=== design 1 ===
Fig. 1: design 1, hierarchy map
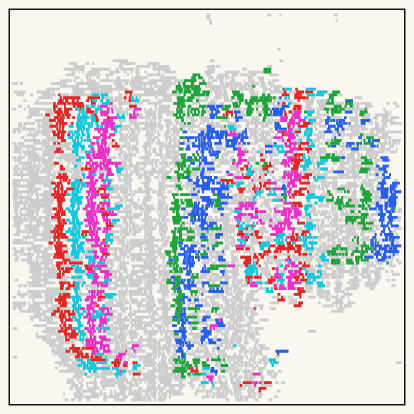

===== config.mk =====
export PLATFORM = sky130hd
export DESIGN_NAME = edf_sched_ic
export DESIGN_NICKNAME = d
export VERILOG_FILES = /design/src/rtl/edf_sched_ic_pkg.sv /design/src/rtl/edf_sched_ic_gateway.sv /design/src/rtl/edf_sched_ic.sv
export SDC_FILE = /design/constraint.sdc
export NUM_CORES = 2
export LEC_CHECK = 0
export ABC_CLOCK_PERIOD_IN_PS = 6000
export CAP_MARGIN = 20
export CORE_MARGIN = 2
export CORE_UTILIZATION = 45
export CTS_CLUSTER_DIAMETER = 150
export CTS_CLUSTER_SIZE = 25
export DETAILED_ROUTE_END_ITERATION = 10
export GPL_ROUTABILITY_DRIVEN = 0
export PLACE_DENSITY = 0.73
export REMOVE_ABC_BUFFERS = 1
export SLEW_MARGIN = 30
export SYNTH_ARGS = -nofsm -noshare
export SYNTH_HDL_FRONTEND = slang
export SYNTH_HIERARCHICAL = 1
export SYNTH_SLANG_ARGS = --single-unit

===== constraint.sdc =====
create_clock -name clk_i -period 6 [get_ports clk_i]
set_input_delay 1.8 -clock clk_i [delete_from_list [all_inputs] [get_ports clk_i]]
set_output_delay 1.8 -clock clk_i [all_outputs]
set_load 0.1 [all_outputs]

===== src/rtl/edf_sched_ic_pkg.sv =====
// -----------------------------------------------------------------------------
// edf_sched_ic_pkg
// Shared definitions for the earliest-deadline-first interrupt controller:
//   - cfg register offsets (relative to the controller base address)
//   - scanner FSM state encoding
//   - saturating deadline adder used by the per-source gateways
// -----------------------------------------------------------------------------
package edf_sched_ic_pkg;

    localparam logic [31:0] REL_DL_OFS  = 32'h0000_0000;
    localparam logic [31:0] ENABLE_OFS  = 32'h0000_0100;
    localparam logic [31:0] PENDING_OFS = 32'h0000_0104;
    localparam logic [31:0] MISS_OFS    = 32'h0000_0108;

    typedef enum logic [1:0] {
        IDLE    = 2'd0,
        SCAN    = 2'd1,
        PRESENT = 2'd2
    } edf_state_e;

    // Adds two unsigned operands that each fit in 'width' bits and clamps the
    // result to the largest 'width'-bit value. The sum is formed one bit wider
    // than 64 so that a carry out of a full 64-bit timestamp is still visible.
    function automatic logic [63:0] sat_add(input logic [63:0] a,
                                            input logic [63:0] b,
                                            input int unsigned width);
        logic [64:0] sum;
        logic [64:0] lim;
        sum = {1'b0, a} + {1'b0, b};
        lim = (65'd1 << width) - 65'd1;
        if (sum > lim) begin
            return lim[63:0];
        end
        return sum[63:0];
    endfunction

endpackage


===== src/rtl/edf_sched_ic_gateway.sv =====
// -----------------------------------------------------------------------------
// edf_gateway
// Per-source request gateway. Detects a rising edge on the source's IRQ line,
// latches it as pending and stamps the absolute deadline mtime + rel_dl
// (saturating at all-ones). A new edge always wins over a same-cycle clear,
// and re-stamps the deadline if the source was already pending.
//
// Optional feature: macro EDF_SCHED_IC_MISS_EN adds a sticky deadline-miss
// flag (set while pending and mtime >= abs_dl, cleared by miss_clr_i).
//
// Ports:
//   clk_i, rst_i   clock, synchronous active-high reset
//   irq_i          level IRQ input of this source
//   mtime_i        current time
//   rel_dl_i       programmed relative deadline
//   clr_i          pending clear (W1C or claim)
//   miss_clr_i     miss flag clear          (EDF_SCHED_IC_MISS_EN only)
//   miss_o         sticky miss flag          (EDF_SCHED_IC_MISS_EN only)
//   pending_o      pending flag
//   abs_dl_o       stamped absolute deadline
// -----------------------------------------------------------------------------
module edf_gateway
    import edf_sched_ic_pkg::*;
#(
    parameter int TsWidth  = 64,
    parameter int RelWidth = 32
) (
    input  logic                clk_i,
    input  logic                rst_i,
    input  logic                irq_i,
    input  logic [TsWidth-1:0]  mtime_i,
    input  logic [RelWidth-1:0] rel_dl_i,
    input  logic                clr_i,
`ifdef EDF_SCHED_IC_MISS_EN
    input  logic                miss_clr_i,
    output logic                miss_o,
`endif
    output logic                pending_o,
    output logic [TsWidth-1:0]  abs_dl_o
);

    logic               irq_q_reg;
    logic               pending_reg;
    logic               pending_next;
    logic [TsWidth-1:0] abs_dl_reg;
    logic [TsWidth-1:0] abs_dl_next;
    logic [TsWidth-1:0] stamp;
    logic               edge_set;

    assign edge_set = irq_i & ~irq_q_reg;
    assign stamp    = TsWidth'(sat_add(64'(mtime_i), 64'(rel_dl_i), TsWidth));

    always_comb begin
        pending_next = pending_reg;
        abs_dl_next  = abs_dl_reg;
        if (edge_set) begin
            pending_next = 1'b1;
            abs_dl_next  = stamp;
        end else if (clr_i) begin
            pending_next = 1'b0;
        end
    end

    always_ff @(posedge clk_i) begin
        if (rst_i) begin
            irq_q_reg   <= 1'b0;
            pending_reg <= 1'b0;
            abs_dl_reg  <= '0;
        end else begin
            irq_q_reg   <= irq_i;
            pending_reg <= pending_next;
            abs_dl_reg  <= abs_dl_next;
        end
    end

    assign pending_o = pending_reg;
    assign abs_dl_o  = abs_dl_reg;

`ifdef EDF_SCHED_IC_MISS_EN
    logic miss_reg;
    logic miss_next;

    // A still-late pending source re-asserts the flag even in a clearing cycle.
    always_comb begin
        miss_next = miss_reg;
        if (miss_clr_i) begin
            miss_next = 1'b0;
        end
        if (pending_reg && (mtime_i >= abs_dl_reg)) begin
            miss_next = 1'b1;
        end
    end

    always_ff @(posedge clk_i) begin
        if (rst_i) begin
            miss_reg <= 1'b0;
        end else begin
            miss_reg <= miss_next;
        end
    end

    assign miss_o = miss_reg;
`endif

endmodule


===== src/rtl/edf_sched_ic.sv =====
// -----------------------------------------------------------------------------
// edf_sched_ic
// Earliest-deadline-first interrupt controller. Each source gets a gateway
// that stamps an absolute deadline on its rising edge; a sequential scanner
// visits one source per cycle, keeps the earliest eligible deadline (ties to
// the lower index) and presents the winner through a valid/ready claim.
//
// Optional feature: macro EDF_SCHED_IC_MISS_EN enables deadline-miss flags,
// the MISS register contents and the dl_miss_o port.
//
// Ports:
//   clk_i, rst_i     clock, synchronous active-high reset
//   cfg_req_i        cfg access strobe
//   cfg_we_i         1 = write
//   cfg_addr_i       byte address
//   cfg_wdata_i      write data
//   cfg_rdata_o      registered read data (holds until the next read)
//   mtime_i          current time
//   irq_i            level IRQ inputs, rising edge = request
//   irq_id_o         presented winner
//   irq_valid_o      winner presented
//   irq_ready_i      core claims the winner
//   dl_miss_o        OR of miss flags (EDF_SCHED_IC_MISS_EN only)
// -----------------------------------------------------------------------------
module edf_sched_ic
    import edf_sched_ic_pkg::*;
#(
    parameter int          NrIrqs   = 8,
    parameter int          TsWidth  = 64,
    parameter int          RelWidth = 32,
    parameter logic [31:0] BaseAddr = 32'h0,
    localparam int         IdWidth  = $clog2(NrIrqs)
) (
    input  logic               clk_i,
    input  logic               rst_i,
    input  logic               cfg_req_i,
    input  logic               cfg_we_i,
    input  logic [31:0]        cfg_addr_i,
    input  logic [31:0]        cfg_wdata_i,
    output logic [31:0]        cfg_rdata_o,
    input  logic [TsWidth-1:0] mtime_i,
    input  logic [NrIrqs-1:0]  irq_i,
    output logic [IdWidth-1:0] irq_id_o,
    output logic               irq_valid_o,
`ifdef EDF_SCHED_IC_MISS_EN
    output logic               dl_miss_o,
`endif
    input  logic               irq_ready_i
);

    localparam logic [IdWidth-1:0] LastIdx = IdWidth'(NrIrqs - 1);

    // ---------------------------------------------------------------------
    // cfg decode
    // ---------------------------------------------------------------------
    logic [31:0]         addr_ofs;
    logic                cfg_wr;
    logic                cfg_rd;
    logic                rel_hit;
    logic [IdWidth-1:0]  rel_idx;

    assign addr_ofs = cfg_addr_i - BaseAddr;
    assign cfg_wr   = cfg_req_i & cfg_we_i;
    assign cfg_rd   = cfg_req_i & ~cfg_we_i;
    assign rel_hit  = (addr_ofs < 32'(4 * NrIrqs)) && (addr_ofs[1:0] == 2'b00);
    assign rel_idx  = addr_ofs[IdWidth+1:2];

    // ---------------------------------------------------------------------
    // REL_DL and ENABLE registers
    // ---------------------------------------------------------------------
    logic [RelWidth-1:0] rel_dl_reg [NrIrqs];
    logic [NrIrqs-1:0]   enable_reg;

    for (genvar gi = 0; gi < NrIrqs; gi++) begin : g_rel_dl
        always_ff @(posedge clk_i) begin
            if (rst_i) begin
                rel_dl_reg[gi] <= '0;
            end else if (cfg_wr && rel_hit && (rel_idx == IdWidth'(gi))) begin
                rel_dl_reg[gi] <= cfg_wdata_i[RelWidth-1:0];
            end
        end
    end

    always_ff @(posedge clk_i) begin
        if (rst_i) begin
            enable_reg <= '0;
        end else if (cfg_wr && (addr_ofs == ENABLE_OFS)) begin
            enable_reg <= cfg_wdata_i[NrIrqs-1:0];
        end
    end

    // ---------------------------------------------------------------------
    // Gateways
    // ---------------------------------------------------------------------
    logic [NrIrqs-1:0]  pending;
    logic [TsWidth-1:0] abs_dl [NrIrqs];
    logic [NrIrqs-1:0]  w1c_pending;
    logic [NrIrqs-1:0]  claim_mask;
    logic [NrIrqs-1:0]  eligible;
    logic               claim;

    assign w1c_pending = (cfg_wr && (addr_ofs == PENDING_OFS)) ? cfg_wdata_i[NrIrqs-1:0] : '0;
    assign eligible    = pending & enable_reg;

`ifdef EDF_SCHED_IC_MISS_EN
    logic [NrIrqs-1:0] miss;
    logic [NrIrqs-1:0] w1c_miss;
    assign w1c_miss  = (cfg_wr && (addr_ofs == MISS_OFS)) ? cfg_wdata_i[NrIrqs-1:0] : '0;
    assign dl_miss_o = |miss;
`endif

    for (genvar gi = 0; gi < NrIrqs; gi++) begin : g_gw
        edf_gateway #(
            .TsWidth  (TsWidth),
            .RelWidth (RelWidth)
        ) u_gw (
            .clk_i      (clk_i),
            .rst_i      (rst_i),
            .irq_i      (irq_i[gi]),
            .mtime_i    (mtime_i),
            .rel_dl_i   (rel_dl_reg[gi]),
            .clr_i      (w1c_pending[gi] | claim_mask[gi]),
`ifdef EDF_SCHED_IC_MISS_EN
            .miss_clr_i (w1c_miss[gi]),
            .miss_o     (miss[gi]),
`endif
            .pending_o  (pending[gi]),
            .abs_dl_o   (abs_dl[gi])
        );
    end

    // ---------------------------------------------------------------------
    // Scanner FSM
    // ---------------------------------------------------------------------
    edf_state_e         state_reg, state_next;
    logic [IdWidth-1:0] idx_reg, idx_next;
    logic               best_valid_reg, best_valid_next;
    logic [IdWidth-1:0] best_id_reg, best_id_next;
    logic [TsWidth-1:0] best_dl_reg, best_dl_next;
    logic [IdWidth-1:0] irq_id_reg, irq_id_next;
    logic               cand_better;

    always_comb begin
        state_next      = state_reg;
        idx_next        = idx_reg;
        best_valid_next = best_valid_reg;
        best_id_next    = best_id_reg;
        best_dl_next    = best_dl_reg;
        irq_id_next     = irq_id_reg;
        cand_better     = 1'b0;
        claim           = 1'b0;
        unique case (state_reg)
            IDLE: begin
                if (|eligible) begin
                    state_next      = SCAN;
                    idx_next        = '0;
                    best_valid_next = 1'b0;
                end
            end
            SCAN: begin
                // Strict less-than keeps the earlier (lower) index on ties.
                cand_better = eligible[idx_reg] &&
                              (!best_valid_reg || (abs_dl[idx_reg] < best_dl_reg));
                if (cand_better) begin
                    best_valid_next = 1'b1;
                    best_id_next    = idx_reg;
                    best_dl_next    = abs_dl[idx_reg];
                end
                if (idx_reg == LastIdx) begin
                    // The best may have been cleared or disabled mid-scan;
                    // only present it if it is still eligible now.
                    if (best_valid_next && eligible[best_id_next]) begin
                        state_next  = PRESENT;
                        irq_id_next = best_id_next;
                    end else if (|eligible) begin
                        idx_next        = '0;
                        best_valid_next = 1'b0;
                    end else begin
                        state_next = IDLE;
                    end
                end else begin
                    idx_next = idx_reg + 1'b1;
                end
            end
            PRESENT: begin
                if (irq_ready_i) begin
                    claim      = 1'b1;
                    state_next = IDLE;
                end
            end
            default: begin
                state_next = IDLE;
            end
        endcase
    end

    always_ff @(posedge clk_i) begin
        if (rst_i) begin
            state_reg      <= IDLE;
            idx_reg        <= '0;
            best_valid_reg <= 1'b0;
            best_id_reg    <= '0;
            best_dl_reg    <= '0;
            irq_id_reg     <= '0;
        end else begin
            state_reg      <= state_next;
            idx_reg        <= idx_next;
            best_valid_reg <= best_valid_next;
            best_id_reg    <= best_id_next;
            best_dl_reg    <= best_dl_next;
            irq_id_reg     <= irq_id_next;
        end
    end

    assign claim_mask  = claim ? (NrIrqs'(1) << irq_id_reg) : '0;
    assign irq_valid_o = (state_reg == PRESENT);
    assign irq_id_o    = irq_id_reg;

    // ---------------------------------------------------------------------
    // Read mux
    // ---------------------------------------------------------------------
    logic [31:0] rdata_reg, rdata_next;

    always_comb begin
        rdata_next = '0;
        if (rel_hit) begin
            rdata_next = 32'(rel_dl_reg[rel_idx]);
        end else if (addr_ofs == ENABLE_OFS) begin
            rdata_next = 32'(enable_reg);
        end else if (addr_ofs == PENDING_OFS) begin
            rdata_next = 32'(pending);
        end else if (addr_ofs == MISS_OFS) begin
`ifdef EDF_SCHED_IC_MISS_EN
            rdata_next = 32'(miss);
`else
            rdata_next = '0;
`endif
        end
    end

    always_ff @(posedge clk_i) begin
        if (rst_i) begin
            rdata_reg <= '0;
        end else if (cfg_rd) begin
            rdata_reg <= rdata_next;
        end
    end

    assign cfg_rdata_o = rdata_reg;

endmodule


=== design 2 ===
==> src/rtl/vend_pkg.sv <==
// vend_pkg: constants and state encoding shared by the vending FSM and the change dispenser.
package vend_pkg;
   localparam int CHG_W          = 3;
   localparam int MAX_CHANGE_DEF = 4;
   typedef enum logic [2:0] {
      IDLE, SODA_ON, SODA_GAP, COIN_WAIT, COIN_ON, COIN_GAP, DONE
   } state_t;
endpackage

==> src/rtl/pulse_timer.sv <==
// pulse_timer: loadable down-counter that parks at 1 and flags the last cycle of a timed state.
module pulse_timer #(
   parameter int W = 3
) (
   input  logic         i_clk,
   input  logic         i_rst_n,
   input  logic         i_load,
   input  logic [W-1:0] i_val,
   output logic         o_last
);
   logic [W-1:0] r_cnt;
   always_ff @(posedge i_clk) begin
      if (!i_rst_n)                r_cnt <= '0;
      else if (i_load)             r_cnt <= i_val;
      else if (r_cnt > W'(1))      r_cnt <= r_cnt - W'(1);
   end
   assign o_last = r_cnt == W'(1);
endmodule

==> src/rtl/change_dispenser.sv <==
// change_dispenser: turns a vend strobe into a soda motor pulse followed by timed nickel ejects,
// with a one-entry pending buffer and a hopper-empty stall.
module change_dispenser
   import vend_pkg::*;
#(
   parameter int PULSE_CYCLES = 4,
   parameter int GAP_CYCLES   = 2,
   parameter int MAX_CHANGE   = MAX_CHANGE_DEF
) (
   input  logic             i_clk,
   input  logic             i_rst_n,
   input  logic             i_soda,
   input  logic [CHG_W-1:0] i_change,
   input  logic             i_hopper_empty,
   output logic             o_soda_motor,
   output logic             o_nickel_eject,
   output logic             o_busy,
   output logic             o_stall,
   output logic             o_done,
   output logic             o_overrun,
   output logic             o_change_err
);
   localparam int TW = $clog2((PULSE_CYCLES > GAP_CYCLES) ? PULSE_CYCLES : GAP_CYCLES) + 1;
   localparam logic [CHG_W-1:0] MAX_C = CHG_W'(MAX_CHANGE);

   state_t           r_state, w_next;
   logic [CHG_W-1:0] r_nick, r_pend, w_clamp, w_load_val;
   logic             r_pend_v, r_motor, r_eject, r_busy, r_done, r_overrun, r_err;
   logic             w_last, w_over, w_mid, w_drop, w_start, w_enter;
   logic [TW-1:0]    w_tval;

   assign w_over     = i_change > MAX_C;
   assign w_clamp    = w_over ? MAX_C : i_change;
   assign w_mid      = r_state != IDLE && r_state != DONE;
   assign w_drop     = i_soda && w_mid && r_pend_v;
   assign w_enter    = w_next != r_state;
   assign w_start    = w_next == SODA_ON && r_state != SODA_ON;
   assign w_load_val = (r_state == DONE && r_pend_v) ? r_pend : w_clamp;
   assign w_tval     = (w_next == SODA_ON || w_next == COIN_ON) ? TW'(PULSE_CYCLES) : TW'(GAP_CYCLES);

   pulse_timer #(.W(TW)) u_timer (
      .i_clk   (i_clk),
      .i_rst_n (i_rst_n),
      .i_load  (w_enter),
      .i_val   (w_tval),
      .o_last  (w_last)
   );

   always_comb begin
      w_next = r_state;
      unique case (r_state)
         IDLE:      if (i_soda)          w_next = SODA_ON;
         SODA_ON:   if (w_last)          w_next = SODA_GAP;
         SODA_GAP:  if (w_last)          w_next = (r_nick == '0) ? DONE : COIN_WAIT;
         COIN_WAIT: if (!i_hopper_empty) w_next = COIN_ON;
         COIN_ON:   if (w_last)          w_next = COIN_GAP;
         COIN_GAP:  if (w_last)          w_next = (r_nick == '0) ? DONE : COIN_WAIT;
         DONE:                           w_next = (r_pend_v || i_soda) ? SODA_ON : IDLE;
         default:                        w_next = IDLE;
      endcase
   end

   always_ff @(posedge i_clk) begin
      if (!i_rst_n) begin
         r_state   <= IDLE;
         r_nick    <= '0;
         r_pend    <= '0;
         r_pend_v  <= 1'b0;
         r_motor   <= 1'b0;
         r_eject   <= 1'b0;
         r_busy    <= 1'b0;
         r_done    <= 1'b0;
         r_overrun <= 1'b0;
         r_err     <= 1'b0;
      end else begin
         r_state   <= w_next;
         r_motor   <= w_next == SODA_ON;
         r_eject   <= w_next == COIN_ON;
         r_busy    <= w_next != IDLE;
         r_done    <= w_next == DONE;
         r_overrun <= w_drop;
         r_err     <= i_soda && w_over && !w_drop;
         if (w_start)
            r_nick <= w_load_val;
         else if (r_state == COIN_ON && w_last && r_nick != '0)
            r_nick <= r_nick - 1'b1;
         // DONE hands the pending entry to the new sequence and can refill it on the same edge
         if (r_state == DONE && r_pend_v) begin
            r_pend_v <= i_soda;
            r_pend   <= w_clamp;
         end else if (i_soda && w_mid && !r_pend_v) begin
            r_pend_v <= 1'b1;
            r_pend   <= w_clamp;
         end
      end
   end

   assign o_soda_motor   = r_motor;
   assign o_nickel_eject = r_eject;
   assign o_busy         = r_busy;
   assign o_done         = r_done;
   assign o_overrun      = r_overrun;
   assign o_change_err   = r_err;
   // stall follows the live sensor so it drops in the very cycle the hopper is refilled
   assign o_stall        = r_state == COIN_WAIT && i_hopper_empty;
endmodule
==> config.mk <==
export PLATFORM = sky130hd
export DESIGN_NAME = change_dispenser
export DESIGN_NICKNAME = d
export VERILOG_FILES = /design/src/rtl/vend_pkg.sv /design/src/rtl/pulse_timer.sv /design/src/rtl/change_dispenser.sv
export SDC_FILE = /design/constraint.sdc
export NUM_CORES = 1
export LEC_CHECK = 0
export ABC_CLOCK_PERIOD_IN_PS = 2900
export CORE_ASPECT_RATIO = 0.75
export CORE_MARGIN = 1
export CORE_UTILIZATION = 54
export DETAILED_ROUTE_END_ITERATION = 8
export PLACE_DENSITY = 0.89
export SETUP_SLACK_MARGIN = 0.15
export SLEW_MARGIN = 10
export SYNTH_ARGS = -nofsm -noshare
export SYNTH_HDL_FRONTEND = slang
export SYNTH_SLANG_ARGS = --single-unit
==> constraint.sdc <==
create_clock -name i_clk -period 2.9 [get_ports i_clk]
set_clock_uncertainty 0.05 [all_clocks]
set_input_delay 0.58 -clock i_clk [delete_from_list [all_inputs] [get_ports i_clk]]
set_output_delay 0.58 -clock i_clk [all_outputs]
set_load 0.005 [all_outputs]
Fig. 2: design 1, cells coloured by class
Bar = 100 um. Fill, decap, tap and diode cells in grey.
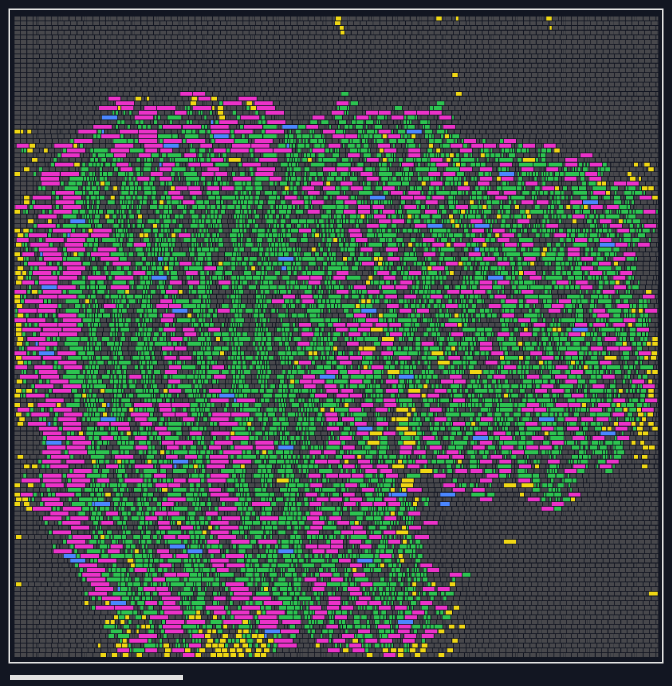
legend:
  sequential cells:
    colour: magenta
    cells: 900
    share_of_their_area: 31%
  clock drivers and dummy loads:
    colour: blue
    cells: 62
    share_of_their_area: 1.8%
  combinational and other logic:
    colour: green
    cells: 5358
    share_of_their_area: 61%
  remaining buffers and delay cells:
    colour: yellow
    cells: 418
    share_of_their_area: 5.9%
Seq/total area: 0.304
total core area: 137000 um^2
share of the core filled with cells: 0.493
row count: 136
cell area after layout: 67800 um^2

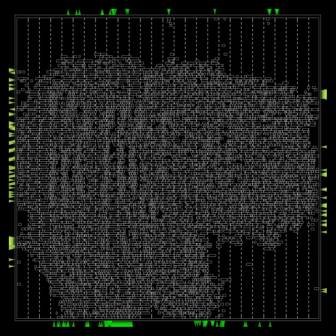
Fig. 3. Cell placement (design 1).
tapcells inserted: 1794
number of flip-flops and latches: 900
final cell count without fillers: 8542

Notes on Fig. 1 above:
legend:
  `g_gw[7].u_gw`:
    colour: green
    cells: 624
  `g_gw[2].u_gw`:
    colour: red
    cells: 600
  `g_gw[3].u_gw`:
    colour: magenta
    cells: 591
  `g_gw[1].u_gw`:
    colour: cyan
    cells: 594
  `g_gw[4].u_gw`:
    colour: blue
    cells: 623

==> results.py, design 1 <==
# Synthesis and PnR figures
metrics = {
    "final_layout": {
        "num-clock-buffers": 57,
        "comb-cell-share": 0.578,
        "antenna-diode-count": 10,
    },
    "logic_synthesis": {
        "synth.cellmix.compoundShare": 0.212,
        "yosysTopAreaCell": "sky130_fd_sc_hd__dfxtp_1",
        "synth.yosys.num_cells": 6675,
        "ys_seq_elements": 900,
        "syn-cell-area_um2": 62300,
    },
    "pwr": {
        "comb-power_uw": 4170,
        "top_power_group": "registers",
        "share_comb_of_total_power": 0.285,
        "clock_power_uw": 3500,
    },
    "grt": {
        "grt_use_met2": 0.496,
        "overflow": 0,
        "gr-max-usage-layer": "met2",
    },
    "status": {
        "status": "completed",
    },
    "clock_network": {
        "tritoncts": "yes",
    },
    "sta": {
        "final.hold.worst_slack_ns": 0.479,
    },
    "place": {
        "portBuffers": 176,
    },
}
## design 1: through the flow
step | power [uW] | cells | TNS [ns] | setup slack [ns] | utilization
3_3_place_gp | 10900 | 8470 | 0 | 0.311 | 0.485
5_1_grt | 15000 | 8535 | 0 | 0.400 | 0.493
4_1_cts | 14400 | 8532 | 0 | 0.732 | 0.493
3_5_place_dp | 11000 | 8470 | 0 | 0.311 | 0.484
2_1_floorplan | 9390 | 6258 | -433.00 | -5.61 | -
6_report | 14600 | 8542 | 0 | 0.593 | 0.493
## design 1: path summary, 6_finish.rpt
kind / from / to / slack, ns
setup / recovery: idx_reg[0]$_SDFFE_PP0P_ / irq_id_o[1]$_SDFFE_PP0P_ / 0.59
setup reg to reg: idx_reg[0]$_SDFFE_PP0P_ / irq_id_o[1]$_SDFFE_PP0P_ / 0.59
hold reg to reg: best_dl_reg[59]$_SDFFE_PP0P_ / best_dl_reg[59]$_SDFFE_PP0P_ / 0.48
hold / removal: best_dl_reg[59]$_SDFFE_PP0P_ / best_dl_reg[59]$_SDFFE_PP0P_ / 0.48
## design 1: cell families after synthesis
group	count (synthesis)
flops	900
xor+xnor	362
simple gates	2459
compound gates	1708
fa+ha+maj	329
buf+inv	610
mux	307
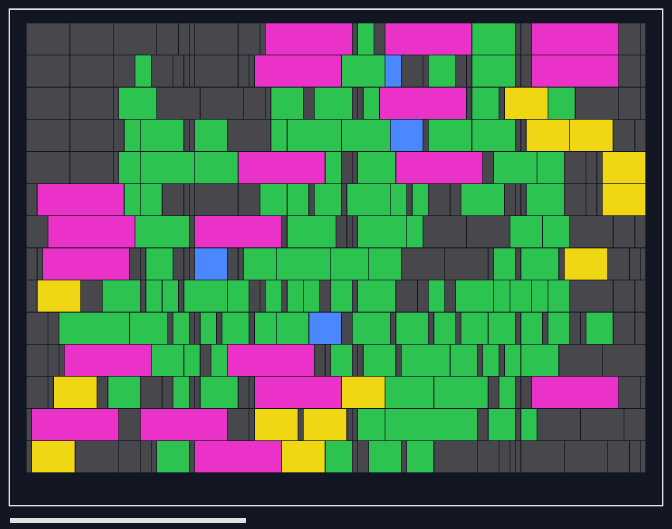
Fig. 4. Cells coloured by class (design 2).
Bar = 20 um. Fill, decap, tap and diode cells in grey.
legend:
  remaining buffers and delay cells:
    colour: yellow
    cells: 13
    share_of_their_area: 10%
  clock drivers and dummy loads:
    colour: blue
    cells: 4
    share_of_their_area: 2.1%
  combinational and other logic:
    colour: green
    cells: 105
    share_of_their_area: 58%
  sequential cells:
    colour: magenta
    cells: 19
    share_of_their_area: 30%

==> results.py, design 2 <==
# Synthesis and PnR figures
metrics = {
    "status": {
        "status": "completed",
    },
    "place": {
        "portBuffers": 13,
        "detailed_place.area_um2": 1280,
    },
    "logic_synthesis": {
        "synth.cellmix.compoundShare": 0.182,
        "netlist_instances": 129,
        "edf_count": 0,
        "synth_top_area_share": 0.332,
        "synth.yosys.num_cells": 129,
        "syn-cell-area_um2": 1150,
    },
    "final_layout": {
        "lay_top_cells": "sky130_fd_sc_hd__dfxtp_1 (19), sky130_fd_sc_hd__clkdlybuf4s50_1 (13), sky130_fd_sc_hd__nand2_1 (11)",
        "syn2layout_area_growth_pct": 14.3,
    },
    "sta": {
        "max-slew-margin-rel": 0.623,
        "fmaxAchievable_mhz": 381,
        "post-route-period-util": 0.905,
    },
    "pwr": {
        "clock_power_uw": 135,
        "peakVddDrop_uv": 531,
        "cell_internal_pwr_uw": 527,
        "top_power_group": "registers",
    },
    "die": {
        "die_area_um2": 2310,
    },
    "routing": {
        "totalWireLength_um": 2410,
        "detail_route.wirelength.met1_um": 1120,
        "route.top_layer_used": "met4",
    },
    "clock_network": {
        "cts_max_level": 1,
        "clk_transition_reported_paths_ns": 0.11,
        "clk_root_buffer_cell": "sky130_fd_sc_hd__clkbuf_4",
        "tritoncts": "yes",
    },
    "setup_path": {
        "capturing_instance_or_port_of_the_critical_path": "o_stall",
        "crit-reg2reg-launch": "u_timer.r_cnt[1]$_SDFFE_PN0P_",
        "crit_path_cell_trace": "nor2b_1, and3_1, clkdlybuf4s50_1",
    },
    "grt": {
        "grt_first_pass_wirelength_um": 3950,
    },
}
## design 2: cell usage after synthesis (2+ instances only)
cell,instances
sky130_fd_sc_hd__nor3_1,2
sky130_fd_sc_hd__nand3_1,4
sky130_fd_sc_hd__a22oi_1,2
sky130_fd_sc_hd__o21ai_0,4
sky130_fd_sc_hd__buf_2,3
sky130_fd_sc_hd__nor3b_1,3
sky130_fd_sc_hd__clkbuf_1,2
sky130_fd_sc_hd__and3_1,2
sky130_fd_sc_hd__ha_1,4
sky130_fd_sc_hd__and4_1,2
sky130_fd_sc_hd__inv_1,9
sky130_fd_sc_hd__o31ai_1,2
sky130_fd_sc_hd__dfxtp_1,19
sky130_fd_sc_hd__o211a_1,2
sky130_fd_sc_hd__xnor2_1,4
sky130_fd_sc_hd__nand2_1,11
sky130_fd_sc_hd__a211oi_1,2
sky130_fd_sc_hd__mux2i_1,8
sky130_fd_sc_hd__nor2b_1,9
sky130_fd_sc_hd__nor2_1,7
sky130_fd_sc_hd__nand2b_1,3
sky130_fd_sc_hd__a21oi_1,3
## design 2: metal layers
metal  track usage  up-vias
met5             0        -
met4        0.0950        0
met3        0.0659        7
met2         0.386       29
met1         0.301      480
li1              -      489

=== design 3 ===
Fig. 5: design 3, clock network drawn from the DEF
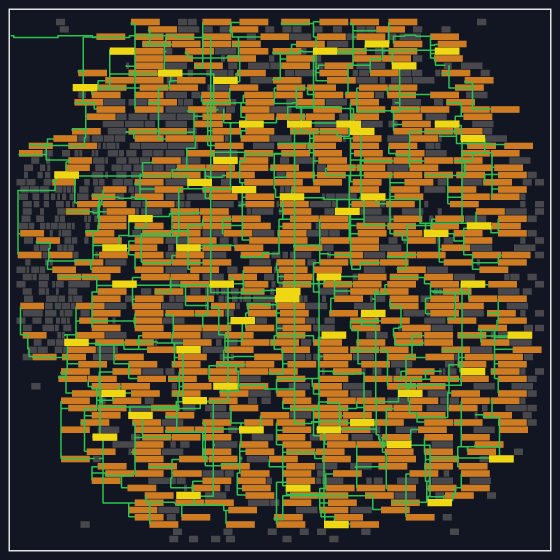

==> src/rtl/arm_word_rx_if.sv <==
// ARM PIO handshake plus downstream valid/ready stream, bundled for arm_word_rx.
interface arm_word_rx_if;
  logic        arm_val;
  logic        arm_ack;
  logic [31:0] arm_data;
  logic        fpga_ack;
  logic        out_valid;
  logic        out_ready;
  logic [30:0] out_data;
  logic        out_first;
  logic        out_last;

  // Receiver side: consumes the ARM handshake, sources the stream.
  modport slave (
    input  arm_val, arm_ack, arm_data, out_ready,
    output fpga_ack, out_valid, out_data, out_first, out_last
  );

  // ARM / downstream side.
  modport master (
    output arm_val, arm_ack, arm_data, out_ready,
    input  fpga_ack, out_valid, out_data, out_first, out_last
  );
endinterface

==> src/rtl/arm_word_rx.sv <==
// ARM->FPGA word receiver: four-phase PIO handshake, FWFT FIFO, packet framing.
module arm_word_rx #(
  parameter int unsigned DEPTH     = 16,
  parameter int unsigned MAX_WORDS = 64
) (
  input  logic                     i_clk,
  input  logic                     i_reset,
  arm_word_rx_if.slave             bus,
  output logic [$clog2(DEPTH):0]   o_fifo_level,
  output logic [7:0]               o_word_count,
  output logic                     o_overrun_err
);

  localparam int unsigned AW = $clog2(DEPTH);
  localparam logic [AW:0] FullLvl = (AW+1)'(DEPTH);

  typedef enum logic [1:0] {StIdle, StWaitRel, StWaitEnd} state_e;

  state_e        r_state;
  state_e        w_state_next;
  logic [32:0]   r_mem [DEPTH];
  logic [AW-1:0] r_wr_ptr;
  logic [AW-1:0] r_rd_ptr;
  logic [AW:0]   r_level;
  logic          r_in_packet;
  logic [7:0]    r_word_count;
  logic          r_overrun_err;

  logic          w_full;
  logic          w_empty;
  logic          w_push;
  logic          w_pop;
  logic          w_first;
  logic [32:0]   w_head;
  logic [31:0]   w_count_inc;

  assign w_full      = (r_level == FullLvl);
  assign w_empty     = (r_level == '0);
  // One capture per handshake: only from IDLE, and never while the FIFO is full.
  assign w_push      = (r_state == StIdle) && bus.arm_val && !bus.arm_ack && !w_full;
  assign w_pop       = !w_empty && bus.out_ready;
  assign w_first     = !r_in_packet;
  assign w_count_inc = 32'(r_word_count) + 32'd1;
  assign w_head      = r_mem[r_rd_ptr];

  // Handshake state register.
  always_ff @(posedge i_clk or negedge i_reset) begin
    if (!i_reset) r_state <= StIdle;
    else          r_state <= w_state_next;
  end

  // Handshake next-state logic.
  always_comb begin
    w_state_next = r_state;
    case (r_state)
      StIdle:    if (w_push) w_state_next = StWaitRel;
      StWaitRel: if (!bus.arm_val && bus.arm_ack) w_state_next = StWaitEnd;
      StWaitEnd: if (!bus.arm_ack) w_state_next = StIdle;
      default:   w_state_next = StIdle;
    endcase
  end

  // fpga_ack is a pure state decode, so it rises with the push edge.
  always_comb begin
    bus.fpga_ack = (r_state == StWaitRel);
  end

  // FIFO storage; contents need no reset since level gates visibility.
  always_ff @(posedge i_clk) begin
    if (w_push) r_mem[r_wr_ptr] <= {w_first, bus.arm_data};
  end

  // FIFO pointers and occupancy; pointers wrap naturally at DEPTH.
  always_ff @(posedge i_clk or negedge i_reset) begin
    if (!i_reset) begin
      r_wr_ptr <= '0;
      r_rd_ptr <= '0;
      r_level  <= '0;
    end else begin
      if (w_push) r_wr_ptr <= r_wr_ptr + 1'b1;
      if (w_pop)  r_rd_ptr <= r_rd_ptr + 1'b1;
      case ({w_push, w_pop})
        2'b10:   r_level <= r_level + 1'b1;
        2'b01:   r_level <= r_level - 1'b1;
        default: r_level <= r_level;
      endcase
    end
  end

  // Packet framing, word counting and sticky overrun detection.
  always_ff @(posedge i_clk or negedge i_reset) begin
    if (!i_reset) begin
      r_in_packet   <= 1'b0;
      r_word_count  <= '0;
      r_overrun_err <= 1'b0;
    end else if (w_push) begin
      r_in_packet <= !bus.arm_data[31];
      if (w_first) begin
        r_word_count <= 8'd1;
      end else begin
        if (r_word_count != 8'hFF) r_word_count <= r_word_count + 8'd1;
        if (w_count_inc > MAX_WORDS) r_overrun_err <= 1'b1;
      end
    end
  end

  // First-word-fall-through stream outputs, forced to zero when empty.
  always_comb begin
    bus.out_valid = !w_empty;
    bus.out_first = !w_empty && w_head[32];
    bus.out_last  = !w_empty && w_head[31];
    bus.out_data  = w_empty ? '0 : w_head[30:0];
  end

  assign o_fifo_level  = r_level;
  assign o_word_count  = r_word_count;
  assign o_overrun_err = r_overrun_err;

endmodule
==> src/flat_wrapper.sv <==
// flat-port wrapper written by rule: the top's interface ports become plain ports
module arm_word_rx_flat 
#(
  parameter int unsigned DEPTH     = 16,
  parameter int unsigned MAX_WORDS = 64
)
  (i_clk, i_reset, o_fifo_level, o_word_count, o_overrun_err, bus_arm_val, bus_arm_ack, bus_arm_data, bus_out_ready, bus_fpga_ack, bus_out_valid, bus_out_data, bus_out_first, bus_out_last);
  arm_word_rx_if bus_i ();
  input  logic i_clk;
  input  logic i_reset;
  output logic [$clog2(DEPTH):0] o_fifo_level;
  output logic [7:0] o_word_count;
  output logic o_overrun_err;
  input wire logic [$bits(bus_i.arm_val)-1:0] bus_arm_val;
  input wire logic [$bits(bus_i.arm_ack)-1:0] bus_arm_ack;
  input wire logic [$bits(bus_i.arm_data)-1:0] bus_arm_data;
  input wire logic [$bits(bus_i.out_ready)-1:0] bus_out_ready;
  output wire logic [$bits(bus_i.fpga_ack)-1:0] bus_fpga_ack;
  output wire logic [$bits(bus_i.out_valid)-1:0] bus_out_valid;
  output wire logic [$bits(bus_i.out_data)-1:0] bus_out_data;
  output wire logic [$bits(bus_i.out_first)-1:0] bus_out_first;
  output wire logic [$bits(bus_i.out_last)-1:0] bus_out_last;
  assign bus_i.arm_val = bus_arm_val;
  assign bus_i.arm_ack = bus_arm_ack;
  assign bus_i.arm_data = bus_arm_data;
  assign bus_i.out_ready = bus_out_ready;
  assign bus_fpga_ack = bus_i.fpga_ack;
  assign bus_out_valid = bus_i.out_valid;
  assign bus_out_data = bus_i.out_data;
  assign bus_out_first = bus_i.out_first;
  assign bus_out_last = bus_i.out_last;
  arm_word_rx #(.DEPTH(DEPTH), .MAX_WORDS(MAX_WORDS)) u_core (.i_clk(i_clk), .i_reset(i_reset), .bus(bus_i), .o_fifo_level(o_fifo_level), .o_word_count(o_word_count), .o_overrun_err(o_overrun_err));
endmodule
==> config.mk <==
export PLATFORM = sky130hd
export DESIGN_NAME = arm_word_rx_flat
export DESIGN_NICKNAME = d
export VERILOG_FILES = /design/src/rtl/arm_word_rx_if.sv /design/src/rtl/arm_word_rx.sv /design/src/flat_wrapper.sv
export SDC_FILE = /design/constraint.sdc
export NUM_CORES = 1
export LEC_CHECK = 0
export CORE_MARGIN = 2
export CORE_UTILIZATION = 55
export DETAILED_ROUTE_END_ITERATION = 6
export GPL_TIMING_DRIVEN = 0
export HOLD_SLACK_MARGIN = 0.02
export PLACE_DENSITY = 0.73
export SYNTH_ARGS = -nofsm -noshare
export SYNTH_HDL_FRONTEND = slang
export SYNTH_SLANG_ARGS = --single-unit
==> constraint.sdc <==
create_clock -name i_clk -period 7.67 [get_ports i_clk]
set_input_delay 0.767 -clock i_clk [delete_from_list [all_inputs] [get_ports i_clk]]
set_output_delay 0.767 -clock i_clk [all_outputs]
set_load 0.02 [all_outputs]
=== design 4 ===
===== config.mk =====
export PLATFORM = sky130hd
export DESIGN_NAME = tsb_enq_arbiter_flat
export DESIGN_NICKNAME = d
export VERILOG_FILES = /design/src/rtl/tsb_enq_arbiter_if.sv /design/src/rtl/tsb_enq_arbiter.sv /design/src/flat_wrapper.sv
export SDC_FILE = /design/constraint.sdc
export NUM_CORES = 1
export LEC_CHECK = 0
export CORE_AREA = 2 2 212 214
export DETAILED_ROUTE_END_ITERATION = 8
export DIE_AREA = 0 0 214 216
export GPL_ROUTABILITY_DRIVEN = 0
export PLACE_DENSITY = 0.58
export SYNTH_ARGS = -nofsm -noshare
export SYNTH_HDL_FRONTEND = slang
export SYNTH_SLANG_ARGS = --single-unit
export TNS_END_PERCENT = 50

===== constraint.sdc =====
create_clock -name clk -period 12.7 [get_ports clk]
set_clock_uncertainty 0.2 [all_clocks]
set_input_delay 1.905 -clock clk [delete_from_list [all_inputs] [get_ports clk]]
set_output_delay 1.905 -clock clk [all_outputs]
set_load 0.02 [all_outputs]

===== src/rtl/tsb_enq_arbiter_if.sv =====
// tsb_enq_arbiter_if
// Bundles the N_PORTS child-manager request channels and the single TSB
// write port seen by tsb_enq_arbiter.
//   s_valid/s_ready   : per-port request handshake
//   s_data            : per-port task (task_t)
//   s_tied            : per-port tied flag
//   s_cq_slot         : per-port CQ slot (cq_slice_slot_t)
//   s_child_id        : per-port child id (child_id_t)
//   m_wvalid/m_wready : registered TSB write handshake
//   m_wdata, m_tied, m_cq_slot, m_child_id : forwarded task fields
//   m_port            : index of the port the held entry came from
// Modports: slave = arbiter side, master = requester/TSB side.
interface tsb_enq_arbiter_if #(
  parameter int N_PORTS = 4,
  parameter int DATA_W  = 64,
  parameter int SLOT_W  = 8,
  parameter int CHILD_W = 8
);
  localparam int PORT_W = $clog2(N_PORTS);

  typedef logic [DATA_W-1:0]  task_t;
  typedef logic [SLOT_W-1:0]  cq_slice_slot_t;
  typedef logic [CHILD_W-1:0] child_id_t;

  logic [N_PORTS-1:0]           s_valid;
  logic [N_PORTS-1:0]           s_ready;
  task_t          [N_PORTS-1:0] s_data;
  logic [N_PORTS-1:0]           s_tied;
  cq_slice_slot_t [N_PORTS-1:0] s_cq_slot;
  child_id_t      [N_PORTS-1:0] s_child_id;

  logic                         m_wvalid;
  logic                         m_wready;
  task_t                        m_wdata;
  logic                         m_tied;
  cq_slice_slot_t               m_cq_slot;
  child_id_t                    m_child_id;
  logic [PORT_W-1:0]            m_port;

  modport slave (
    input  s_valid, s_data, s_tied, s_cq_slot, s_child_id, m_wready,
    output s_ready, m_wvalid, m_wdata, m_tied, m_cq_slot, m_child_id, m_port
  );

  modport master (
    output s_valid, s_data, s_tied, s_cq_slot, s_child_id, m_wready,
    input  s_ready, m_wvalid, m_wdata, m_tied, m_cq_slot, m_child_id, m_port
  );
endinterface


===== src/rtl/tsb_enq_arbiter.sv =====
// tsb_enq_arbiter
// Round-robin arbiter that funnels N_PORTS child-manager task requests into
// a single one-entry registered TSB write port (1-cycle latency, one task per
// cycle when the TSB drains every cycle). Counts accepted transfers per port.
// Ports:
//   clk          : clock
//   rstn         : synchronous active-low reset
//   bus          : tsb_enq_arbiter_if.slave (request channels + TSB write port)
//   almost_full  : TSB occupancy warning
//   grant_cnt    : per-port accepted-transfer counters (wrap modulo 2^CNT_W)
// Optional feature: define TSB_ARB_AF_THROTTLE_EN to restrict grants to port 0
// while almost_full is high; otherwise almost_full is ignored.
module tsb_enq_arbiter #(
  parameter int N_PORTS = 4,
  parameter int CNT_W   = 32,
  parameter int DATA_W  = 64,
  parameter int SLOT_W  = 8,
  parameter int CHILD_W = 8
) (
  input  logic                            clk,
  input  logic                            rstn,
  tsb_enq_arbiter_if.slave                bus,
  input  logic                            almost_full,
  output logic [N_PORTS-1:0][CNT_W-1:0]   grant_cnt
);
  localparam int PTR_W = $clog2(N_PORTS);

  logic [N_PORTS-1:0] eligible;
  logic [N_PORTS-1:0] grant;
  logic [PTR_W-1:0]   grant_idx;
  logic               found;
  logic               can_load;
  logic               accept;
  logic [PTR_W-1:0]   rr_ptr;

  logic               vld_p1;
  logic [DATA_W-1:0]  wdata_p1;
  logic               tied_p1;
  logic [SLOT_W-1:0]  slot_p1;
  logic [CHILD_W-1:0] child_p1;
  logic [PTR_W-1:0]   port_p1;

`ifdef TSB_ARB_AF_THROTTLE_EN
  // Under TSB back-pressure only port 0 may enqueue.
  assign eligible = almost_full ? (bus.s_valid & N_PORTS'(1)) : bus.s_valid;
`else
  logic unused_almost_full;
  assign unused_almost_full = almost_full;
  assign eligible = bus.s_valid;
`endif

  // Search starts one past rr_ptr so the last winner has lowest priority.
  always_comb begin
    logic [PTR_W:0]   sum;
    logic [PTR_W-1:0] cand;
    grant     = '0;
    grant_idx = '0;
    found     = 1'b0;
    sum       = '0;
    cand      = '0;
    for (int k = 1; k <= N_PORTS; k++) begin
      sum = {1'b0, rr_ptr} + (PTR_W+1)'(k);
      if (sum >= (PTR_W+1)'(N_PORTS)) sum = sum - (PTR_W+1)'(N_PORTS);
      cand = PTR_W'(sum);
      if (!found && eligible[cand]) begin
        found       = 1'b1;
        grant[cand] = 1'b1;
        grant_idx   = cand;
      end
    end
  end

  // The output register can take a new entry when empty or draining now.
  assign can_load    = !vld_p1 || bus.m_wready;
  assign accept      = rstn && found && can_load;
  assign bus.s_ready = rstn ? (grant & {N_PORTS{can_load}}) : '0;

  // ---- stage p0 -> p1: accepted request captured into the TSB write register
  always_ff @(posedge clk) begin
    if (!rstn) begin
      vld_p1    <= 1'b0;
      rr_ptr    <= PTR_W'(N_PORTS-1);
      grant_cnt <= '0;
      wdata_p1  <= '0;
      tied_p1   <= 1'b0;
      slot_p1   <= '0;
      child_p1  <= '0;
      port_p1   <= '0;
    end else begin
      if (accept) begin
        vld_p1               <= 1'b1;
        wdata_p1             <= bus.s_data[grant_idx];
        tied_p1              <= bus.s_tied[grant_idx];
        slot_p1              <= bus.s_cq_slot[grant_idx];
        child_p1             <= bus.s_child_id[grant_idx];
        port_p1              <= grant_idx;
        rr_ptr               <= grant_idx;
        grant_cnt[grant_idx] <= grant_cnt[grant_idx] + CNT_W'(1);
      end else if (bus.m_wready) begin
        vld_p1 <= 1'b0;
      end
    end
  end

  assign bus.m_wvalid   = vld_p1;
  assign bus.m_wdata    = wdata_p1;
  assign bus.m_tied     = tied_p1;
  assign bus.m_cq_slot  = slot_p1;
  assign bus.m_child_id = child_p1;
  assign bus.m_port     = port_p1;
endmodule

===== src/flat_wrapper.sv =====
// flat-port wrapper written by rule: the top's interface ports become plain ports
module tsb_enq_arbiter_flat 
#(
  parameter int N_PORTS = 4,
  parameter int CNT_W   = 32,
  parameter int DATA_W  = 64,
  parameter int SLOT_W  = 8,
  parameter int CHILD_W = 8
)
  (clk, rstn, almost_full, grant_cnt, bus_s_valid, bus_s_data, bus_s_tied, bus_s_cq_slot, bus_s_child_id, bus_m_wready, bus_s_ready, bus_m_wvalid, bus_m_wdata, bus_m_tied, bus_m_cq_slot, bus_m_child_id, bus_m_port);
  tsb_enq_arbiter_if #(.N_PORTS(N_PORTS), .DATA_W(DATA_W), .SLOT_W(SLOT_W), .CHILD_W(CHILD_W)) bus_i ();
  input  logic clk;
  input  logic rstn;
  input  logic almost_full;
  output logic [N_PORTS-1:0][CNT_W-1:0] grant_cnt;
  input wire logic [$bits(bus_i.s_valid)-1:0] bus_s_valid;
  input wire logic [$bits(bus_i.s_data)-1:0] bus_s_data;
  input wire logic [$bits(bus_i.s_tied)-1:0] bus_s_tied;
  input wire logic [$bits(bus_i.s_cq_slot)-1:0] bus_s_cq_slot;
  input wire logic [$bits(bus_i.s_child_id)-1:0] bus_s_child_id;
  input wire logic [$bits(bus_i.m_wready)-1:0] bus_m_wready;
  output wire logic [$bits(bus_i.s_ready)-1:0] bus_s_ready;
  output wire logic [$bits(bus_i.m_wvalid)-1:0] bus_m_wvalid;
  output wire logic [$bits(bus_i.m_wdata)-1:0] bus_m_wdata;
  output wire logic [$bits(bus_i.m_tied)-1:0] bus_m_tied;
  output wire logic [$bits(bus_i.m_cq_slot)-1:0] bus_m_cq_slot;
  output wire logic [$bits(bus_i.m_child_id)-1:0] bus_m_child_id;
  output wire logic [$bits(bus_i.m_port)-1:0] bus_m_port;
  assign bus_i.s_valid = bus_s_valid;
  assign bus_i.s_data = bus_s_data;
  assign bus_i.s_tied = bus_s_tied;
  assign bus_i.s_cq_slot = bus_s_cq_slot;
  assign bus_i.s_child_id = bus_s_child_id;
  assign bus_i.m_wready = bus_m_wready;
  assign bus_s_ready = bus_i.s_ready;
  assign bus_m_wvalid = bus_i.m_wvalid;
  assign bus_m_wdata = bus_i.m_wdata;
  assign bus_m_tied = bus_i.m_tied;
  assign bus_m_cq_slot = bus_i.m_cq_slot;
  assign bus_m_child_id = bus_i.m_child_id;
  assign bus_m_port = bus_i.m_port;
  tsb_enq_arbiter #(.N_PORTS(N_PORTS), .CNT_W(CNT_W), .DATA_W(DATA_W), .SLOT_W(SLOT_W), .CHILD_W(CHILD_W)) u_core (.clk(clk), .rstn(rstn), .bus(bus_i), .almost_full(almost_full), .grant_cnt(grant_cnt));
endmodule

=== design 5 ===
===== src/rtl/bit_serial_core.sv =====
// Bit-serial accumulator machine: each accepted instruction runs LSB first over
// WIDTH shift cycles through one full adder, then pulses o_done for a cycle.
module bit_serial_core #(
   parameter int WIDTH = 8,
   parameter int NREG  = 4
) (
   input  logic                    i_clk,
   input  logic                    i_rst,
   input  logic                    i_start,
   input  logic [2:0]              i_op,
   input  logic [$clog2(NREG)-1:0] i_rd,
   input  logic [$clog2(NREG)-1:0] i_rs,
   input  logic [WIDTH-1:0]        i_data_switch,
   output logic                    o_busy,
   output logic                    o_done,
   output logic [WIDTH-1:0]        o_acc,
   output logic [WIDTH-1:0]        o_y,
   output logic                    o_carry
);
   localparam int RW = $clog2(NREG);
   localparam int CW = $clog2(WIDTH);
   localparam logic [CW-1:0] CNT_LAST = CW'(WIDTH - 1);

   localparam logic [2:0] OP_LOAD  = 3'd1;
   localparam logic [2:0] OP_ADD   = 3'd2;
   localparam logic [2:0] OP_SUB   = 3'd3;
   localparam logic [2:0] OP_STORE = 3'd4;
   localparam logic [2:0] OP_CLR   = 3'd5;

   typedef enum logic [1:0] {IDLE, SHIFT, DONE} state_t;

   state_t            state;
   state_t            state_nxt;
   logic [CW-1:0]     cnt;
   logic [2:0]        op_q;
   logic [RW-1:0]     rd_q;
   logic [RW-1:0]     rs_q;
   logic [WIDTH-1:0]  sw_q;
   logic [WIDTH-1:0]  acc;
   logic              carry;
   logic              carry_out;
   logic [WIDTH-1:0]  regs [NREG];

   logic              last;
   logic              addend;
   logic [1:0]        fa;

   // Returns {carry, sum} of a single-bit full add.
   function automatic logic [1:0] full_add(input logic a, input logic b, input logic c);
      return {(a & b) | (a & c) | (b & c), a ^ b ^ c};
   endfunction

   assign last   = (cnt == CNT_LAST);
   // SUB feeds the inverted source bit; the +1 comes from the carry preset.
   assign addend = regs[rs_q][0] ^ (op_q == OP_SUB);
   assign fa     = full_add(acc[0], addend, carry);

   always_ff @(posedge i_clk) begin
      if (i_rst) state <= IDLE;
      else       state <= state_nxt;
   end

   always_comb begin
      state_nxt = state;
      o_busy    = 1'b0;
      o_done    = 1'b0;
      case (state)
         IDLE:  if (i_start) state_nxt = SHIFT;
         SHIFT: begin
            o_busy = 1'b1;
            if (last) state_nxt = DONE;
         end
         DONE: begin
            o_busy    = 1'b1;
            o_done    = 1'b1;
            state_nxt = IDLE;
         end
         default: state_nxt = IDLE;
      endcase
   end

   always_ff @(posedge i_clk) begin
      if (i_rst) begin
         cnt       <= '0;
         op_q      <= '0;
         rd_q      <= '0;
         rs_q      <= '0;
         sw_q      <= '0;
         acc       <= '0;
         carry     <= 1'b0;
         carry_out <= 1'b0;
         for (int i = 0; i < NREG; i++) regs[i] <= '0;
      end else begin
         case (state)
            IDLE: if (i_start) begin
               op_q  <= i_op;
               rd_q  <= i_rd;
               rs_q  <= i_rs;
               sw_q  <= i_data_switch;
               carry <= (i_op == OP_SUB);
               cnt   <= '0;
            end
            SHIFT: begin
               cnt  <= last ? '0 : cnt + CW'(1);
               sw_q <= {sw_q[0], sw_q[WIDTH-1:1]};
               case (op_q)
                  OP_LOAD: regs[rd_q] <= {sw_q[0], regs[rd_q][WIDTH-1:1]};
                  OP_ADD, OP_SUB: begin
                     acc        <= {fa[0], acc[WIDTH-1:1]};
                     carry      <= fa[1];
                     regs[rs_q] <= {regs[rs_q][0], regs[rs_q][WIDTH-1:1]};
                     if (last) carry_out <= fa[1];
                  end
                  OP_STORE: begin
                     regs[rd_q] <= {acc[0], regs[rd_q][WIDTH-1:1]};
                     acc        <= {acc[0], acc[WIDTH-1:1]};
                  end
                  OP_CLR:  acc <= {1'b0, acc[WIDTH-1:1]};
                  default: ;
               endcase
            end
            default: ;
         endcase
      end
   end

   assign o_acc   = acc;
   assign o_y     = regs[0];
   assign o_carry = carry_out;

endmodule


===== config.mk =====
export PLATFORM = sky130hd
export DESIGN_NAME = bit_serial_core
export DESIGN_NICKNAME = d
export VERILOG_FILES = /design/src/rtl/bit_serial_core.sv
export SDC_FILE = /design/constraint.sdc
export NUM_CORES = 1
export LEC_CHECK = 0
export CAP_MARGIN = 20
export CORE_MARGIN = 2
export CORE_UTILIZATION = 35
export CTS_BUF_LIST = sky130_fd_sc_hd__clkbuf_2
export CTS_CLUSTER_SIZE = 25
export DETAILED_ROUTE_END_ITERATION = 8
export GPL_TIMING_DRIVEN = 1
export PLACE_DENSITY_LB_ADDON = 0.15
export SYNTH_ARGS = -nofsm -noshare
export SYNTH_HDL_FRONTEND = slang
export SYNTH_SLANG_ARGS = --single-unit

===== constraint.sdc =====
create_clock -name i_clk -period 2.9 [get_ports i_clk]
set_input_delay 0.87 -clock i_clk [delete_from_list [all_inputs] [get_ports i_clk]]
set_output_delay 0.87 -clock i_clk [all_outputs]
set_load 0.02 [all_outputs]

=== design 6 ===
`src/rtl/alu_seq.sv`:
```
// Handshaked ALU: single-cycle add/sub/logic/shift ops plus a WIDTH-cycle
// shift-add multiply-accumulate, with registered result, carry and compare flags.
module alu_seq #(
    parameter int unsigned WIDTH = 16
) (
    input  logic             clk,
    input  logic             rst_n,
    input  logic             in_valid,
    output logic             in_ready,
    input  logic [WIDTH-1:0] a,
    input  logic [WIDTH-1:0] b,
    input  logic [WIDTH-1:0] imm,
    input  logic [3:0]       op,
    output logic             out_valid,
    input  logic             out_ready,
    output logic [WIDTH-1:0] res,
    output logic             zero_res,
    output logic             cout,
    output logic [3:0]       status
);

    localparam int unsigned SW = $clog2(WIDTH);
    localparam int unsigned CW = SW;

    localparam logic [3:0] OP_ADD = 4'b0000;
    localparam logic [3:0] OP_SUB = 4'b0001;
    localparam logic [3:0] OP_AND = 4'b0010;
    localparam logic [3:0] OP_OR  = 4'b0011;
    localparam logic [3:0] OP_XOR = 4'b0100;
    localparam logic [3:0] OP_SHL = 4'b0101;
    localparam logic [3:0] OP_SHR = 4'b0110;
    localparam logic [3:0] OP_MUL = 4'b0111;

    typedef enum logic [1:0] {
        S_IDLE = 2'd0,
        S_MUL  = 2'd1,
        S_DONE = 2'd2
    } state_t;

    state_t           state, state_d;
    logic [CW-1:0]    cnt;
    logic [WIDTH-1:0] mcand, mplier, acc, acc_next;
    logic [WIDTH-1:0] alu_res;
    logic             alu_cout;
    logic [WIDTH+1:0] sum, diff;
    logic [3:0]       status_c;
    logic             accept, is_mul, mul_last;

    assign is_mul   = (op == OP_MUL);
    assign accept   = in_valid && in_ready;
    assign mul_last = (state == S_MUL) && (cnt == CW'(WIDTH - 1));
    assign acc_next = acc + (mplier[0] ? mcand : '0);
    assign status_c = {a == b, a != b, a >= b, a < b};

    // Single-cycle datapath; two guard bits hold the carry out / borrow sign.
    always_comb begin
        alu_res  = '0;
        alu_cout = 1'b0;
        sum      = {2'b00, a} + {2'b00, b} + {2'b00, imm};
        diff     = {2'b00, a} - {2'b00, b} - {2'b00, imm};
        case (op)
            OP_ADD: begin
                alu_res  = sum[WIDTH-1:0];
                alu_cout = |sum[WIDTH+1:WIDTH];
            end
            OP_SUB: begin
                alu_res  = diff[WIDTH-1:0];
                alu_cout = diff[WIDTH+1];
            end
            OP_AND:  alu_res = a & b & imm;
            OP_OR:   alu_res = a | b | imm;
            OP_XOR:  alu_res = a ^ b ^ imm;
            OP_SHL:  alu_res = a << b[SW-1:0];
            OP_SHR:  alu_res = a >> b[SW-1:0];
            default: alu_res = '0;
        endcase
    end

    always_ff @(posedge clk or negedge rst_n) begin
        if (!rst_n) state <= S_IDLE;
        else        state <= state_d;
    end

    // in_ready depends only on state and out_ready, never on in_valid.
    always_comb begin
        state_d  = state;
        in_ready = 1'b0;
        case (state)
            S_IDLE: begin
                in_ready = 1'b1;
                if (in_valid) state_d = is_mul ? S_MUL : S_DONE;
            end
            S_MUL: begin
                if (mul_last) state_d = S_DONE;
            end
            S_DONE: begin
                in_ready = out_ready;
                if (out_ready) begin
                    if (in_valid) state_d = is_mul ? S_MUL : S_DONE;
                    else          state_d = S_IDLE;
                end
            end
            default: state_d = S_IDLE;
        endcase
    end

    // Capture on accept; the multiplier consumes one bit of b per MUL cycle.
    always_ff @(posedge clk or negedge rst_n) begin
        if (!rst_n) begin
            cnt       <= '0;
            mcand     <= '0;
            mplier    <= '0;
            acc       <= '0;
            res       <= '0;
            zero_res  <= 1'b0;
            cout      <= 1'b0;
            status    <= '0;
            out_valid <= 1'b0;
        end else begin
            out_valid <= (state_d == S_DONE);
            if (accept) begin
                cnt    <= '0;
                mcand  <= a;
                mplier <= b;
                acc    <= imm;
                status <= status_c;
                if (!is_mul) begin
                    res      <= alu_res;
                    zero_res <= (alu_res == '0);
                    cout     <= alu_cout;
                end
            end else if (state == S_MUL) begin
                cnt    <= cnt + CW'(1);
                acc    <= acc_next;
                mcand  <= mcand << 1;
                mplier <= mplier >> 1;
                if (mul_last) begin
                    res      <= acc_next;
                    zero_res <= (acc_next == '0);
                    cout     <= 1'b0;
                end
            end
        end
    end

endmodule
```
`config.mk`:
```
export PLATFORM = sky130hd
export DESIGN_NAME = alu_seq
export DESIGN_NICKNAME = d
export VERILOG_FILES = /design/src/rtl/alu_seq.sv
export SDC_FILE = /design/constraint.sdc
export NUM_CORES = 1
export LEC_CHECK = 0
export CAP_MARGIN = 0
export CORE_MARGIN = 2
export CORE_UTILIZATION = 55
export CTS_CLUSTER_DIAMETER = 60
export DETAILED_ROUTE_END_ITERATION = 10
export PLACE_DENSITY = 0.77
export SLEW_MARGIN = 20
export SYNTH_ARGS = -nofsm -noshare
export SYNTH_HDL_FRONTEND = slang
export SYNTH_SLANG_ARGS = --single-unit
```
`constraint.sdc`:
```
create_clock -name clk -period 3.5 [get_ports clk]
set_input_delay 0.7 -clock clk [delete_from_list [all_inputs] [get_ports clk]]
set_output_delay 0.7 -clock clk [all_outputs]
set_load 0.01 [all_outputs]
```
Fig. 6: design 3, the metal 2 layer
Bar = 50 um.
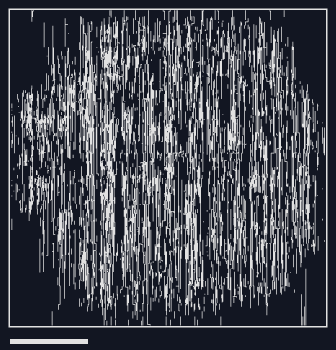
longest straight run: 62.9 um
main direction: vertical
Routed Wire Length: 45500 um
met2 demand-to-capacity share in global routing: 0.378
total number of vias: 10500

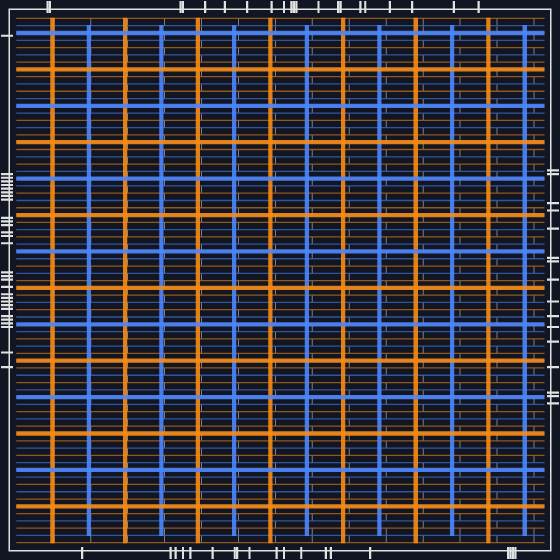
Fig. 7. PDN straps and rails (design 3).
Pins as bars on the die edge. Tap cells in grey.
legend:
  VDD:
    colour: blue
  VSS:
    colour: orange
rows: 72
met1 rails: 73
signal pins: 86
die extent in y: 202 um
Die X-Extent: 202 um
total core area: 38600 um^2
maximum vdd ir drop: 221 uV

## Picture notes: Fig. 5
legend:
  flip-flops:
    colour: orange
    count: 553
  clock wires:
    colour: green
    length: 5880 um
  clock drivers:
    colour: yellow
    count: 54
flops lie: all over the die
routed clock nets: 55
Clock Power: 2540 uW
fraction of power consumed by the clock network: 0.276
setup skew after layout: 0.0183 ns
later-pin clock latency in the skew report: 0.58 ns

==> results.py, design 3 <==
# Synthesis and PnR figures
metrics = {
    "status": {
        "status": "completed",
    },
    "die": {
        "num_io_pins": 86,
        "die_area_um2": 40700,
    },
    "final_layout": {
        "seqCellArea_um2": 16500,
        "instances_no_fill": 1699,
        "non_clock_buffer_share_of_cell_area": 0.0620,
    },
    "pwr": {
        "share_comb_of_total_power": 0.335,
        "switching_power_uw": 2830,
    },
    "routing": {
        "detail_route.wirelength.met1_um": 18900,
        "detailroute.wirelength.met3_um": 2920,
        "drc": 0,
    },
    "logic_synthesis": {
        "ys_top_logic_family": "multiplexers",
        "number_of_synthesis_warnings": 0,
        "yosysTopAreaCell": "sky130_fd_sc_hd__edfxtp_1",
        "yosysUniqueCellTypes": 49,
        "synth.avg_cell_area_um2": 22.1,
    },
    "setup_path": {
        "capturing_instance_or_port_of_the_critical_path": "bus_out_data[21]",
    },
    "grt": {
        "overflow": 0,
    },
    "clock_network": {
        "cts_max_level": 2,
    },
}
[design 3: synth_stat cells (all sizes together) (3+ instances only)]
master	count
clkbuf	14
inv	9
nand3	3
nor2b	3
nor2	15
xnor2	7
nor3	6
nand4	5
nand2	14
a31oi	4
dfrtp	25
xor2	6
nand2b	6
o22ai	34
o21ai	8
edfxtp	528
ha	9
buf	37
mux2i	66
mux4	132
a21oi	9
[design 3: worst max-delay path: cells and delay by family, from the launching register on]
kind	cells	cell delay, ns
buffers and inverters	2	1.32
flip-flops	1	0.50
AND/OR/NAND/NOR	3	0.97
AND-OR/OR-AND	1	0.26
[design 3: state kept, by name, indices dropped and copies added (netlist names)]
register	cells
u_core.o_fifo_level	5
u_core.o_overrun_err	1
u_core.o_word_count	8
u_core.r_mem	528
u_core.r_state	2
u_core.r_in_packet	1
u_core.r_rd_ptr	4
u_core.r_wr_ptr	4
[design 3: power groups by stage]
stage / Combinational, uW / Sequential [uW] / Clock (uW)
5_1_grt: 3270 / 3580 / 2690
2_1_floorplan: 1940 / 3640 / 0
3_5_place_dp: 3090 / 3630 / 0
4_1_cts: 3120 / 3570 / 2570
3_3_place_gp: 2990 / 3630 / 0
6_report: 3070 / 3570 / 2540
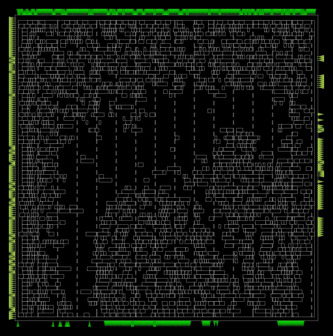
Fig. 8. Cell placement (design 4).
tapcells inserted: 592
Seq/total area: 0.224
total core area: 43800 um^2
share of the core filled with cells: 0.436
final cell count without fillers: 2859

==> results.py, design 4 <==
# Synthesis and PnR figures
metrics = {
    "status": {
        "status": "completed",
    },
    "setup_path": {
        "reg2reg_slack_ns": 5.74,
        "capturing_instance_or_port_of_the_critical_path": "u_core.grant_cnt[46]$_SDFFE_PN0P_",
        "worst-setup-path-type": "reg -> reg",
    },
    "grt": {
        "grt.met3_usage": 0.0485,
        "pin_count_of_the_biggest_net_entering_global_routing": 107,
        "grt_first_pass_wirelength_um": 87500,
    },
    "pwr": {
        "cell_internal_pwr_uw": 2500,
        "seq_power_uw": 1140,
        "cellLeakagePower_uw": 0.00735,
    },
    "clock_network": {
        "post_cts_resized": 0,
        "clk_root_buffer_cell": "sky130_fd_sc_hd__clkbuf_16",
        "tritoncts": "yes",
        "cts_max_level": 1,
    },
    "sta": {
        "post-route-period-util": 0.548,
        "fmaxAchievable_mhz": 144,
    },
    "die": {
        "initial_core_util": 0.285,
        "die_extent_in_y_um": 216,
    },
    "final_layout": {
        "non_clock_buffer_share_of_cell_area": 0.292,
        "layout_top_cell": "sky130_fd_sc_hd__clkdlybuf4s50_1",
        "flip_flop_count_of_the_largest_register_all_copies_and_words_added": 128,
        "seqCellArea_um2": 4280,
        "lay_top_cells": "sky130_fd_sc_hd__clkdlybuf4s50_1 (545), sky130_fd_sc_hd__nand2_1 (528), sky130_fd_sc_hd__nand3_1 (381)",
    },
    "routing": {
        "met2_length_um": 28500,
        "detail_route.wirelength.met1_um": 24300,
        "totalWireLength_um": 59800,
    },
    "place": {
        "dp_cells": 2809,
    },
    "logic_synthesis": {
        "synth_top_flop_cell": "sky130_fd_sc_hd__dfxtp_1",
        "yosys-mux-area-fraction": 0.0485,
    },
    "worst_hold_path": {
        "timing.hold.worst.start": "u_core.bus.m_cq_slot[2]$_SDFFE_PN0P_",
        "worstHoldPathType": "reg -> reg",
    },
}
-- design 4: logic make-up after synthesis --
group / Yosys count
compound gates: 272
xor+xnor: 35
fa+ha+maj: 9
buf+inv: 156
flops: 214
mux: 45
simple gates: 1075
-- design 4: worst max-delay path, cell delays in order (launching register included) --
cell                       delay (ns)
sky130_fd_sc_hd__dfxtp_1         0.86
sky130_fd_sc_hd__clkinv_1        0.54
sky130_fd_sc_hd__ha_1            0.71
sky130_fd_sc_hd__mux4_2          0.61
sky130_fd_sc_hd__nand2b_1        0.18
sky130_fd_sc_hd__o221ai_1        0.40
sky130_fd_sc_hd__a21o_4          0.60
sky130_fd_sc_hd__and3_1          0.26
sky130_fd_sc_hd__a31oi_1         0.34
sky130_fd_sc_hd__ha_1            0.31
sky130_fd_sc_hd__nand4b_1        0.39
sky130_fd_sc_hd__a211oi_2        0.77
sky130_fd_sc_hd__nand3_1         0.17
sky130_fd_sc_hd__xor2_1          0.32
sky130_fd_sc_hd__a21oi_1         0.11
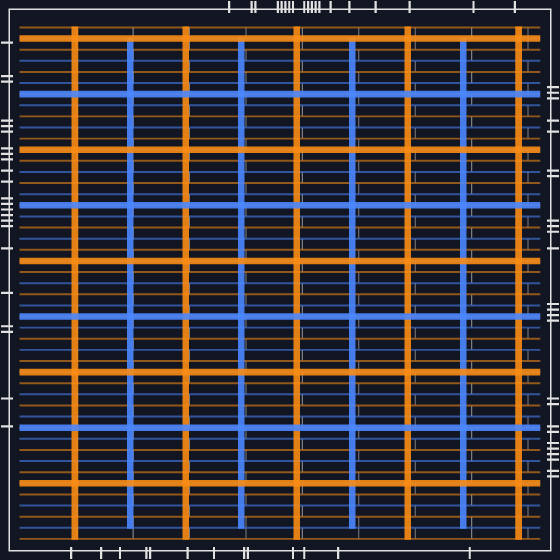
Fig. 9. PDN straps and rails (design 6).
Pins as bars on the die edge. Tap cells in grey.
legend:
  VSS:
    colour: orange
  VDD:
    colour: blue
met4 straps: 9
met5 straps: 9

==> results.py, design 6 <==
# Synthesis and PnR figures
metrics = {
    "status": {
        "violated_checks": "setup timing",
        "status": "complete, but fails checks",
    },
    "grt": {
        "global_route_track_usage_on_met1": 0.570,
        "overflow": 0,
    },
    "setup_path": {
        "crit-reg2reg-launch": "mplier[0]$_DFFE_PN0P_",
        "arrival_ns": 4.36,
    },
    "sta": {
        "worst_slack_ns": -0.602,
        "finalSetupViolations": 12,
        "timing.final.max_slew_violations": 0,
    },
    "logic_synthesis": {
        "fp_nets": 1289,
        "yosysTopAreaCell": "sky130_fd_sc_hd__dfrtp_1",
        "netlist_instances": 1117,
        "synth.cellmix.compoundShare": 0.242,
    },
    "clock_network": {
        "post_cts_hold_buffer_count": 0,
        "cts_max_level": 3,
        "worst_skew_pair.late_latency_ns": 0.36,
        "tritoncts_num_sinks": 77,
    },
    "routing": {
        "routedWlPerCell_um": 23.1,
        "detail_route.wirelength.met1_um": 14900,
        "detail_route.first_pass.iterations": 5,
    },
    "place": {
        "pre_cts_slack_ns": -1.62,
        "finalWeightedCongestion": 1.05,
    },
    "die": {
        "placementRows": 46,
    },
    "final_layout": {
        "layout.cell_area.non_filler_um2": 13200,
    },
}
design 6: synth_stat cells (21+ instances only):
library cell,instances
sky130_fd_sc_hd__a22oi_1,51
sky130_fd_sc_hd__inv_1,70
sky130_fd_sc_hd__nor2_1,99
sky130_fd_sc_hd__o21ai_0,61
sky130_fd_sc_hd__a21oi_1,76
sky130_fd_sc_hd__ha_1,96
sky130_fd_sc_hd__xor2_1,21
sky130_fd_sc_hd__nand2_1,150
sky130_fd_sc_hd__mux2i_1,29
sky130_fd_sc_hd__xnor2_1,27
sky130_fd_sc_hd__dfrtp_1,77
sky130_fd_sc_hd__and2_1,21
sky130_fd_sc_hd__clkbuf_1,30
design 6: area by class of cell:
type,instances,area share
inverters,71,0.0215
clock inverters,7,0.00436
multi-input cells,919,0.551
repair buffers,382,0.239
flip-flops and latches,77,0.146
clock buffers,9,0.0171
well taps,216,0.0205
design 6: where the power goes:
part	internal, uW	total [uW]	switching [uW]
logic	2020	4400	2370
clock network	493	969	476
registers	1290	1590	298
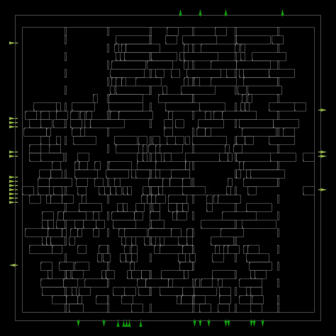
Fig. 10. Cell placement (design 5).
number of flip-flops and latches: 66
share of the core filled with cells: 0.440
final cell count without fillers: 435
filler instances: 847

==> results.py, design 5 <==
# Synthesis and PnR figures
metrics = {
    "sta": {
        "min_period_ns": 2.74,
        "timing.clock.skew_ns": 0.0288,
        "post-route-period-util": 0.947,
        "max-slew-margin-rel": 0.629,
        "grt_setup_unrepaired": "no",
        "finalSetupViolations": 0,
    },
    "clock_network": {
        "tritoncts": "yes",
        "post-cts-setup-buffer-count": 0,
        "clk_root_buffer_cell": "sky130_fd_sc_hd__clkbuf_2",
    },
    "place": {
        "dpl.hpwl_um": 4960,
    },
    "logic_synthesis": {
        "synth_top_flop_cell": "sky130_fd_sc_hd__dfxtp_1",
        "fp_nets": 297,
        "synthSimpleGateAreaFrac": 0.138,
        "syn-cell-area_um2": 3170,
    },
    "routing": {
        "via_per_inst": 5.12,
        "route.top_layer_used": "met4",
        "detail_route.first_pass.iterations": 5,
    },
    "grt": {
        "grt_first_pass_wirelength_um": 11500,
        "initial_antenna_violation_count": 0,
    },
    "status": {
        "status": "completed",
    },
    "die": {
        "num_io_pins": 37,
    },
    "final_layout": {
        "syn2layout_area_growth_pct": 21.9,
    },
    "pwr": {
        "cellLeakagePower_uw": 0.00144,
        "sw_frac_of_total": 0.344,
    },
    "setup_path": {
        "path_depth": 3,
        "critical_path.endpoint_type": "output pin",
        "capturing_instance_or_port_of_the_critical_path": "o_busy",
        "crit_path_cell_trace": "inv_1, ha_1, clkdlybuf4s50_1",
    },
    "job": {
        "warnings": 30,
    },
}
-- design 5: cell type report --
class	instances	area (um^2)	share of cell area
Multi-Input combinational cell	177	1410	0.366
Clock buffer	10	50.0	0.0130
Clock inverter	6	57.6	0.0149
Timing Repair Buffer	55	515	0.134
Inverter	13	48.8	0.0126
Tap cell	108	135	0.0350
Sequential cell	66	1640	0.425
-- design 5: Yosys cell counts, drive strengths merged, types with 5 or more instances --
cell / count
a21oi: 12
ha: 7
mux4: 15
a211oi: 10
dfxtp: 34
buf: 10
inv: 13
mux2i: 18
nand2: 15
clkbuf: 5
nor2: 51
edfxtp: 32
nand3: 8
a22oi: 8
-- design 5: metrics by stage --
| stage | cells | instance area, um^2 | utilization |
|---|---|---|---|
| 2_1_floorplan | 271 | 3170 | - |
| 3_3_place_gp | 419 | 3750 | 0.428 |
| 3_5_place_dp | 419 | 3750 | 0.428 |
| 4_1_cts | 435 | 3860 | 0.440 |
| 5_1_grt | 435 | 3860 | 0.440 |
| 6_report | 435 | 3860 | 0.440 |

=== design 7 ===
Fig. 11: design 7, cell placement
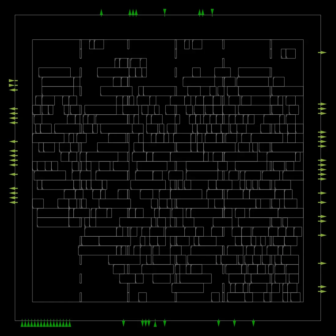

File: src/rtl/layer_sched.sv
// layer_sched -- sequences the shared MAC/activation datapath through every
// neuron of every layer of a fully connected network.
//
// Per neuron: clear accumulator, stream weight/activation addresses with a
// valid/ready handshake, wait out the MAC pipeline, strobe the activation,
// then request a write-back into activation memory.
//
// Optional feature macro: LAYER_SCHED_ARGMAX_EN
//   defined   -> running signed max over output-layer write-backs, winning
//                index presented on pred from the DONE cycle onward.
//   undefined -> pred is tied to 0 and wb_data is ignored.
//
// Ports
//   clk       in   clock, rising edge
//   rst       in   asynchronous active-low reset
//   start     in   begin inference (sampled only in IDLE)
//   mac_rdy   in   datapath accepts the current feed beat
//   wb_ack    in   activation RAM accepted the write-back
//   wb_data   in   activated result of the current write-back (argmax only)
//   busy      out  inference in progress
//   w_addr    out  flat weight ROM address
//   x_addr    out  activation RAM read address
//   mac_vld   out  feed beat valid
//   mac_last  out  current beat is the neuron's last input
//   mac_clr   out  one-cycle accumulator clear
//   act_en    out  one-cycle activation strobe
//   wb_en     out  write-back request
//   wb_addr   out  write-back address
//   layer     out  current layer index
//   done      out  one-cycle completion pulse
//   pred      out  argmax of the output layer
module layer_sched #(
  parameter int NO_HL   = 2,
  parameter int NO_NIL  = 784,
  parameter int NO_NHL  = 28,
  parameter int NO_NOL  = 10,
  parameter int MAC_LAT = 2,
  parameter int W_AW    = 15,
  parameter int X_AW    = 11,
  parameter int DATA_W  = 16
) (
  input  logic              clk,
  input  logic              rst,
  input  logic              start,
  input  logic              mac_rdy,
  input  logic              wb_ack,
  input  logic [DATA_W-1:0] wb_data,
  output logic              busy,
  output logic [W_AW-1:0]   w_addr,
  output logic [X_AW-1:0]   x_addr,
  output logic              mac_vld,
  output logic              mac_last,
  output logic              mac_clr,
  output logic              act_en,
  output logic              wb_en,
  output logic [X_AW-1:0]   wb_addr,
  output logic [1:0]        layer,
  output logic              done,
  output logic [3:0]        pred
);

  localparam int MAXN_IN  = (NO_NIL > NO_NHL) ? NO_NIL : NO_NHL;
  localparam int MAXN_OUT = (NO_NHL > NO_NOL) ? NO_NHL : NO_NOL;
  // Input counter must hold N_IN itself (it steps past the last beat).
  localparam int IW = $clog2(MAXN_IN + 1);
  localparam int NW = $clog2(MAXN_OUT + 1);
  localparam int DW = $clog2(MAC_LAT + 1);
  localparam logic [1:0] L_OUT = 2'(NO_HL);

  typedef enum logic [2:0] {
    S_IDLE  = 3'd0,
    S_CLR   = 3'd1,
    S_FEED  = 3'd2,
    S_DRAIN = 3'd3,
    S_ACT   = 3'd4,
    S_WB    = 3'd5,
    S_DONE  = 3'd6
  } state_t;

  state_t          r_state;
  state_t          w_next;
  logic [IW-1:0]   r_i;
  logic [NW-1:0]   r_neuron;
  logic [1:0]      r_layer;
  logic [W_AW-1:0] r_w_addr;
  logic [DW-1:0]   r_drain;

  logic [IW-1:0]   w_in_last;
  logic [NW-1:0]   w_out_last;
  logic            w_feed_last;
  logic            w_neuron_last;
  logic            w_layer_last;
  logic            w_drain_end;
  logic [X_AW-1:0] w_rd_base;
  logic [X_AW-1:0] w_wr_base;

  // Layer geometry and memory map, all derived from registered counters.
  assign w_in_last     = (r_layer == 2'd0) ? IW'(NO_NIL - 1) : IW'(NO_NHL - 1);
  assign w_out_last    = (r_layer == L_OUT) ? NW'(NO_NOL - 1) : NW'(NO_NHL - 1);
  assign w_feed_last   = (r_i == w_in_last);
  assign w_neuron_last = (r_neuron == w_out_last);
  assign w_layer_last  = (r_layer == L_OUT);
  assign w_drain_end   = (r_drain == DW'(MAC_LAT - 1));
  // Layer 0 reads the image at 0; layer k reads what layer k-1 wrote.
  assign w_rd_base = (r_layer == 2'd0) ? X_AW'(0)
                   : X_AW'(NO_NIL) + X_AW'(NO_NHL) * (X_AW'(r_layer) - X_AW'(1));
  assign w_wr_base = X_AW'(NO_NIL) + X_AW'(NO_NHL) * X_AW'(r_layer);

  // FSM state register.
  always_ff @(posedge clk or negedge rst) begin
    if (!rst) begin
      r_state <= S_IDLE;
    end else begin
      r_state <= w_next;
    end
  end

  // Next-state and output decode from registered state.
  always_comb begin
    w_next   = r_state;
    busy     = 1'b0;
    mac_vld  = 1'b0;
    mac_last = 1'b0;
    mac_clr  = 1'b0;
    act_en   = 1'b0;
    wb_en    = 1'b0;
    done     = 1'b0;
    x_addr   = X_AW'(0);
    wb_addr  = X_AW'(0);
    case (r_state)
      S_IDLE: begin
        w_next = start ? S_CLR : S_IDLE;
      end
      S_CLR: begin
        busy    = 1'b1;
        mac_clr = 1'b1;
        w_next  = S_FEED;
      end
      S_FEED: begin
        busy     = 1'b1;
        mac_vld  = 1'b1;
        mac_last = w_feed_last;
        x_addr   = w_rd_base + X_AW'(r_i);
        w_next   = (mac_rdy && w_feed_last) ? S_DRAIN : S_FEED;
      end
      S_DRAIN: begin
        busy   = 1'b1;
        w_next = w_drain_end ? S_ACT : S_DRAIN;
      end
      S_ACT: begin
        busy   = 1'b1;
        act_en = 1'b1;
        w_next = S_WB;
      end
      S_WB: begin
        busy    = 1'b1;
        wb_en   = 1'b1;
        wb_addr = w_wr_base + X_AW'(r_neuron);
        if (wb_ack) begin
          w_next = (w_neuron_last && w_layer_last) ? S_DONE : S_CLR;
        end else begin
          w_next = S_WB;
        end
      end
      S_DONE: begin
        done   = 1'b1;
        w_next = S_IDLE;
      end
      default: begin
        w_next = S_IDLE;
      end
    endcase
  end

  // Sequencing counters: input index, neuron, layer, flat weight address.
  always_ff @(posedge clk or negedge rst) begin
    if (!rst) begin
      r_i      <= '0;
      r_neuron <= '0;
      r_layer  <= 2'd0;
      r_w_addr <= '0;
      r_drain  <= '0;
    end else begin
      case (r_state)
        S_IDLE: begin
          if (start) begin
            r_layer  <= 2'd0;
            r_neuron <= '0;
            r_w_addr <= '0;
          end
        end
        S_CLR: begin
          r_i     <= '0;
          r_drain <= '0;
        end
        S_FEED: begin
          if (mac_rdy) begin
            r_i      <= r_i + IW'(1);
            r_w_addr <= r_w_addr + W_AW'(1);
          end
        end
        S_DRAIN: begin
          r_drain <= r_drain + DW'(1);
        end
        S_WB: begin
          if (wb_ack) begin
            if (!w_neuron_last) begin
              r_neuron <= r_neuron + NW'(1);
            end else if (!w_layer_last) begin
              r_layer  <= r_layer + 2'd1;
              r_neuron <= '0;
            end
          end
        end
        default: begin
        end
      endcase
    end
  end

  assign w_addr = r_w_addr;
  assign layer  = r_layer;

`ifdef LAYER_SCHED_ARGMAX_EN
  logic signed [DATA_W-1:0] r_max;
  logic [3:0]               r_arg;
  logic [3:0]               r_pred;
  logic                     w_out_ack;
  logic                     w_take;

  assign w_out_ack = (r_state == S_WB) && wb_ack && w_layer_last;
  // Neuron 0 always seeds; later neurons win only on strictly greater.
  assign w_take    = (r_neuron == '0) || ($signed(wb_data) > r_max);

  // Running max over output-layer write-backs; pred loads as DONE is entered.
  always_ff @(posedge clk or negedge rst) begin
    if (!rst) begin
      r_max  <= '0;
      r_arg  <= 4'd0;
      r_pred <= 4'd0;
    end else if (w_out_ack) begin
      if (w_take) begin
        r_max <= $signed(wb_data);
        r_arg <= 4'(r_neuron);
      end
      if (w_neuron_last) begin
        r_pred <= w_take ? 4'(r_neuron) : r_arg;
      end
    end
  end

  assign pred = r_pred;
`else
  logic w_unused_wb_data;
  assign w_unused_wb_data = ^wb_data;
  assign pred = 4'd0;
`endif

endmodule
File: config.mk
export PLATFORM = sky130hd
export DESIGN_NAME = layer_sched
export DESIGN_NICKNAME = d
export VERILOG_FILES = /design/src/rtl/layer_sched.sv
export SDC_FILE = /design/constraint.sdc
export NUM_CORES = 1
export LEC_CHECK = 0
export CAP_MARGIN = 5
export CORE_MARGIN = 5
export CORE_UTILIZATION = 47
export CTS_CLUSTER_DIAMETER = 100
export DETAILED_ROUTE_END_ITERATION = 8
export DONT_BUFFER_PORTS = 1
export GPL_TIMING_DRIVEN = 0
export PLACE_DENSITY = 0.75
export SYNTH_ARGS = -nofsm -noshare
export SYNTH_HDL_FRONTEND = slang
export SYNTH_SLANG_ARGS = --single-unit
File: constraint.sdc
create_clock -name clk -period 2.55 [get_ports clk]
set_input_delay 0.3825 -clock clk [delete_from_list [all_inputs] [get_ports clk]]
set_output_delay 0.3825 -clock clk [all_outputs]
set_load 0.01 [all_outputs]
=== design 8 ===
**src/rtl/fetch_ctrl.sv**
```systemverilog
// fetch_ctrl: instruction-fetch sequencer owning the program counter.
//
// Drives a single-outstanding req/gnt/rvalid instruction-memory port, applies
// branch (PCSrc/branch_target) and trap redirects, holds the fetched
// instruction while decode stalls, and discards responses made stale by a
// redirect taken while the transaction was in flight.
//
// Ports:
//   clk            rising-edge clock
//   reset          asynchronous active-low reset
//   stall          decode cannot accept; if_* outputs hold
//   PCSrc          branch/jump taken this cycle
//   branch_target  redirect target (bits [1:0] forced to 0)
//   trap           trap redirect, priority over PCSrc
//   imem_req       registered fetch request
//   imem_addr      fetch address (equals pc_curr)
//   imem_gnt       memory accepts the address this cycle
//   imem_rvalid    response valid
//   imem_rdata     response instruction
//   pc_curr        PC of the current or next fetch
//   if_valid       if_instr/if_pc hold a valid instruction
//   if_instr       fetched instruction
//   if_pc          address of if_instr
module fetch_ctrl #(
    parameter logic [31:0] RESET_VECTOR = 32'h0000_0000,
    parameter logic [31:0] TRAP_VECTOR  = 32'h0000_0100
) (
    input  logic        clk,
    input  logic        reset,
    input  logic        stall,
    input  logic        PCSrc,
    input  logic [31:0] branch_target,
    input  logic        trap,
    output logic        imem_req,
    output logic [31:0] imem_addr,
    input  logic        imem_gnt,
    input  logic        imem_rvalid,
    input  logic [31:0] imem_rdata,
    output logic [31:0] pc_curr,
    output logic        if_valid,
    output logic [31:0] if_instr,
    output logic [31:0] if_pc
);

    typedef enum logic [1:0] {
        IDLE,
        REQ,
        WAIT,
        HOLD
    } state_e;

    localparam logic [31:0] NOP = 32'h0000_0013;

    state_e      state_q, state_d;
    logic [31:0] pc_q, pc_d;
    logic        req_q, req_d;
    logic        valid_q, valid_d;
    logic [31:0] instr_q, instr_d;
    logic [31:0] ifpc_q, ifpc_d;
    logic        kill_q, kill_d;

    logic        redirect;
    logic [31:0] target;

    assign redirect = trap | PCSrc;
    assign target   = trap ? TRAP_VECTOR : (branch_target & 32'hFFFF_FFFC);

    always_comb begin
        state_d = state_q;
        pc_d    = pc_q;
        valid_d = valid_q;
        instr_d = instr_q;
        ifpc_d  = ifpc_q;
        kill_d  = kill_q;

        // Consumption and flush both retire the held instruction; a load in
        // WAIT below overrides this.
        if (valid_q && (!stall || redirect)) begin
            valid_d = 1'b0;
        end

        unique case (state_q)
            IDLE: begin
                state_d = REQ;
                if (redirect) pc_d = target;
            end
            REQ: begin
                if (redirect) pc_d = target;
                if (imem_gnt) begin
                    state_d = WAIT;
                    // Granted address is already stale if redirected now.
                    kill_d  = redirect;
                end
            end
            WAIT: begin
                if (imem_rvalid) begin
                    if (kill_q || redirect) begin
                        kill_d  = 1'b0;
                        state_d = REQ;
                        if (redirect) pc_d = target;
                    end else begin
                        instr_d = imem_rdata;
                        ifpc_d  = pc_q;
                        valid_d = 1'b1;
                        pc_d    = pc_q + 32'd4;
                        state_d = stall ? HOLD : REQ;
                    end
                end else if (redirect) begin
                    pc_d   = target;
                    kill_d = 1'b1;
                end
            end
            HOLD: begin
                if (redirect || !stall) begin
                    state_d = REQ;
                    if (redirect) pc_d = target;
                end
            end
            default: state_d = IDLE;
        endcase

        req_d = (state_d == REQ);
    end

    always_ff @(posedge clk or negedge reset) begin
        if (!reset) begin
            state_q <= IDLE;
            pc_q    <= RESET_VECTOR;
            req_q   <= 1'b0;
            valid_q <= 1'b0;
            instr_q <= NOP;
            ifpc_q  <= '0;
            kill_q  <= 1'b0;
        end else begin
            state_q <= state_d;
            pc_q    <= pc_d;
            req_q   <= req_d;
            valid_q <= valid_d;
            instr_q <= instr_d;
            ifpc_q  <= ifpc_d;
            kill_q  <= kill_d;
        end
    end

    assign imem_req  = req_q;
    assign imem_addr = pc_q;
    assign pc_curr   = pc_q;
    assign if_valid  = valid_q;
    assign if_instr  = instr_q;
    assign if_pc     = ifpc_q;

endmodule
```
**config.mk**
```make
export PLATFORM = sky130hd
export DESIGN_NAME = fetch_ctrl
export DESIGN_NICKNAME = d
export VERILOG_FILES = /design/src/rtl/fetch_ctrl.sv
export SDC_FILE = /design/constraint.sdc
export NUM_CORES = 1
export LEC_CHECK = 0
export ABC_CLOCK_PERIOD_IN_PS = 3550
export CORE_UTILIZATION = 34
export CTS_BUF_LIST = sky130_fd_sc_hd__clkbuf_2
export DETAILED_ROUTE_END_ITERATION = 16
export GPL_ROUTABILITY_DRIVEN = 0
export PLACE_DENSITY = 0.65
export REMOVE_ABC_BUFFERS = 1
export SYNTH_ARGS = -nofsm -noshare
export SYNTH_HDL_FRONTEND = slang
export SYNTH_SLANG_ARGS = --single-unit
export TNS_END_PERCENT = 20
```
**constraint.sdc**
```tcl
create_clock -name clk -period 3.55 [get_ports clk]
set_input_delay 0.5325 -clock clk [delete_from_list [all_inputs] [get_ports clk]]
set_output_delay 0.5325 -clock clk [all_outputs]
set_load 0.01 [all_outputs]
```
Fig. 12: design 7, cells coloured by class
Bar = 20 um. Fill, decap, tap and diode cells in grey.
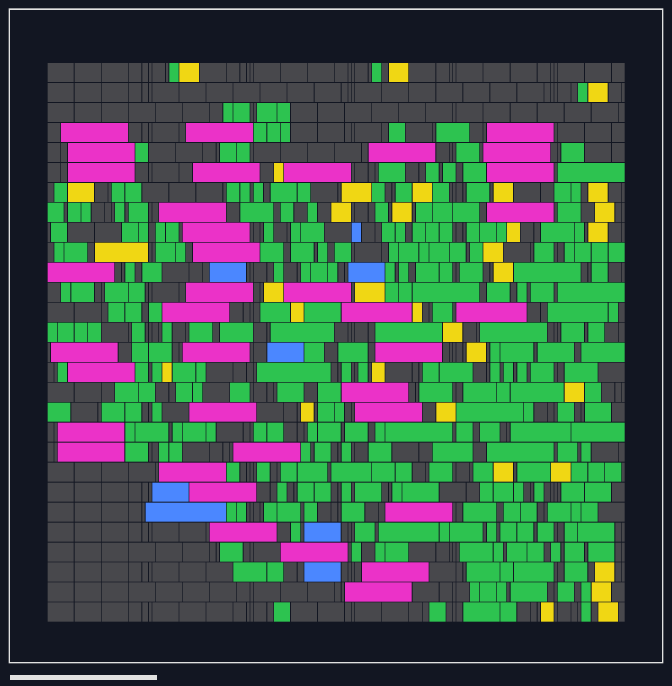
legend:
  sequential cells:
    colour: magenta
    cells: 37
    share_of_their_area: 27%
  clock drivers and dummy loads:
    colour: blue
    cells: 8
    share_of_their_area: 3.4%
  combinational and other logic:
    colour: green
    cells: 280
    share_of_their_area: 62%
  remaining buffers and delay cells:
    colour: yellow
    cells: 34
    share_of_their_area: 7.4%
Seq/total area: 0.263
share of the core filled with cells: 0.590
cell area after layout: 3530 um^2
total core area: 5990 um^2

Notes on Fig. 11 above:
filler instances: 527
number of flip-flops and latches: 37

==> results.py, design 7 <==
# Synthesis and PnR figures
metrics = {
    "die": {
        "placementRows": 28,
    },
    "status": {
        "violated_checks": "setup timing",
        "status": "complete, but fails checks",
    },
    "sta": {
        "finalSetupViolations": 11,
        "worst_slack_ns": -0.425,
        "min_period_ns": 2.98,
    },
    "logic_synthesis": {
        "yosys.cell_count.top_type": "sky130_fd_sc_hd__dfrtp_1",
        "ys_top_logic_family": "simple AND/OR/NAND/NOR gates",
        "synthSimpleGateAreaFrac": 0.277,
    },
    "routing": {
        "vias": 2489,
        "drc": 0,
        "totalWireLength_um": 7070,
    },
    "setup_path": {
        "buffers_plus_inverters_on_the_worst_setup_path": 1,
        "reg2reg_slack_ns": 0.43,
        "critical_path.slowest_cell": "sky130_fd_sc_hd__dfrtp_2",
        "setup.worst_path.start_class": "flip-flop",
    },
    "pwr": {
        "power-per-cell-area_nw_per_um2": 608,
    },
    "worst_hold_path": {
        "min_path_cells": 2,
    },
    "clock_network": {
        "cts_buffers": 5,
        "post_cts_hold_buffer_count": 2,
        "worst_case_clock_buffer_depth": 2,
    },
}
## design 7: final cells by class
| class | instances | area, um^2 | area share |
|---|---|---|---|
| multi-input cells | 259 | 2060 | 0.582 |
| flip-flops and latches | 37 | 928 | 0.263 |
| repair buffers | 17 | 139 | 0.0393 |
| plain buffers | 17 | 115 | 0.0326 |
| well taps | 75 | 93.8 | 0.0266 |
| clock buffers | 7 | 86.3 | 0.0244 |
| inverters | 21 | 83.8 | 0.0237 |
| clock inverters | 1 | 30.0 | 0.00850 |
## design 7: through the flow
stage               cells  total power, uW  setup slack (ns)  hold slack [ns]   util
finish                434             2150            -0.425            0.220  0.590
global route          434             2300            -0.509            0.223  0.590
CTS                   427             2150            -0.380            0.216  0.571
detailed placement    409             1580            -0.257           0.0880  0.510
global placement      409             1550            -0.152           0.0882  0.510
floorplan             334             1410            0.0188           0.0869      -
## design 7: routing by layer
layer,vias up,GRT usage,wire (um)
met1,1197,0.218,2990
met4,0,0.0522,70
met2,61,0.317,3580
met3,9,0.0512,428
li1,1222,-,-
met5,-,0,0
## design 7: flip-flops by register name (all words and copies together), names as in the netlist
name	count
r_state	3
r_neuron	5
r_i	10
r_drain	2
layer	2
w_addr	15
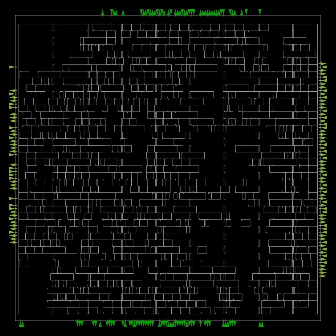
Fig. 13. Cell placement (design 8).
share of the core filled with cells: 0.502
tapcells inserted: 180
total core area: 14100 um^2
final cell count without fillers: 920

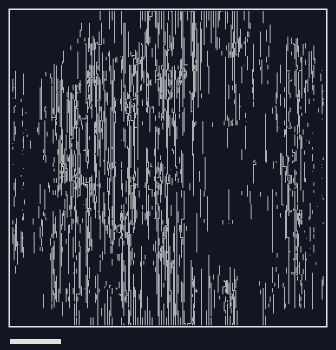
Fig. 14. The metal 2 layer (design 8).
Bar = 20 um.
share of all routed wire: 47%
nets with wire on the layer: 666
wire length on this layer: 6970 um
total number of vias: 4743
Routed Wire Length: 14700 um

==> results.py, design 8 <==
# Synthesis and PnR figures
metrics = {
    "pwr": {
        "sw_frac_of_total": 0.313,
        "cell_internal_pwr_uw": 2230,
        "power_uw": 3240,
    },
    "place": {
        "dpl.hpwl_um": 10500,
    },
    "die": {
        "num_io_pins": 201,
    },
    "worst_hold_path": {
        "worstHoldPathType": "in -> reg",
        "worst_hold_path.endpoint": "if_instr[20]$_DFFE_PN0P_",
    },
    "final_layout": {
        "layout_top_cell": "sky130_fd_sc_hd__nand2_1",
        "num-clock-buffers": 9,
        "number_of_nets_in_the_layout": 808,
        "num-nonclk-inverters": 13,
        "post_route_cells_drive_above_1_share": 0.0554,
        "dominant_cells": "registers",
    },
    "setup_path": {
        "critical_path.slowest_cell": "sky130_fd_sc_hd__dfrtp_1",
        "worst_ep_required_time_ns": 3.02,
        "critical-path-max-stage-delay_ns": 0.64,
        "timing.critical_path.fanout_max": 12,
    },
    "routing": {
        "routedWlPerCell_um": 16.0,
        "via_per_inst": 5.16,
    },
    "grt": {
        "initial_antenna_violation_count": 0,
    },
    "sta": {
        "fmaxAchievable_mhz": 418,
        "worst_slew_pin_slew_ns": 0.782,
    },
    "status": {
        "status": "completed",
    },
    "clock_network": {
        "cts_max_level": 3,
    },
    "logic_synthesis": {
        "yosys-top-cells-area": "sky130_fd_sc_hd__dfrtp_1 (49%), sky130_fd_sc_hd__nand2_1 (15%), sky130_fd_sc_hd__buf_4 (5.0%)",
    },
}
[design 8: layer usage]
metal,up-vias,track usage,part of all wire
li1,2273,-,-
met1,2284,0.265,0.45
met2,168,0.326,0.47
met3,18,0.0346,0.063
met4,0,0.0783,0.017
met5,-,0,0
[design 8: kinds of logic after synthesis]
logic type,after synthesis,synth area share
AND/OR/NAND/NOR,312,0.283
flip-flops,101,0.507
buffers and inverters,77,0.0851
AND-OR/OR-AND,76,0.108
XOR/XNOR,6,0.0105
multiplexers,2,0.00401
adder cells (fa/ha/maj),1,0.00250
[design 8: through the flow]
step / utilization / setup TNS (ns) / setup slack (ns) / instance area [um^2] / hold WS (ns)
after floorplan: - / -0.161 / -0.122 / 4620 / 0.237
after global placement: 0.493 / 0 / 0.681 / 6950 / 0.448
final: 0.502 / 0 / 1.16 / 7080 / 0.391
after global routing: 0.502 / 0 / 0.936 / 7080 / 0.325
after CTS: 0.502 / 0 / 1.08 / 7080 / 0.337
after detailed placement: 0.493 / 0 / 0.600 / 6950 / 0.453
[design 8: flip-flops by register name, summed over array words and instances (netlist names)]
register   count
if_valid       1
imem_req       1
if_instr      32
if_pc         32
state_q        2
imem_addr     32
kill_q         1

=== design 9 ===
===== config.mk =====
export PLATFORM = sky130hd
export DESIGN_NAME = inference_sequencer
export DESIGN_NICKNAME = d
export VERILOG_FILES = /design/src/rtl/inference_sequencer.sv
export SDC_FILE = /design/constraint.sdc
export NUM_CORES = 1
export LEC_CHECK = 0
export CORE_MARGIN = 5
export CORE_UTILIZATION = 36
export CTS_BUF_LIST = sky130_fd_sc_hd__clkbuf_8
export DETAILED_ROUTE_END_ITERATION = 12
export HOLD_SLACK_MARGIN = 0.03
export SYNTH_ARGS = -nofsm -noshare
export SYNTH_HDL_FRONTEND = slang
export SYNTH_SLANG_ARGS = --single-unit

===== constraint.sdc =====
create_clock -name clk -period 2.49 [get_ports clk]
set_input_delay 0.249 -clock clk [delete_from_list [all_inputs] [get_ports clk]]
set_output_delay 0.249 -clock clk [all_outputs]
set_load 0.01 [all_outputs]

===== src/rtl/inference_sequencer.sv =====
// Per-sample control sequencer for an N-layer conv1d pipeline: input shift strobe,
// per-layer reset/wait with watchdog, activation-cache strobes, overrun tracking, latency capture.
module inference_sequencer #(
  parameter int N_LAYERS           = 4,
  parameter int TIMEOUT            = 1024,
  parameter int CNT_W              = 16,
  parameter int OVR_W              = 8,
  parameter int RESTART_ON_OVERRUN = 1
) (
  input  logic                        clk,
  input  logic                        rst,
  input  logic                        sample_clk,
  input  logic [N_LAYERS-1:0]         layer_out_v,
  input  logic                        clear_flags,
  output logic                        shift_strobe,
  output logic [N_LAYERS-1:0]         layer_rst,
  output logic [N_LAYERS-2:0]         cache_strobe,
  output logic [$clog2(N_LAYERS)-1:0] layer_idx,
  output logic                        busy,
  output logic                        done,
  output logic                        timeout_flag,
  output logic                        overrun_flag,
  output logic [OVR_W-1:0]            overrun_count,
  output logic [CNT_W-1:0]            last_latency
);

  localparam int IDX_W  = $clog2(N_LAYERS);
  localparam int WAIT_W = $clog2(TIMEOUT + 1);
  localparam logic [IDX_W-1:0]  LAST_IDX  = IDX_W'(N_LAYERS - 1);
  localparam logic [WAIT_W-1:0] WAIT_LAST = WAIT_W'(TIMEOUT - 1);

  localparam logic [2:0] S_IDLE  = 3'd0;
  localparam logic [2:0] S_SHIFT = 3'd1;
  localparam logic [2:0] S_LRST  = 3'd2;
  localparam logic [2:0] S_LRUN  = 3'd3;
  localparam logic [2:0] S_CACHE = 3'd4;
  localparam logic [2:0] S_DONE  = 3'd5;

  logic [2:0]        state, state_nxt;
  logic              prev_sample_clk;
  logic              sample_edge;
  logic              overrun;
  logic              timeout_hit;
  logic              cur_out_v;
  logic [WAIT_W-1:0] wait_cnt;
  logic [CNT_W-1:0]  lat_cnt;
  logic [CNT_W-1:0]  lat_cur;

  assign sample_edge = sample_clk & ~prev_sample_clk;
  // An edge landing in DONE starts the next sample rather than counting as an overrun.
  assign overrun     = sample_edge && (state != S_IDLE) && (state != S_DONE);

  always_comb begin
    cur_out_v = 1'b0;
    for (int unsigned i = 0; i < N_LAYERS; i++)
      if (layer_idx == IDX_W'(i)) cur_out_v = layer_out_v[i];
  end

  always_comb begin
    state_nxt   = state;
    timeout_hit = 1'b0;
    case (state)
      S_IDLE:  if (sample_edge) state_nxt = S_SHIFT;
      S_SHIFT: state_nxt = S_LRST;
      S_LRST:  state_nxt = S_LRUN;
      S_LRUN: begin
        if (cur_out_v) begin
          state_nxt = (layer_idx == LAST_IDX) ? S_DONE : S_CACHE;
        end else if (wait_cnt == WAIT_LAST) begin
          state_nxt   = S_IDLE;
          timeout_hit = 1'b1;
        end
      end
      S_CACHE: state_nxt = S_LRST;
      S_DONE:  state_nxt = sample_edge ? S_SHIFT : S_IDLE;
      default: state_nxt = S_IDLE;
    endcase
    // A restarting overrun pre-empts whatever the current state would have done.
    if (overrun && (RESTART_ON_OVERRUN != 0)) begin
      state_nxt   = S_SHIFT;
      timeout_hit = 1'b0;
    end
  end

  // Busy-cycle count including the current cycle; SHIFT always restarts it at 1.
  assign lat_cur = (state == S_SHIFT) ? CNT_W'(1)
                 : ((&lat_cnt) ? lat_cnt : lat_cnt + CNT_W'(1));

  always_ff @(posedge clk) begin
    if (rst) begin
      state           <= S_IDLE;
      prev_sample_clk <= 1'b0;
      layer_idx       <= '0;
      wait_cnt        <= '0;
      lat_cnt         <= '0;
      last_latency    <= '0;
      timeout_flag    <= 1'b0;
      overrun_flag    <= 1'b0;
      overrun_count   <= '0;
    end else begin
      prev_sample_clk <= sample_clk;
      state           <= state_nxt;

      if (state_nxt == S_SHIFT)  layer_idx <= '0;
      else if (state == S_CACHE) layer_idx <= layer_idx + IDX_W'(1);

      if (state == S_LRST)      wait_cnt <= '0;
      else if (state == S_LRUN) wait_cnt <= wait_cnt + WAIT_W'(1);

      if (state != S_IDLE) lat_cnt      <= lat_cur;
      if (state == S_DONE) last_latency <= lat_cur;

      if (timeout_hit)      timeout_flag <= 1'b1;
      else if (clear_flags) timeout_flag <= 1'b0;

      if (overrun) begin
        overrun_flag  <= 1'b1;
        overrun_count <= clear_flags ? OVR_W'(1)
                       : ((&overrun_count) ? overrun_count : overrun_count + OVR_W'(1));
      end else if (clear_flags) begin
        overrun_flag  <= 1'b0;
        overrun_count <= '0;
      end
    end
  end

  always_comb begin
    shift_strobe = (state == S_SHIFT);
    done         = (state == S_DONE);
    busy         = (state != S_IDLE);
    layer_rst    = '0;
    cache_strobe = '0;
    for (int unsigned i = 0; i < N_LAYERS; i++)
      layer_rst[i] = (state == S_LRST) && (layer_idx == IDX_W'(i));
    for (int unsigned i = 0; i < N_LAYERS - 1; i++)
      cache_strobe[i] = (state == S_CACHE) && (layer_idx == IDX_W'(i));
  end

endmodule


=== design 10 ===
<file path="src/rtl/branch_predictor.sv">
// Direct-mapped BTB with a 2-bit saturating counter per entry, plus EX-stage mispredict detection.
// Optional resolved-branch / mispredict statistics counters are enabled by defining BP_STATS_EN.
`ifndef NOBRANCH
`define NOBRANCH 3'b000
`endif

module branch_predictor #(
    parameter int unsigned ENTRIES = 64,
    parameter int unsigned IDX_W   = $clog2(ENTRIES)
) (
    input  logic        clk,
    input  logic        rst_n,
    input  logic [31:0] PCF,
    output logic        PredTakenF,
    output logic [31:0] PredTargetF,
    input  logic        StallE,
    input  logic [2:0]  BranchTypeE,
    input  logic        BranchE,
    input  logic [31:0] PCE,
    input  logic [31:0] BrTargetE,
    input  logic        PredTakenE,
    input  logic [31:0] PredTargetE,
    output logic        MispredictE,
    output logic [31:0] CorrectPCE,
    output logic [31:0] BrCount,
    output logic [31:0] MissCount
);

    localparam int unsigned TAG_W = 30 - IDX_W;

    logic [ENTRIES-1:0] r_valid;
    logic [1:0]         r_ctr    [ENTRIES];
    logic [TAG_W-1:0]   r_tag    [ENTRIES];
    logic [31:0]        r_target [ENTRIES];

    logic [IDX_W-1:0] w_f_idx;
    logic [TAG_W-1:0] w_f_tag;
    logic [IDX_W-1:0] w_e_idx;
    logic [TAG_W-1:0] w_e_tag;
    logic             w_f_hit;
    logic             w_e_hit;
    logic             w_is_branch;
    logic             w_upd;
    logic [1:0]       w_e_ctr;

    assign w_f_idx = PCF[IDX_W+1:2];
    assign w_f_tag = PCF[31:IDX_W+2];
    assign w_e_idx = PCE[IDX_W+1:2];
    assign w_e_tag = PCE[31:IDX_W+2];

    assign w_f_hit     = r_valid[w_f_idx] && (r_tag[w_f_idx] == w_f_tag);
    assign w_e_hit     = r_valid[w_e_idx] && (r_tag[w_e_idx] == w_e_tag);
    assign w_e_ctr     = r_ctr[w_e_idx];
    assign w_is_branch = (BranchTypeE != `NOBRANCH);
    assign w_upd       = w_is_branch && !StallE;

    // Lookup reads the registered table only, so a same-cycle update is not bypassed.
    assign PredTakenF  = rst_n && w_f_hit && r_ctr[w_f_idx][1];
    assign PredTargetF = PredTakenF ? r_target[w_f_idx] : (PCF + 32'd4);

    assign MispredictE = rst_n && w_is_branch &&
                         ((BranchE != PredTakenE) || (BranchE && (PredTargetE != BrTargetE)));
    assign CorrectPCE  = BranchE ? BrTargetE : (PCE + 32'd4);

    always_ff @(posedge clk or negedge rst_n) begin
        if (!rst_n) begin
            r_valid <= '0;
            for (int unsigned i = 0; i < ENTRIES; i++) begin
                r_ctr[i] <= 2'b01;
            end
        end else if (w_upd) begin
            if (w_e_hit) begin
                if (BranchE) begin
                    r_ctr[w_e_idx] <= (w_e_ctr == 2'b11) ? 2'b11 : w_e_ctr + 2'd1;
                end else begin
                    r_ctr[w_e_idx] <= (w_e_ctr == 2'b00) ? 2'b00 : w_e_ctr - 2'd1;
                end
            end else if (BranchE) begin
                r_valid[w_e_idx] <= 1'b1;
                r_ctr[w_e_idx]   <= 2'b10;
            end
        end
    end

    // Tag/target need no reset: they are only observed through a set valid bit.
    always_ff @(posedge clk) begin
        if (rst_n && w_upd && BranchE) begin
            r_tag[w_e_idx]    <= w_e_tag;
            r_target[w_e_idx] <= BrTargetE;
        end
    end

`ifdef BP_STATS_EN
    logic [31:0] r_br_count;
    logic [31:0] r_miss_count;

    always_ff @(posedge clk or negedge rst_n) begin
        if (!rst_n) begin
            r_br_count   <= 32'd0;
            r_miss_count <= 32'd0;
        end else if (w_upd) begin
            if (r_br_count != 32'hFFFF_FFFF) begin
                r_br_count <= r_br_count + 32'd1;
            end
            if (MispredictE && (r_miss_count != 32'hFFFF_FFFF)) begin
                r_miss_count <= r_miss_count + 32'd1;
            end
        end
    end

    assign BrCount   = r_br_count;
    assign MissCount = r_miss_count;
`else
    assign BrCount   = 32'd0;
    assign MissCount = 32'd0;
`endif

endmodule

</file>
<file path="config.mk">
export PLATFORM = sky130hd
export DESIGN_NAME = branch_predictor
export DESIGN_NICKNAME = d
export VERILOG_FILES = /design/src/rtl/branch_predictor.sv
export SDC_FILE = /design/constraint.sdc
export NUM_CORES = 2
export LEC_CHECK = 0
export CAP_MARGIN = 20
export CORE_ASPECT_RATIO = 0.6
export CORE_MARGIN = 3
export CORE_UTILIZATION = 45
export DETAILED_ROUTE_END_ITERATION = 7
export PLACE_DENSITY_LB_ADDON = 0.05
export SETUP_SLACK_MARGIN = 0.2
export SYNTH_ARGS = -nofsm -noshare
export SYNTH_HDL_FRONTEND = slang
export SYNTH_SLANG_ARGS = --single-unit
</file>
<file path="constraint.sdc">
create_clock -name clk -period 5.1 [get_ports clk]
set_clock_uncertainty 0.15 [all_clocks]
set_input_delay 0.765 -clock clk [delete_from_list [all_inputs] [get_ports clk]]
set_output_delay 0.765 -clock clk [all_outputs]
set_load 0.1 [all_outputs]
</file>
=== design 11 ===
<file path="src/rtl/fetch_pc_ifid.sv">
// Instruction-fetch stage: owns the PC, drives the instruction-memory address
// and captures the returned instruction into the IF/ID pipeline register.
module fetch_pc_ifid #(
  parameter logic [31:0] RESET_PC  = 32'd0,
  parameter logic [31:0] MEM_BYTES = 32'd400
) (
  input  logic        CLK,
  input  logic        RST,
  input  logic        STALL,
  input  logic        REDIR,
  input  logic [31:0] TGT,
  input  logic [31:0] INS,
  output logic [31:0] DR,
  output logic [31:0] INS_ID,
  output logic [31:0] PC4_ID,
  output logic        VALID_ID,
  output logic        MISAL,
  output logic        OOR_ERR,
  output logic [31:0] FCNT
);

  typedef enum logic [2:0] {
    ACT_RESET,
    ACT_REDIRECT,
    ACT_HOLD,
    ACT_FETCH,
    ACT_OUT_OF_RANGE
  } action_e;

  logic [31:0] pc;
  logic [31:0] pc_seq;
  logic [31:0] redir_pc;
  logic        in_range;
  logic        tgt_misaligned;
  action_e     action;

  assign DR             = pc;
  assign pc_seq         = pc + 32'd4;
  assign redir_pc       = {TGT[31:2], 2'b00};
  assign in_range       = (pc < MEM_BYTES);
  assign tgt_misaligned = (TGT[1:0] != 2'b00);

  // One decision per cycle, in priority order: reset, redirect, stall, fetch.
  always_comb begin
    // NOTE: default first so every path assigns action and no latch is inferred.
    action = ACT_FETCH;
    if (RST) begin
      action = ACT_RESET;
    end else if (REDIR) begin
      action = ACT_REDIRECT;
    end else if (STALL) begin
      action = ACT_HOLD;
    end else if (!in_range) begin
      action = ACT_OUT_OF_RANGE;
    end
  end

  // NOTE: state registers use non-blocking assignments so all updates take
  // effect together at the clock edge, independent of statement order.
  always_ff @(posedge CLK) begin
    unique case (action)
      ACT_RESET: begin
        pc       <= RESET_PC;
        INS_ID   <= 32'd0;
        PC4_ID   <= 32'd0;
        VALID_ID <= 1'b0;
        MISAL    <= 1'b0;
        OOR_ERR  <= 1'b0;
        FCNT     <= 32'd0;
      end
      ACT_REDIRECT: begin
        // The instruction on INS this cycle is wrong-path; decode sees a NOP.
        pc       <= redir_pc;
        INS_ID   <= 32'd0;
        PC4_ID   <= 32'd0;
        VALID_ID <= 1'b0;
        MISAL    <= tgt_misaligned;
      end
      ACT_HOLD: begin
        MISAL <= 1'b0;
      end
      ACT_FETCH: begin
        pc       <= pc_seq;
        INS_ID   <= INS;
        PC4_ID   <= pc_seq;
        VALID_ID <= 1'b1;
        MISAL    <= 1'b0;
        FCNT     <= FCNT + 32'd1;
      end
      ACT_OUT_OF_RANGE: begin
        // Fetch proceeds past the end of memory; only the error flag records it.
        pc       <= pc_seq;
        INS_ID   <= 32'd0;
        PC4_ID   <= pc_seq;
        VALID_ID <= 1'b0;
        MISAL    <= 1'b0;
        OOR_ERR  <= 1'b1;
      end
      default: begin
        MISAL <= 1'b0;
      end
    endcase
  end

endmodule

</file>
<file path="config.mk">
export PLATFORM = sky130hd
export DESIGN_NAME = fetch_pc_ifid
export DESIGN_NICKNAME = d
export VERILOG_FILES = /design/src/rtl/fetch_pc_ifid.sv
export SDC_FILE = /design/constraint.sdc
export NUM_CORES = 1
export LEC_CHECK = 0
export ABC_AREA = 1
export CORE_ASPECT_RATIO = 1.75
export CORE_MARGIN = 10
export CORE_UTILIZATION = 48
export CTS_CLUSTER_DIAMETER = 200
export CTS_CLUSTER_SIZE = 20
export DETAILED_ROUTE_END_ITERATION = 8
export HOLD_SLACK_MARGIN = 0.05
export PLACE_DENSITY = 0.9
export SLEW_MARGIN = 20
export SYNTH_ARGS = -nofsm -noshare
export SYNTH_HDL_FRONTEND = slang
export SYNTH_SLANG_ARGS = --single-unit
</file>
<file path="constraint.sdc">
create_clock -name CLK -period 4.1 [get_ports CLK]
set_input_delay 0.82 -clock CLK [delete_from_list [all_inputs] [get_ports CLK]]
set_output_delay 0.82 -clock CLK [all_outputs]
set_load 0.01 [all_outputs]
</file>

==> layout pictures side by side <==
Clock network drawn from the DEF.
Plate I
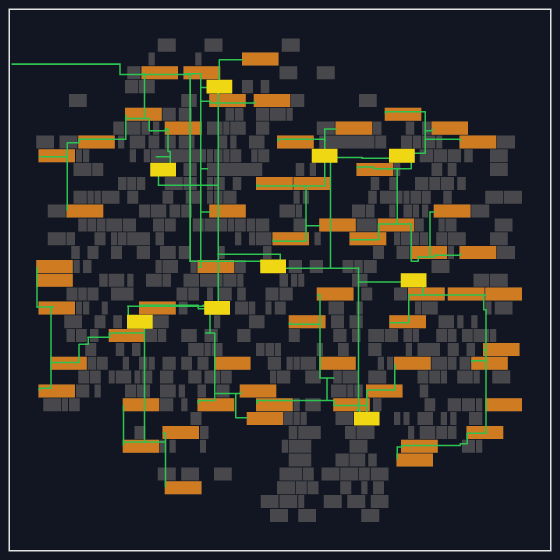
Plate II
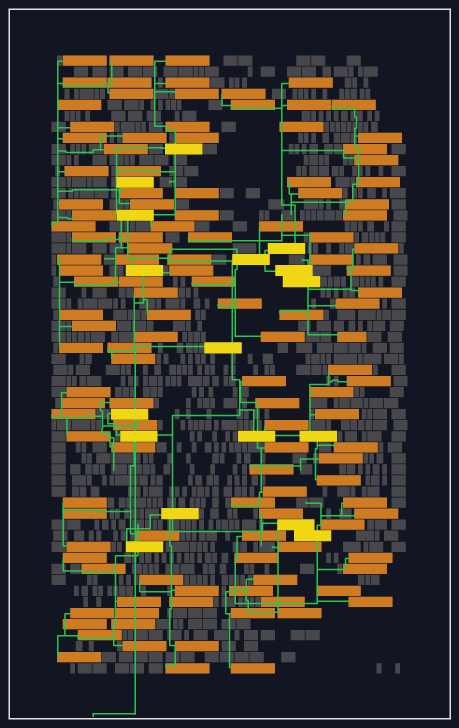
Plate III
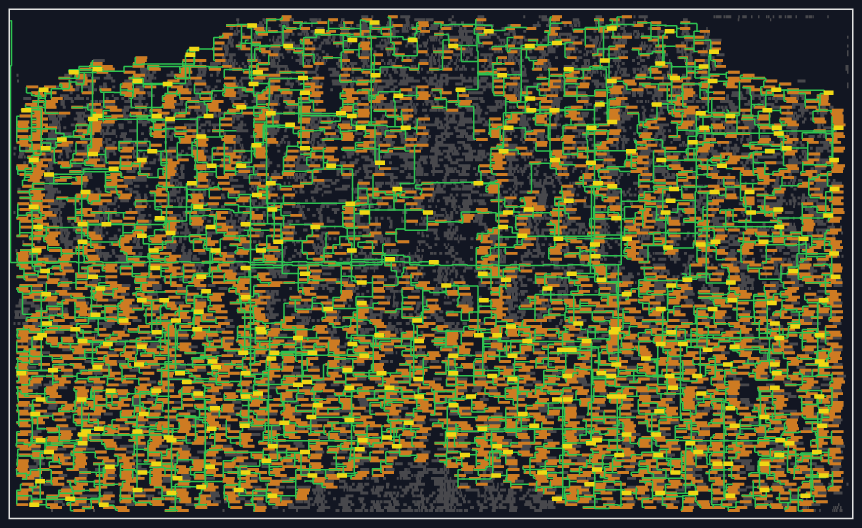
design 10 -> Plate III
design 9 -> Plate I
design 11 -> Plate II

Key to Plate II:
legend:
  clock wires:
    colour: green
    length: 1640 um
  clock drivers:
    colour: yellow
    count: 17
  flip-flops:
    colour: orange
    count: 127
routed clock nets: 18
flops lie: all over the die

Fig. 15: design 10, the metal 2 layer
Bar = 200 um.
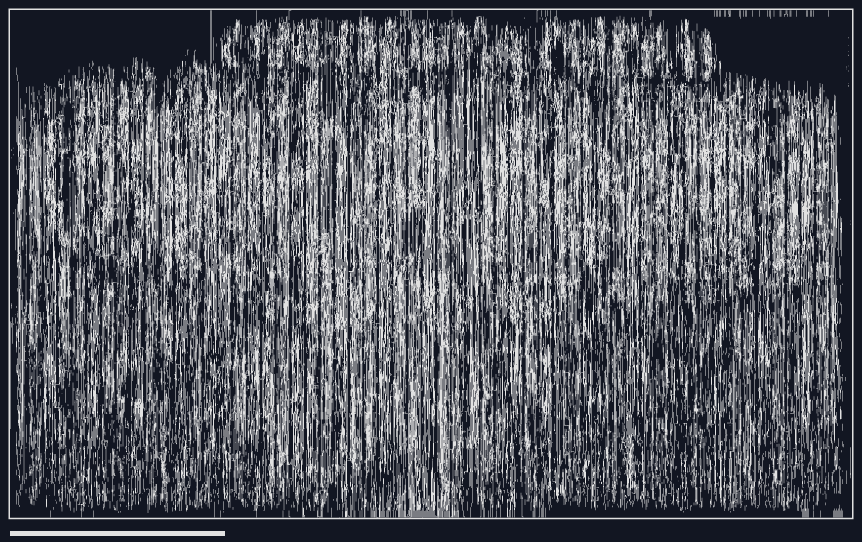
wire length on this layer: 280 mm
nets with wire on the layer: 9130
longest straight run: 226 um

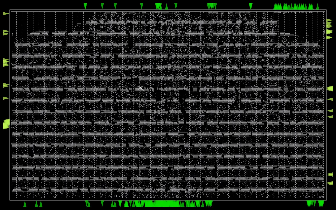
Fig. 16. Cell placement (design 10).
Seq/total area: 0.576
total core area: 359000 um^2
final cell count without fillers: 15100

==> results.py, design 10 <==
# Synthesis and PnR figures
metrics = {
    "setup_path": {
        "timing.critical_path.fanout_max": 11,
        "buffers_plus_inverters_on_the_worst_setup_path": 10,
    },
    "sta": {
        "worst_slew_pin_slew_ns": 1.15,
        "finalSetupViolations": 33,
        "hold_viol_final": 0,
        "worst_slack_ns": -0.842,
    },
    "place": {
        "dpl.hpwl_um": 442000,
    },
    "worst_hold_path": {
        "min_path_cells": 1,
    },
    "grt": {
        "overflow": 0,
    },
    "status": {
        "violated_checks": "DRC, setup timing",
        "status": "complete, but fails checks",
    },
    "routing": {
        "drc": 5,
        "totalWireLength_um": 711000,
    },
    "die": {
        "die_area_um2": 371000,
    },
    "final_layout": {
        "post_route_cells_drive_above_1_share": 0.345,
    },
}
-- design 10: power by group --
| part | total [uW] | internal [uW] | switching (uW) |
|---|---|---|---|
| Sequential | 34300 | 34100 | 167 |
| Clock | 27100 | 14900 | 12200 |
| Combinational | 6930 | 2580 | 4350 |
| Total | 68300 | 51600 | 16700 |
-- design 10: final cells by class --
type	instances	area, um^2
fill	28000	164000
sequential	3776	113000
multi-input combinational	4265	48600
timing repair buffer	1523	16600
clock buffer	454	9430
tap	4816	6030
clock inverter	193	2010
antenna	33	82.6
inverter	16	78.8
-- design 10: what timing repair did --
action,in CTS,in global routing
resized,43,31
endpoints found under the hold margin,29,0
setup endpoints to repair,226,218
buffers inserted,5,13
hold buffers,2,0
gates cloned,3,4
pin swaps,9,15
-- design 10: flip-flops by register name, summed over array words and instances, names as in the netlist --
name	flops
r_ctr	128
r_tag	1536
r_target	2048
r_valid	64
-- design 10: metrics by stage --
step                      total power (uW)  cell area [um^2]
final                                68300            195000
after global routing                 69800            195000
after floorplan                      38200            165000
after CTS                            68200            195000
after global placement               41500            183000
after detailed placement             41500            183000
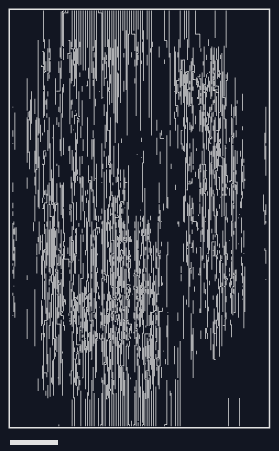
Fig. 17. The metal 2 layer (design 11).
Bar = 20 um.
longest straight run: 52.2 um
wire length on this layer: 10700 um
share of all routed wire: 54%
main direction: vertical
nets with wire on the layer: 858
total number of vias: 5818
Routed Wire Length: 19900 um

==> results.py, design 11 <==
# Synthesis and PnR figures
metrics = {
    "status": {
        "status": "completed",
    },
    "clock_network": {
        "post_cts_hold_buffer_count": 0,
        "post-cts-setup-buffer-count": 0,
    },
    "grt": {
        "first_global_vias": 5837,
        "initial_antenna_violation_count": 0,
    },
    "logic_synthesis": {
        "yosys.area_share.adder": 0.00383,
        "yosys.cell_count.top_type": "sky130_fd_sc_hd__nand2_1",
        "postSynth.asyncResetShare": 0,
    },
    "sta": {
        "fmaxAchievable_mhz": 422,
        "worst_slack_ns": 1.73,
        "finalSetupViolations": 0,
    },
    "pwr": {
        "peakVddDrop_uv": 293,
        "comb-power_uw": 397,
        "top_power_group": "registers",
        "clock_power_uw": 1480,
        "power_uw": 3450,
    },
    "final_layout": {
        "multi_input_comb_area_um2": 2250,
        "fillerInstances": 1052,
        "num-clock-buffers": 17,
    },
    "place": {
        "dp_cells": 1094,
    },
    "job": {
        "cap_violations": 0,
    },
    "routing": {
        "drt_iter0_markers": 465,
    },
}
[design 11: sequential cells by signal, summed over array words and instances (netlist names)]
| name | cells |
|---|---|
| FCNT | 32 |
| MISAL | 1 |
| PC4_ID | 30 |
| DR | 30 |
| OOR_ERR | 1 |
| INS_ID | 32 |
| VALID_ID | 1 |
[design 11: layout by cell type (no fill, tap or decap), types with 6 or more instances in the layout]
cell type and n:
sky130_fd_sc_hd__nand3_1 46, sky130_fd_sc_hd__edfxtp_1 126, sky130_fd_sc_hd__clkbuf_16 17, sky130_fd_sc_hd__nor2_2 7, sky130_fd_sc_hd__nand4_1 11, sky130_fd_sc_hd__nor2_1 150, sky130_fd_sc_hd__clkdlybuf4s50_1 194, sky130_fd_sc_hd__inv_1 103
sky130_fd_sc_hd__inv_8 6, sky130_fd_sc_hd__nor3_1 15, sky130_fd_sc_hd__a21oi_1 9, sky130_fd_sc_hd__o21ai_0 25, sky130_fd_sc_hd__nand2_1 170
[design 11: layer usage]
metal	wire length, um	share of wire	track usage
met4	681	0.034	0.0900
met5	0	0	0
met1	6640	0.33	0.212
met3	1800	0.091	0.0663
met2	10700	0.54	0.377
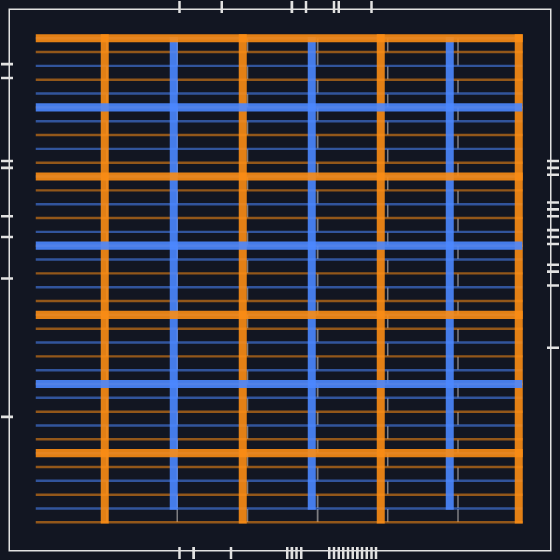
Fig. 18. PDN straps and rails (design 9).
Pins as bars on the die edge. Tap cells in grey.
legend:
  VSS:
    colour: orange
  VDD:
    colour: blue
met1 rails: 36
tap cells: 111
signal pins: 46
rows: 35

==> results.py, design 9 <==
# Synthesis and PnR figures
metrics = {
    "status": {
        "status": "completed",
    },
    "die": {
        "num_io_pins": 46,
    },
    "logic_synthesis": {
        "synth.yosys.seq_area_share": 0.355,
    },
    "clock_network": {
        "cts_buffers": 9,
        "clk_root_buffer_cell": "sky130_fd_sc_hd__clkbuf_8",
        "tritoncts_num_sinks": 59,
    },
    "sta": {
        "finalSetupViolations": 0,
        "grt_setup_unrepaired": "no",
        "timing.final.max_slew_violations": 0,
    },
    "final_layout": {
        "antenna-diode-count": 0,
        "number_of_nets_in_the_layout": 474,
    },
    "pwr": {
        "seq_power_uw": 964,
    },
    "setup_path": {
        "crit-reg2reg-launch": "lat_cnt[0]$_SDFFE_PP0N_",
        "buffers_plus_inverters_on_the_worst_setup_path": 2,
        "crit_path_cell_trace": "or2_2, nor2_1, inv_1, clkdlybuf4s50_1",
        "family_with_the_most_delay_on_the_worst_path": "buffers and inverters",
    },
    "worst_hold_path": {
        "worstHoldPathType": "reg -> reg",
    },
    "job": {
        "warnings": 29,
    },
    "routing": {
        "antenna_left": 0,
    },
    "place": {
        "dpl.hpwl_um": 6310,
    },
}
==> design 9: sequential cells by signal, summed over array words and instances (netlist names) <==
register,count
last_latency,16
lat_cnt,16
layer_idx,2
overrun_count,8
overrun_flag,1
prev_sample_clk,1
state,3
timeout_flag,1
wait_cnt,11
==> design 9: kinds of logic (layout without fill, tap and decap cells) <==
family                   count (synthesis)  after routing  share of synthesized area
AND-OR/OR-AND                           94             94                      0.196
multiplexers                             2              2                    0.00601
XOR/XNOR                                12             12                     0.0316
flip-flops                              59             59                      0.355
adder cells (fa/ha/maj)                  7              7                     0.0263
AND/OR/NAND/NOR                        199            199                      0.321
buffers and inverters                   52             90                     0.0646
==> design 9: area by class of cell <==
cell class / count / area [um^2]
clock buffers: 9 / 124
inverters: 17 / 63.8
well taps: 111 / 139
clock inverters: 6 / 106
multi-input cells: 314 / 1930
flip-flops and latches: 59 / 1180
fillers: 923 / 5010
repair buffers: 58 / 548
==> design 9: routing by layer <==
layer,vias to the layer above,share of wire,track usage
li1,1656,-,-
met1,1557,0.45,0.200
met2,75,0.48,0.276
met3,21,0.046,0.0407
met4,0,0.026,0.0731
met5,-,0,0


==> gallery <==
Clock network drawn from the DEF.
image #1
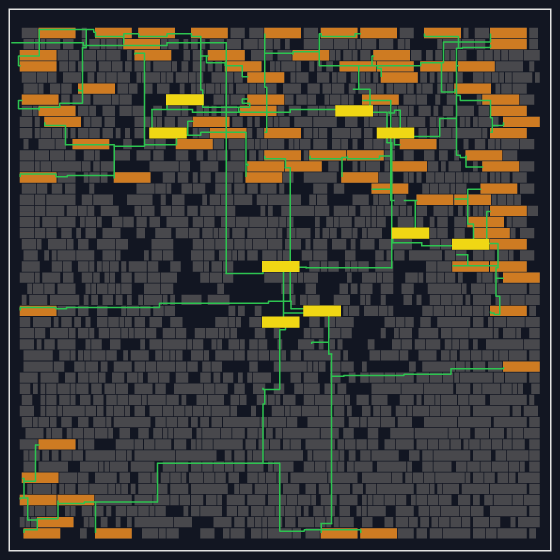
image #2
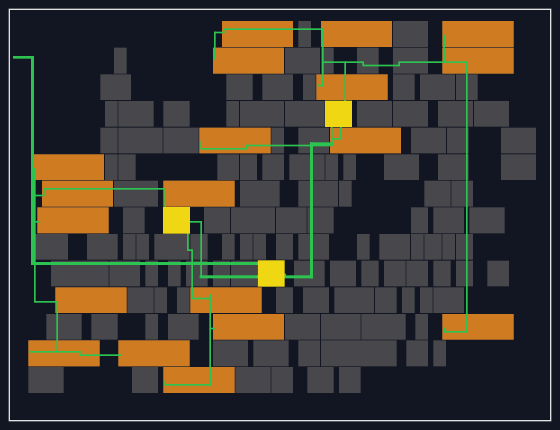
image #3
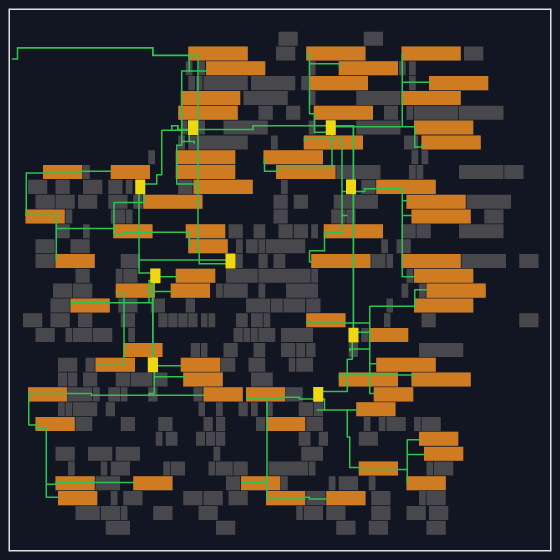
image #4
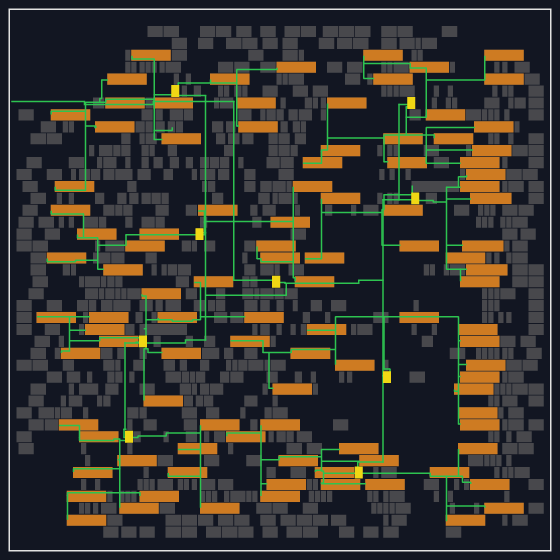
image #5
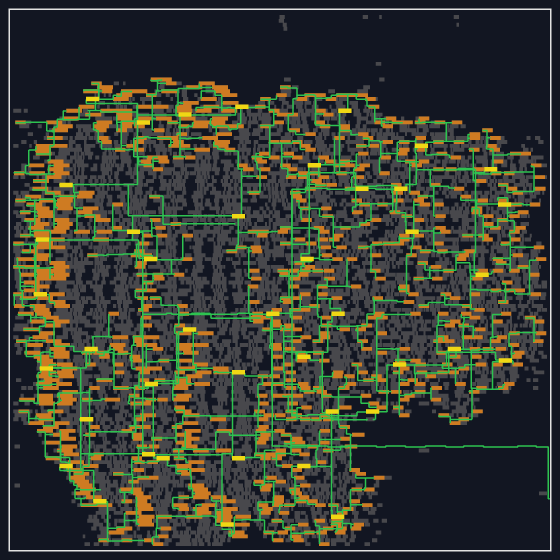
image #6
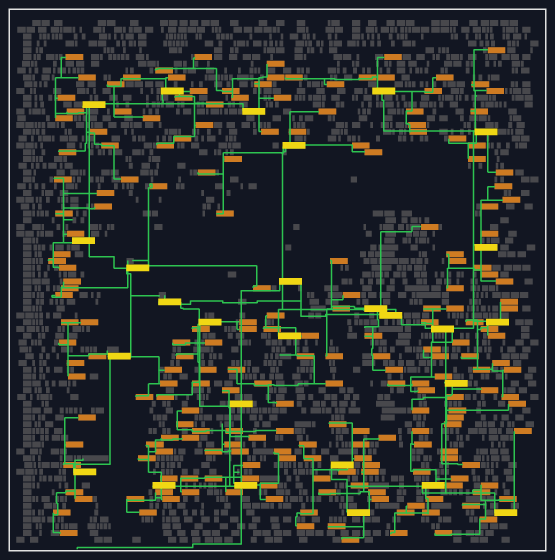
Image #2 comes from design 2.
Image #1 comes from design 6.
Image #4 comes from design 8.
Image #6 comes from design 4.
Image #5 comes from design 1.
Image #3 comes from design 5.
- most sequential cells: image #5


==> gallery <==
Cells coloured by class.
shot_01.png
Bar = 200 um. Fill, decap, tap and diode cells in grey.
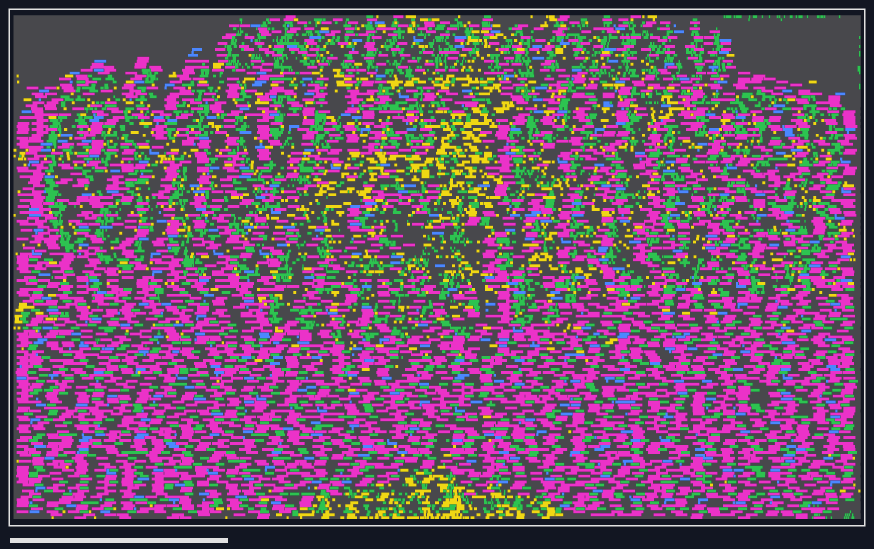
shot_02.png
Bar = 50 um. Fill, decap, tap and diode cells in grey.
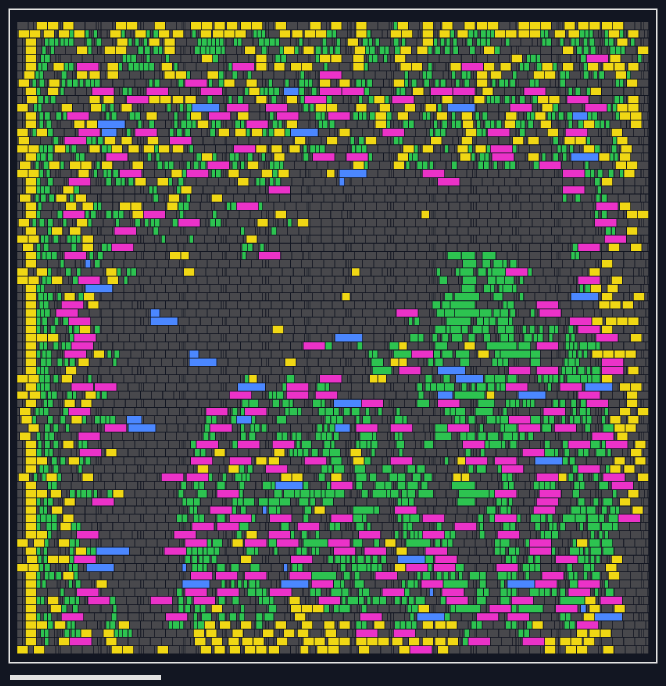
shot_03.png
Bar = 20 um. Fill, decap, tap and diode cells in grey.
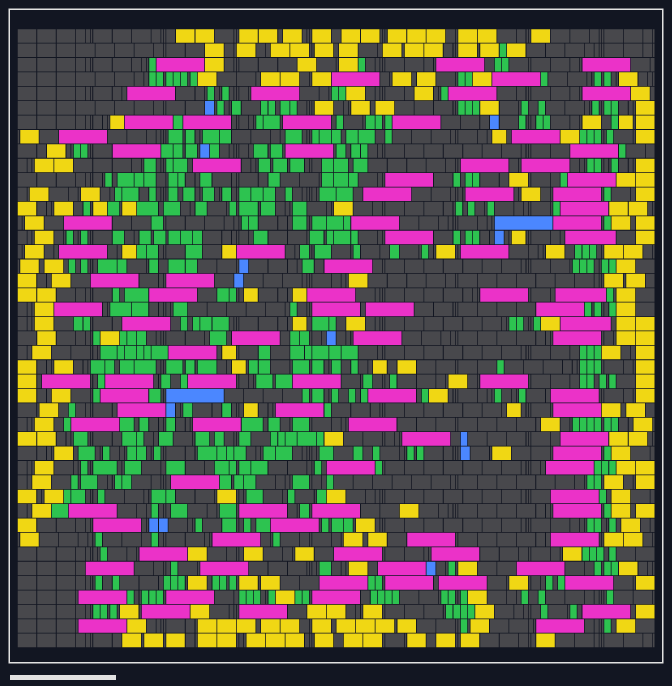
shot_04.png
Bar = 50 um. Fill, decap, tap and diode cells in grey.
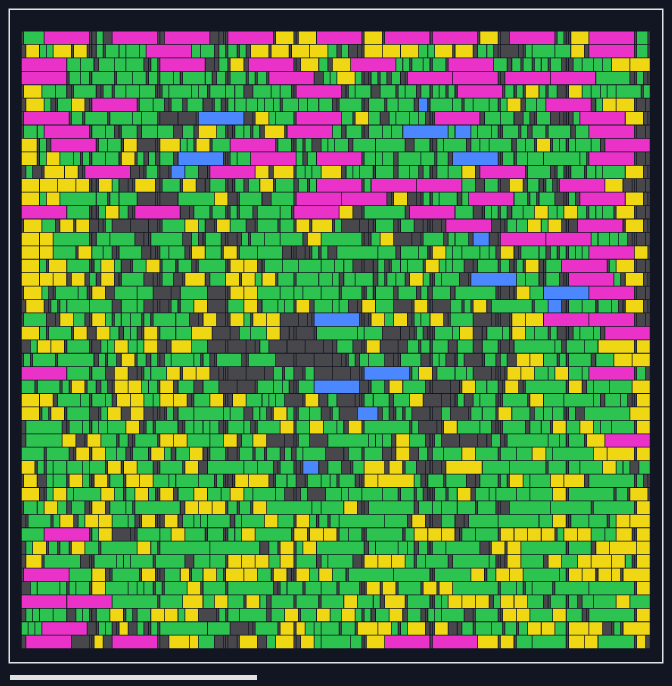
shot_05.png
Bar = 20 um. Fill, decap, tap and diode cells in grey.
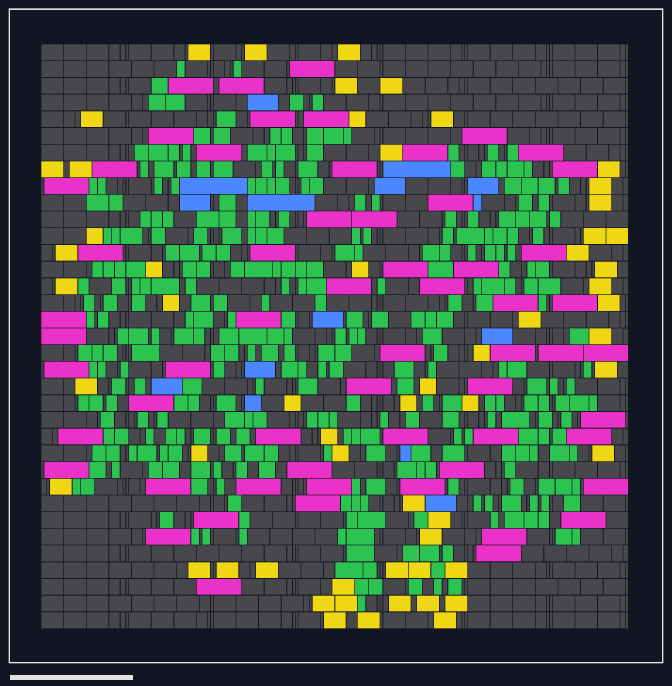
For design 9, see shot_05.png.
For design 10, see shot_01.png.
For design 8, see shot_03.png.
For design 4, see shot_02.png.
For design 6, see shot_04.png.
- most cells: shot_01.png

Key to shot_02.png:
legend:
  clock drivers and dummy loads:
    colour: blue
    cells: 44
    share_of_their_area: 4.6%
  combinational and other logic:
    colour: green
    cells: 1441
    share_of_their_area: 42%
  remaining buffers and delay cells:
    colour: yellow
    cells: 562
    share_of_their_area: 30%
  sequential cells:
    colour: magenta
    cells: 214
    share_of_their_area: 23%

Power is estimated from default activity; no workload was simulated.
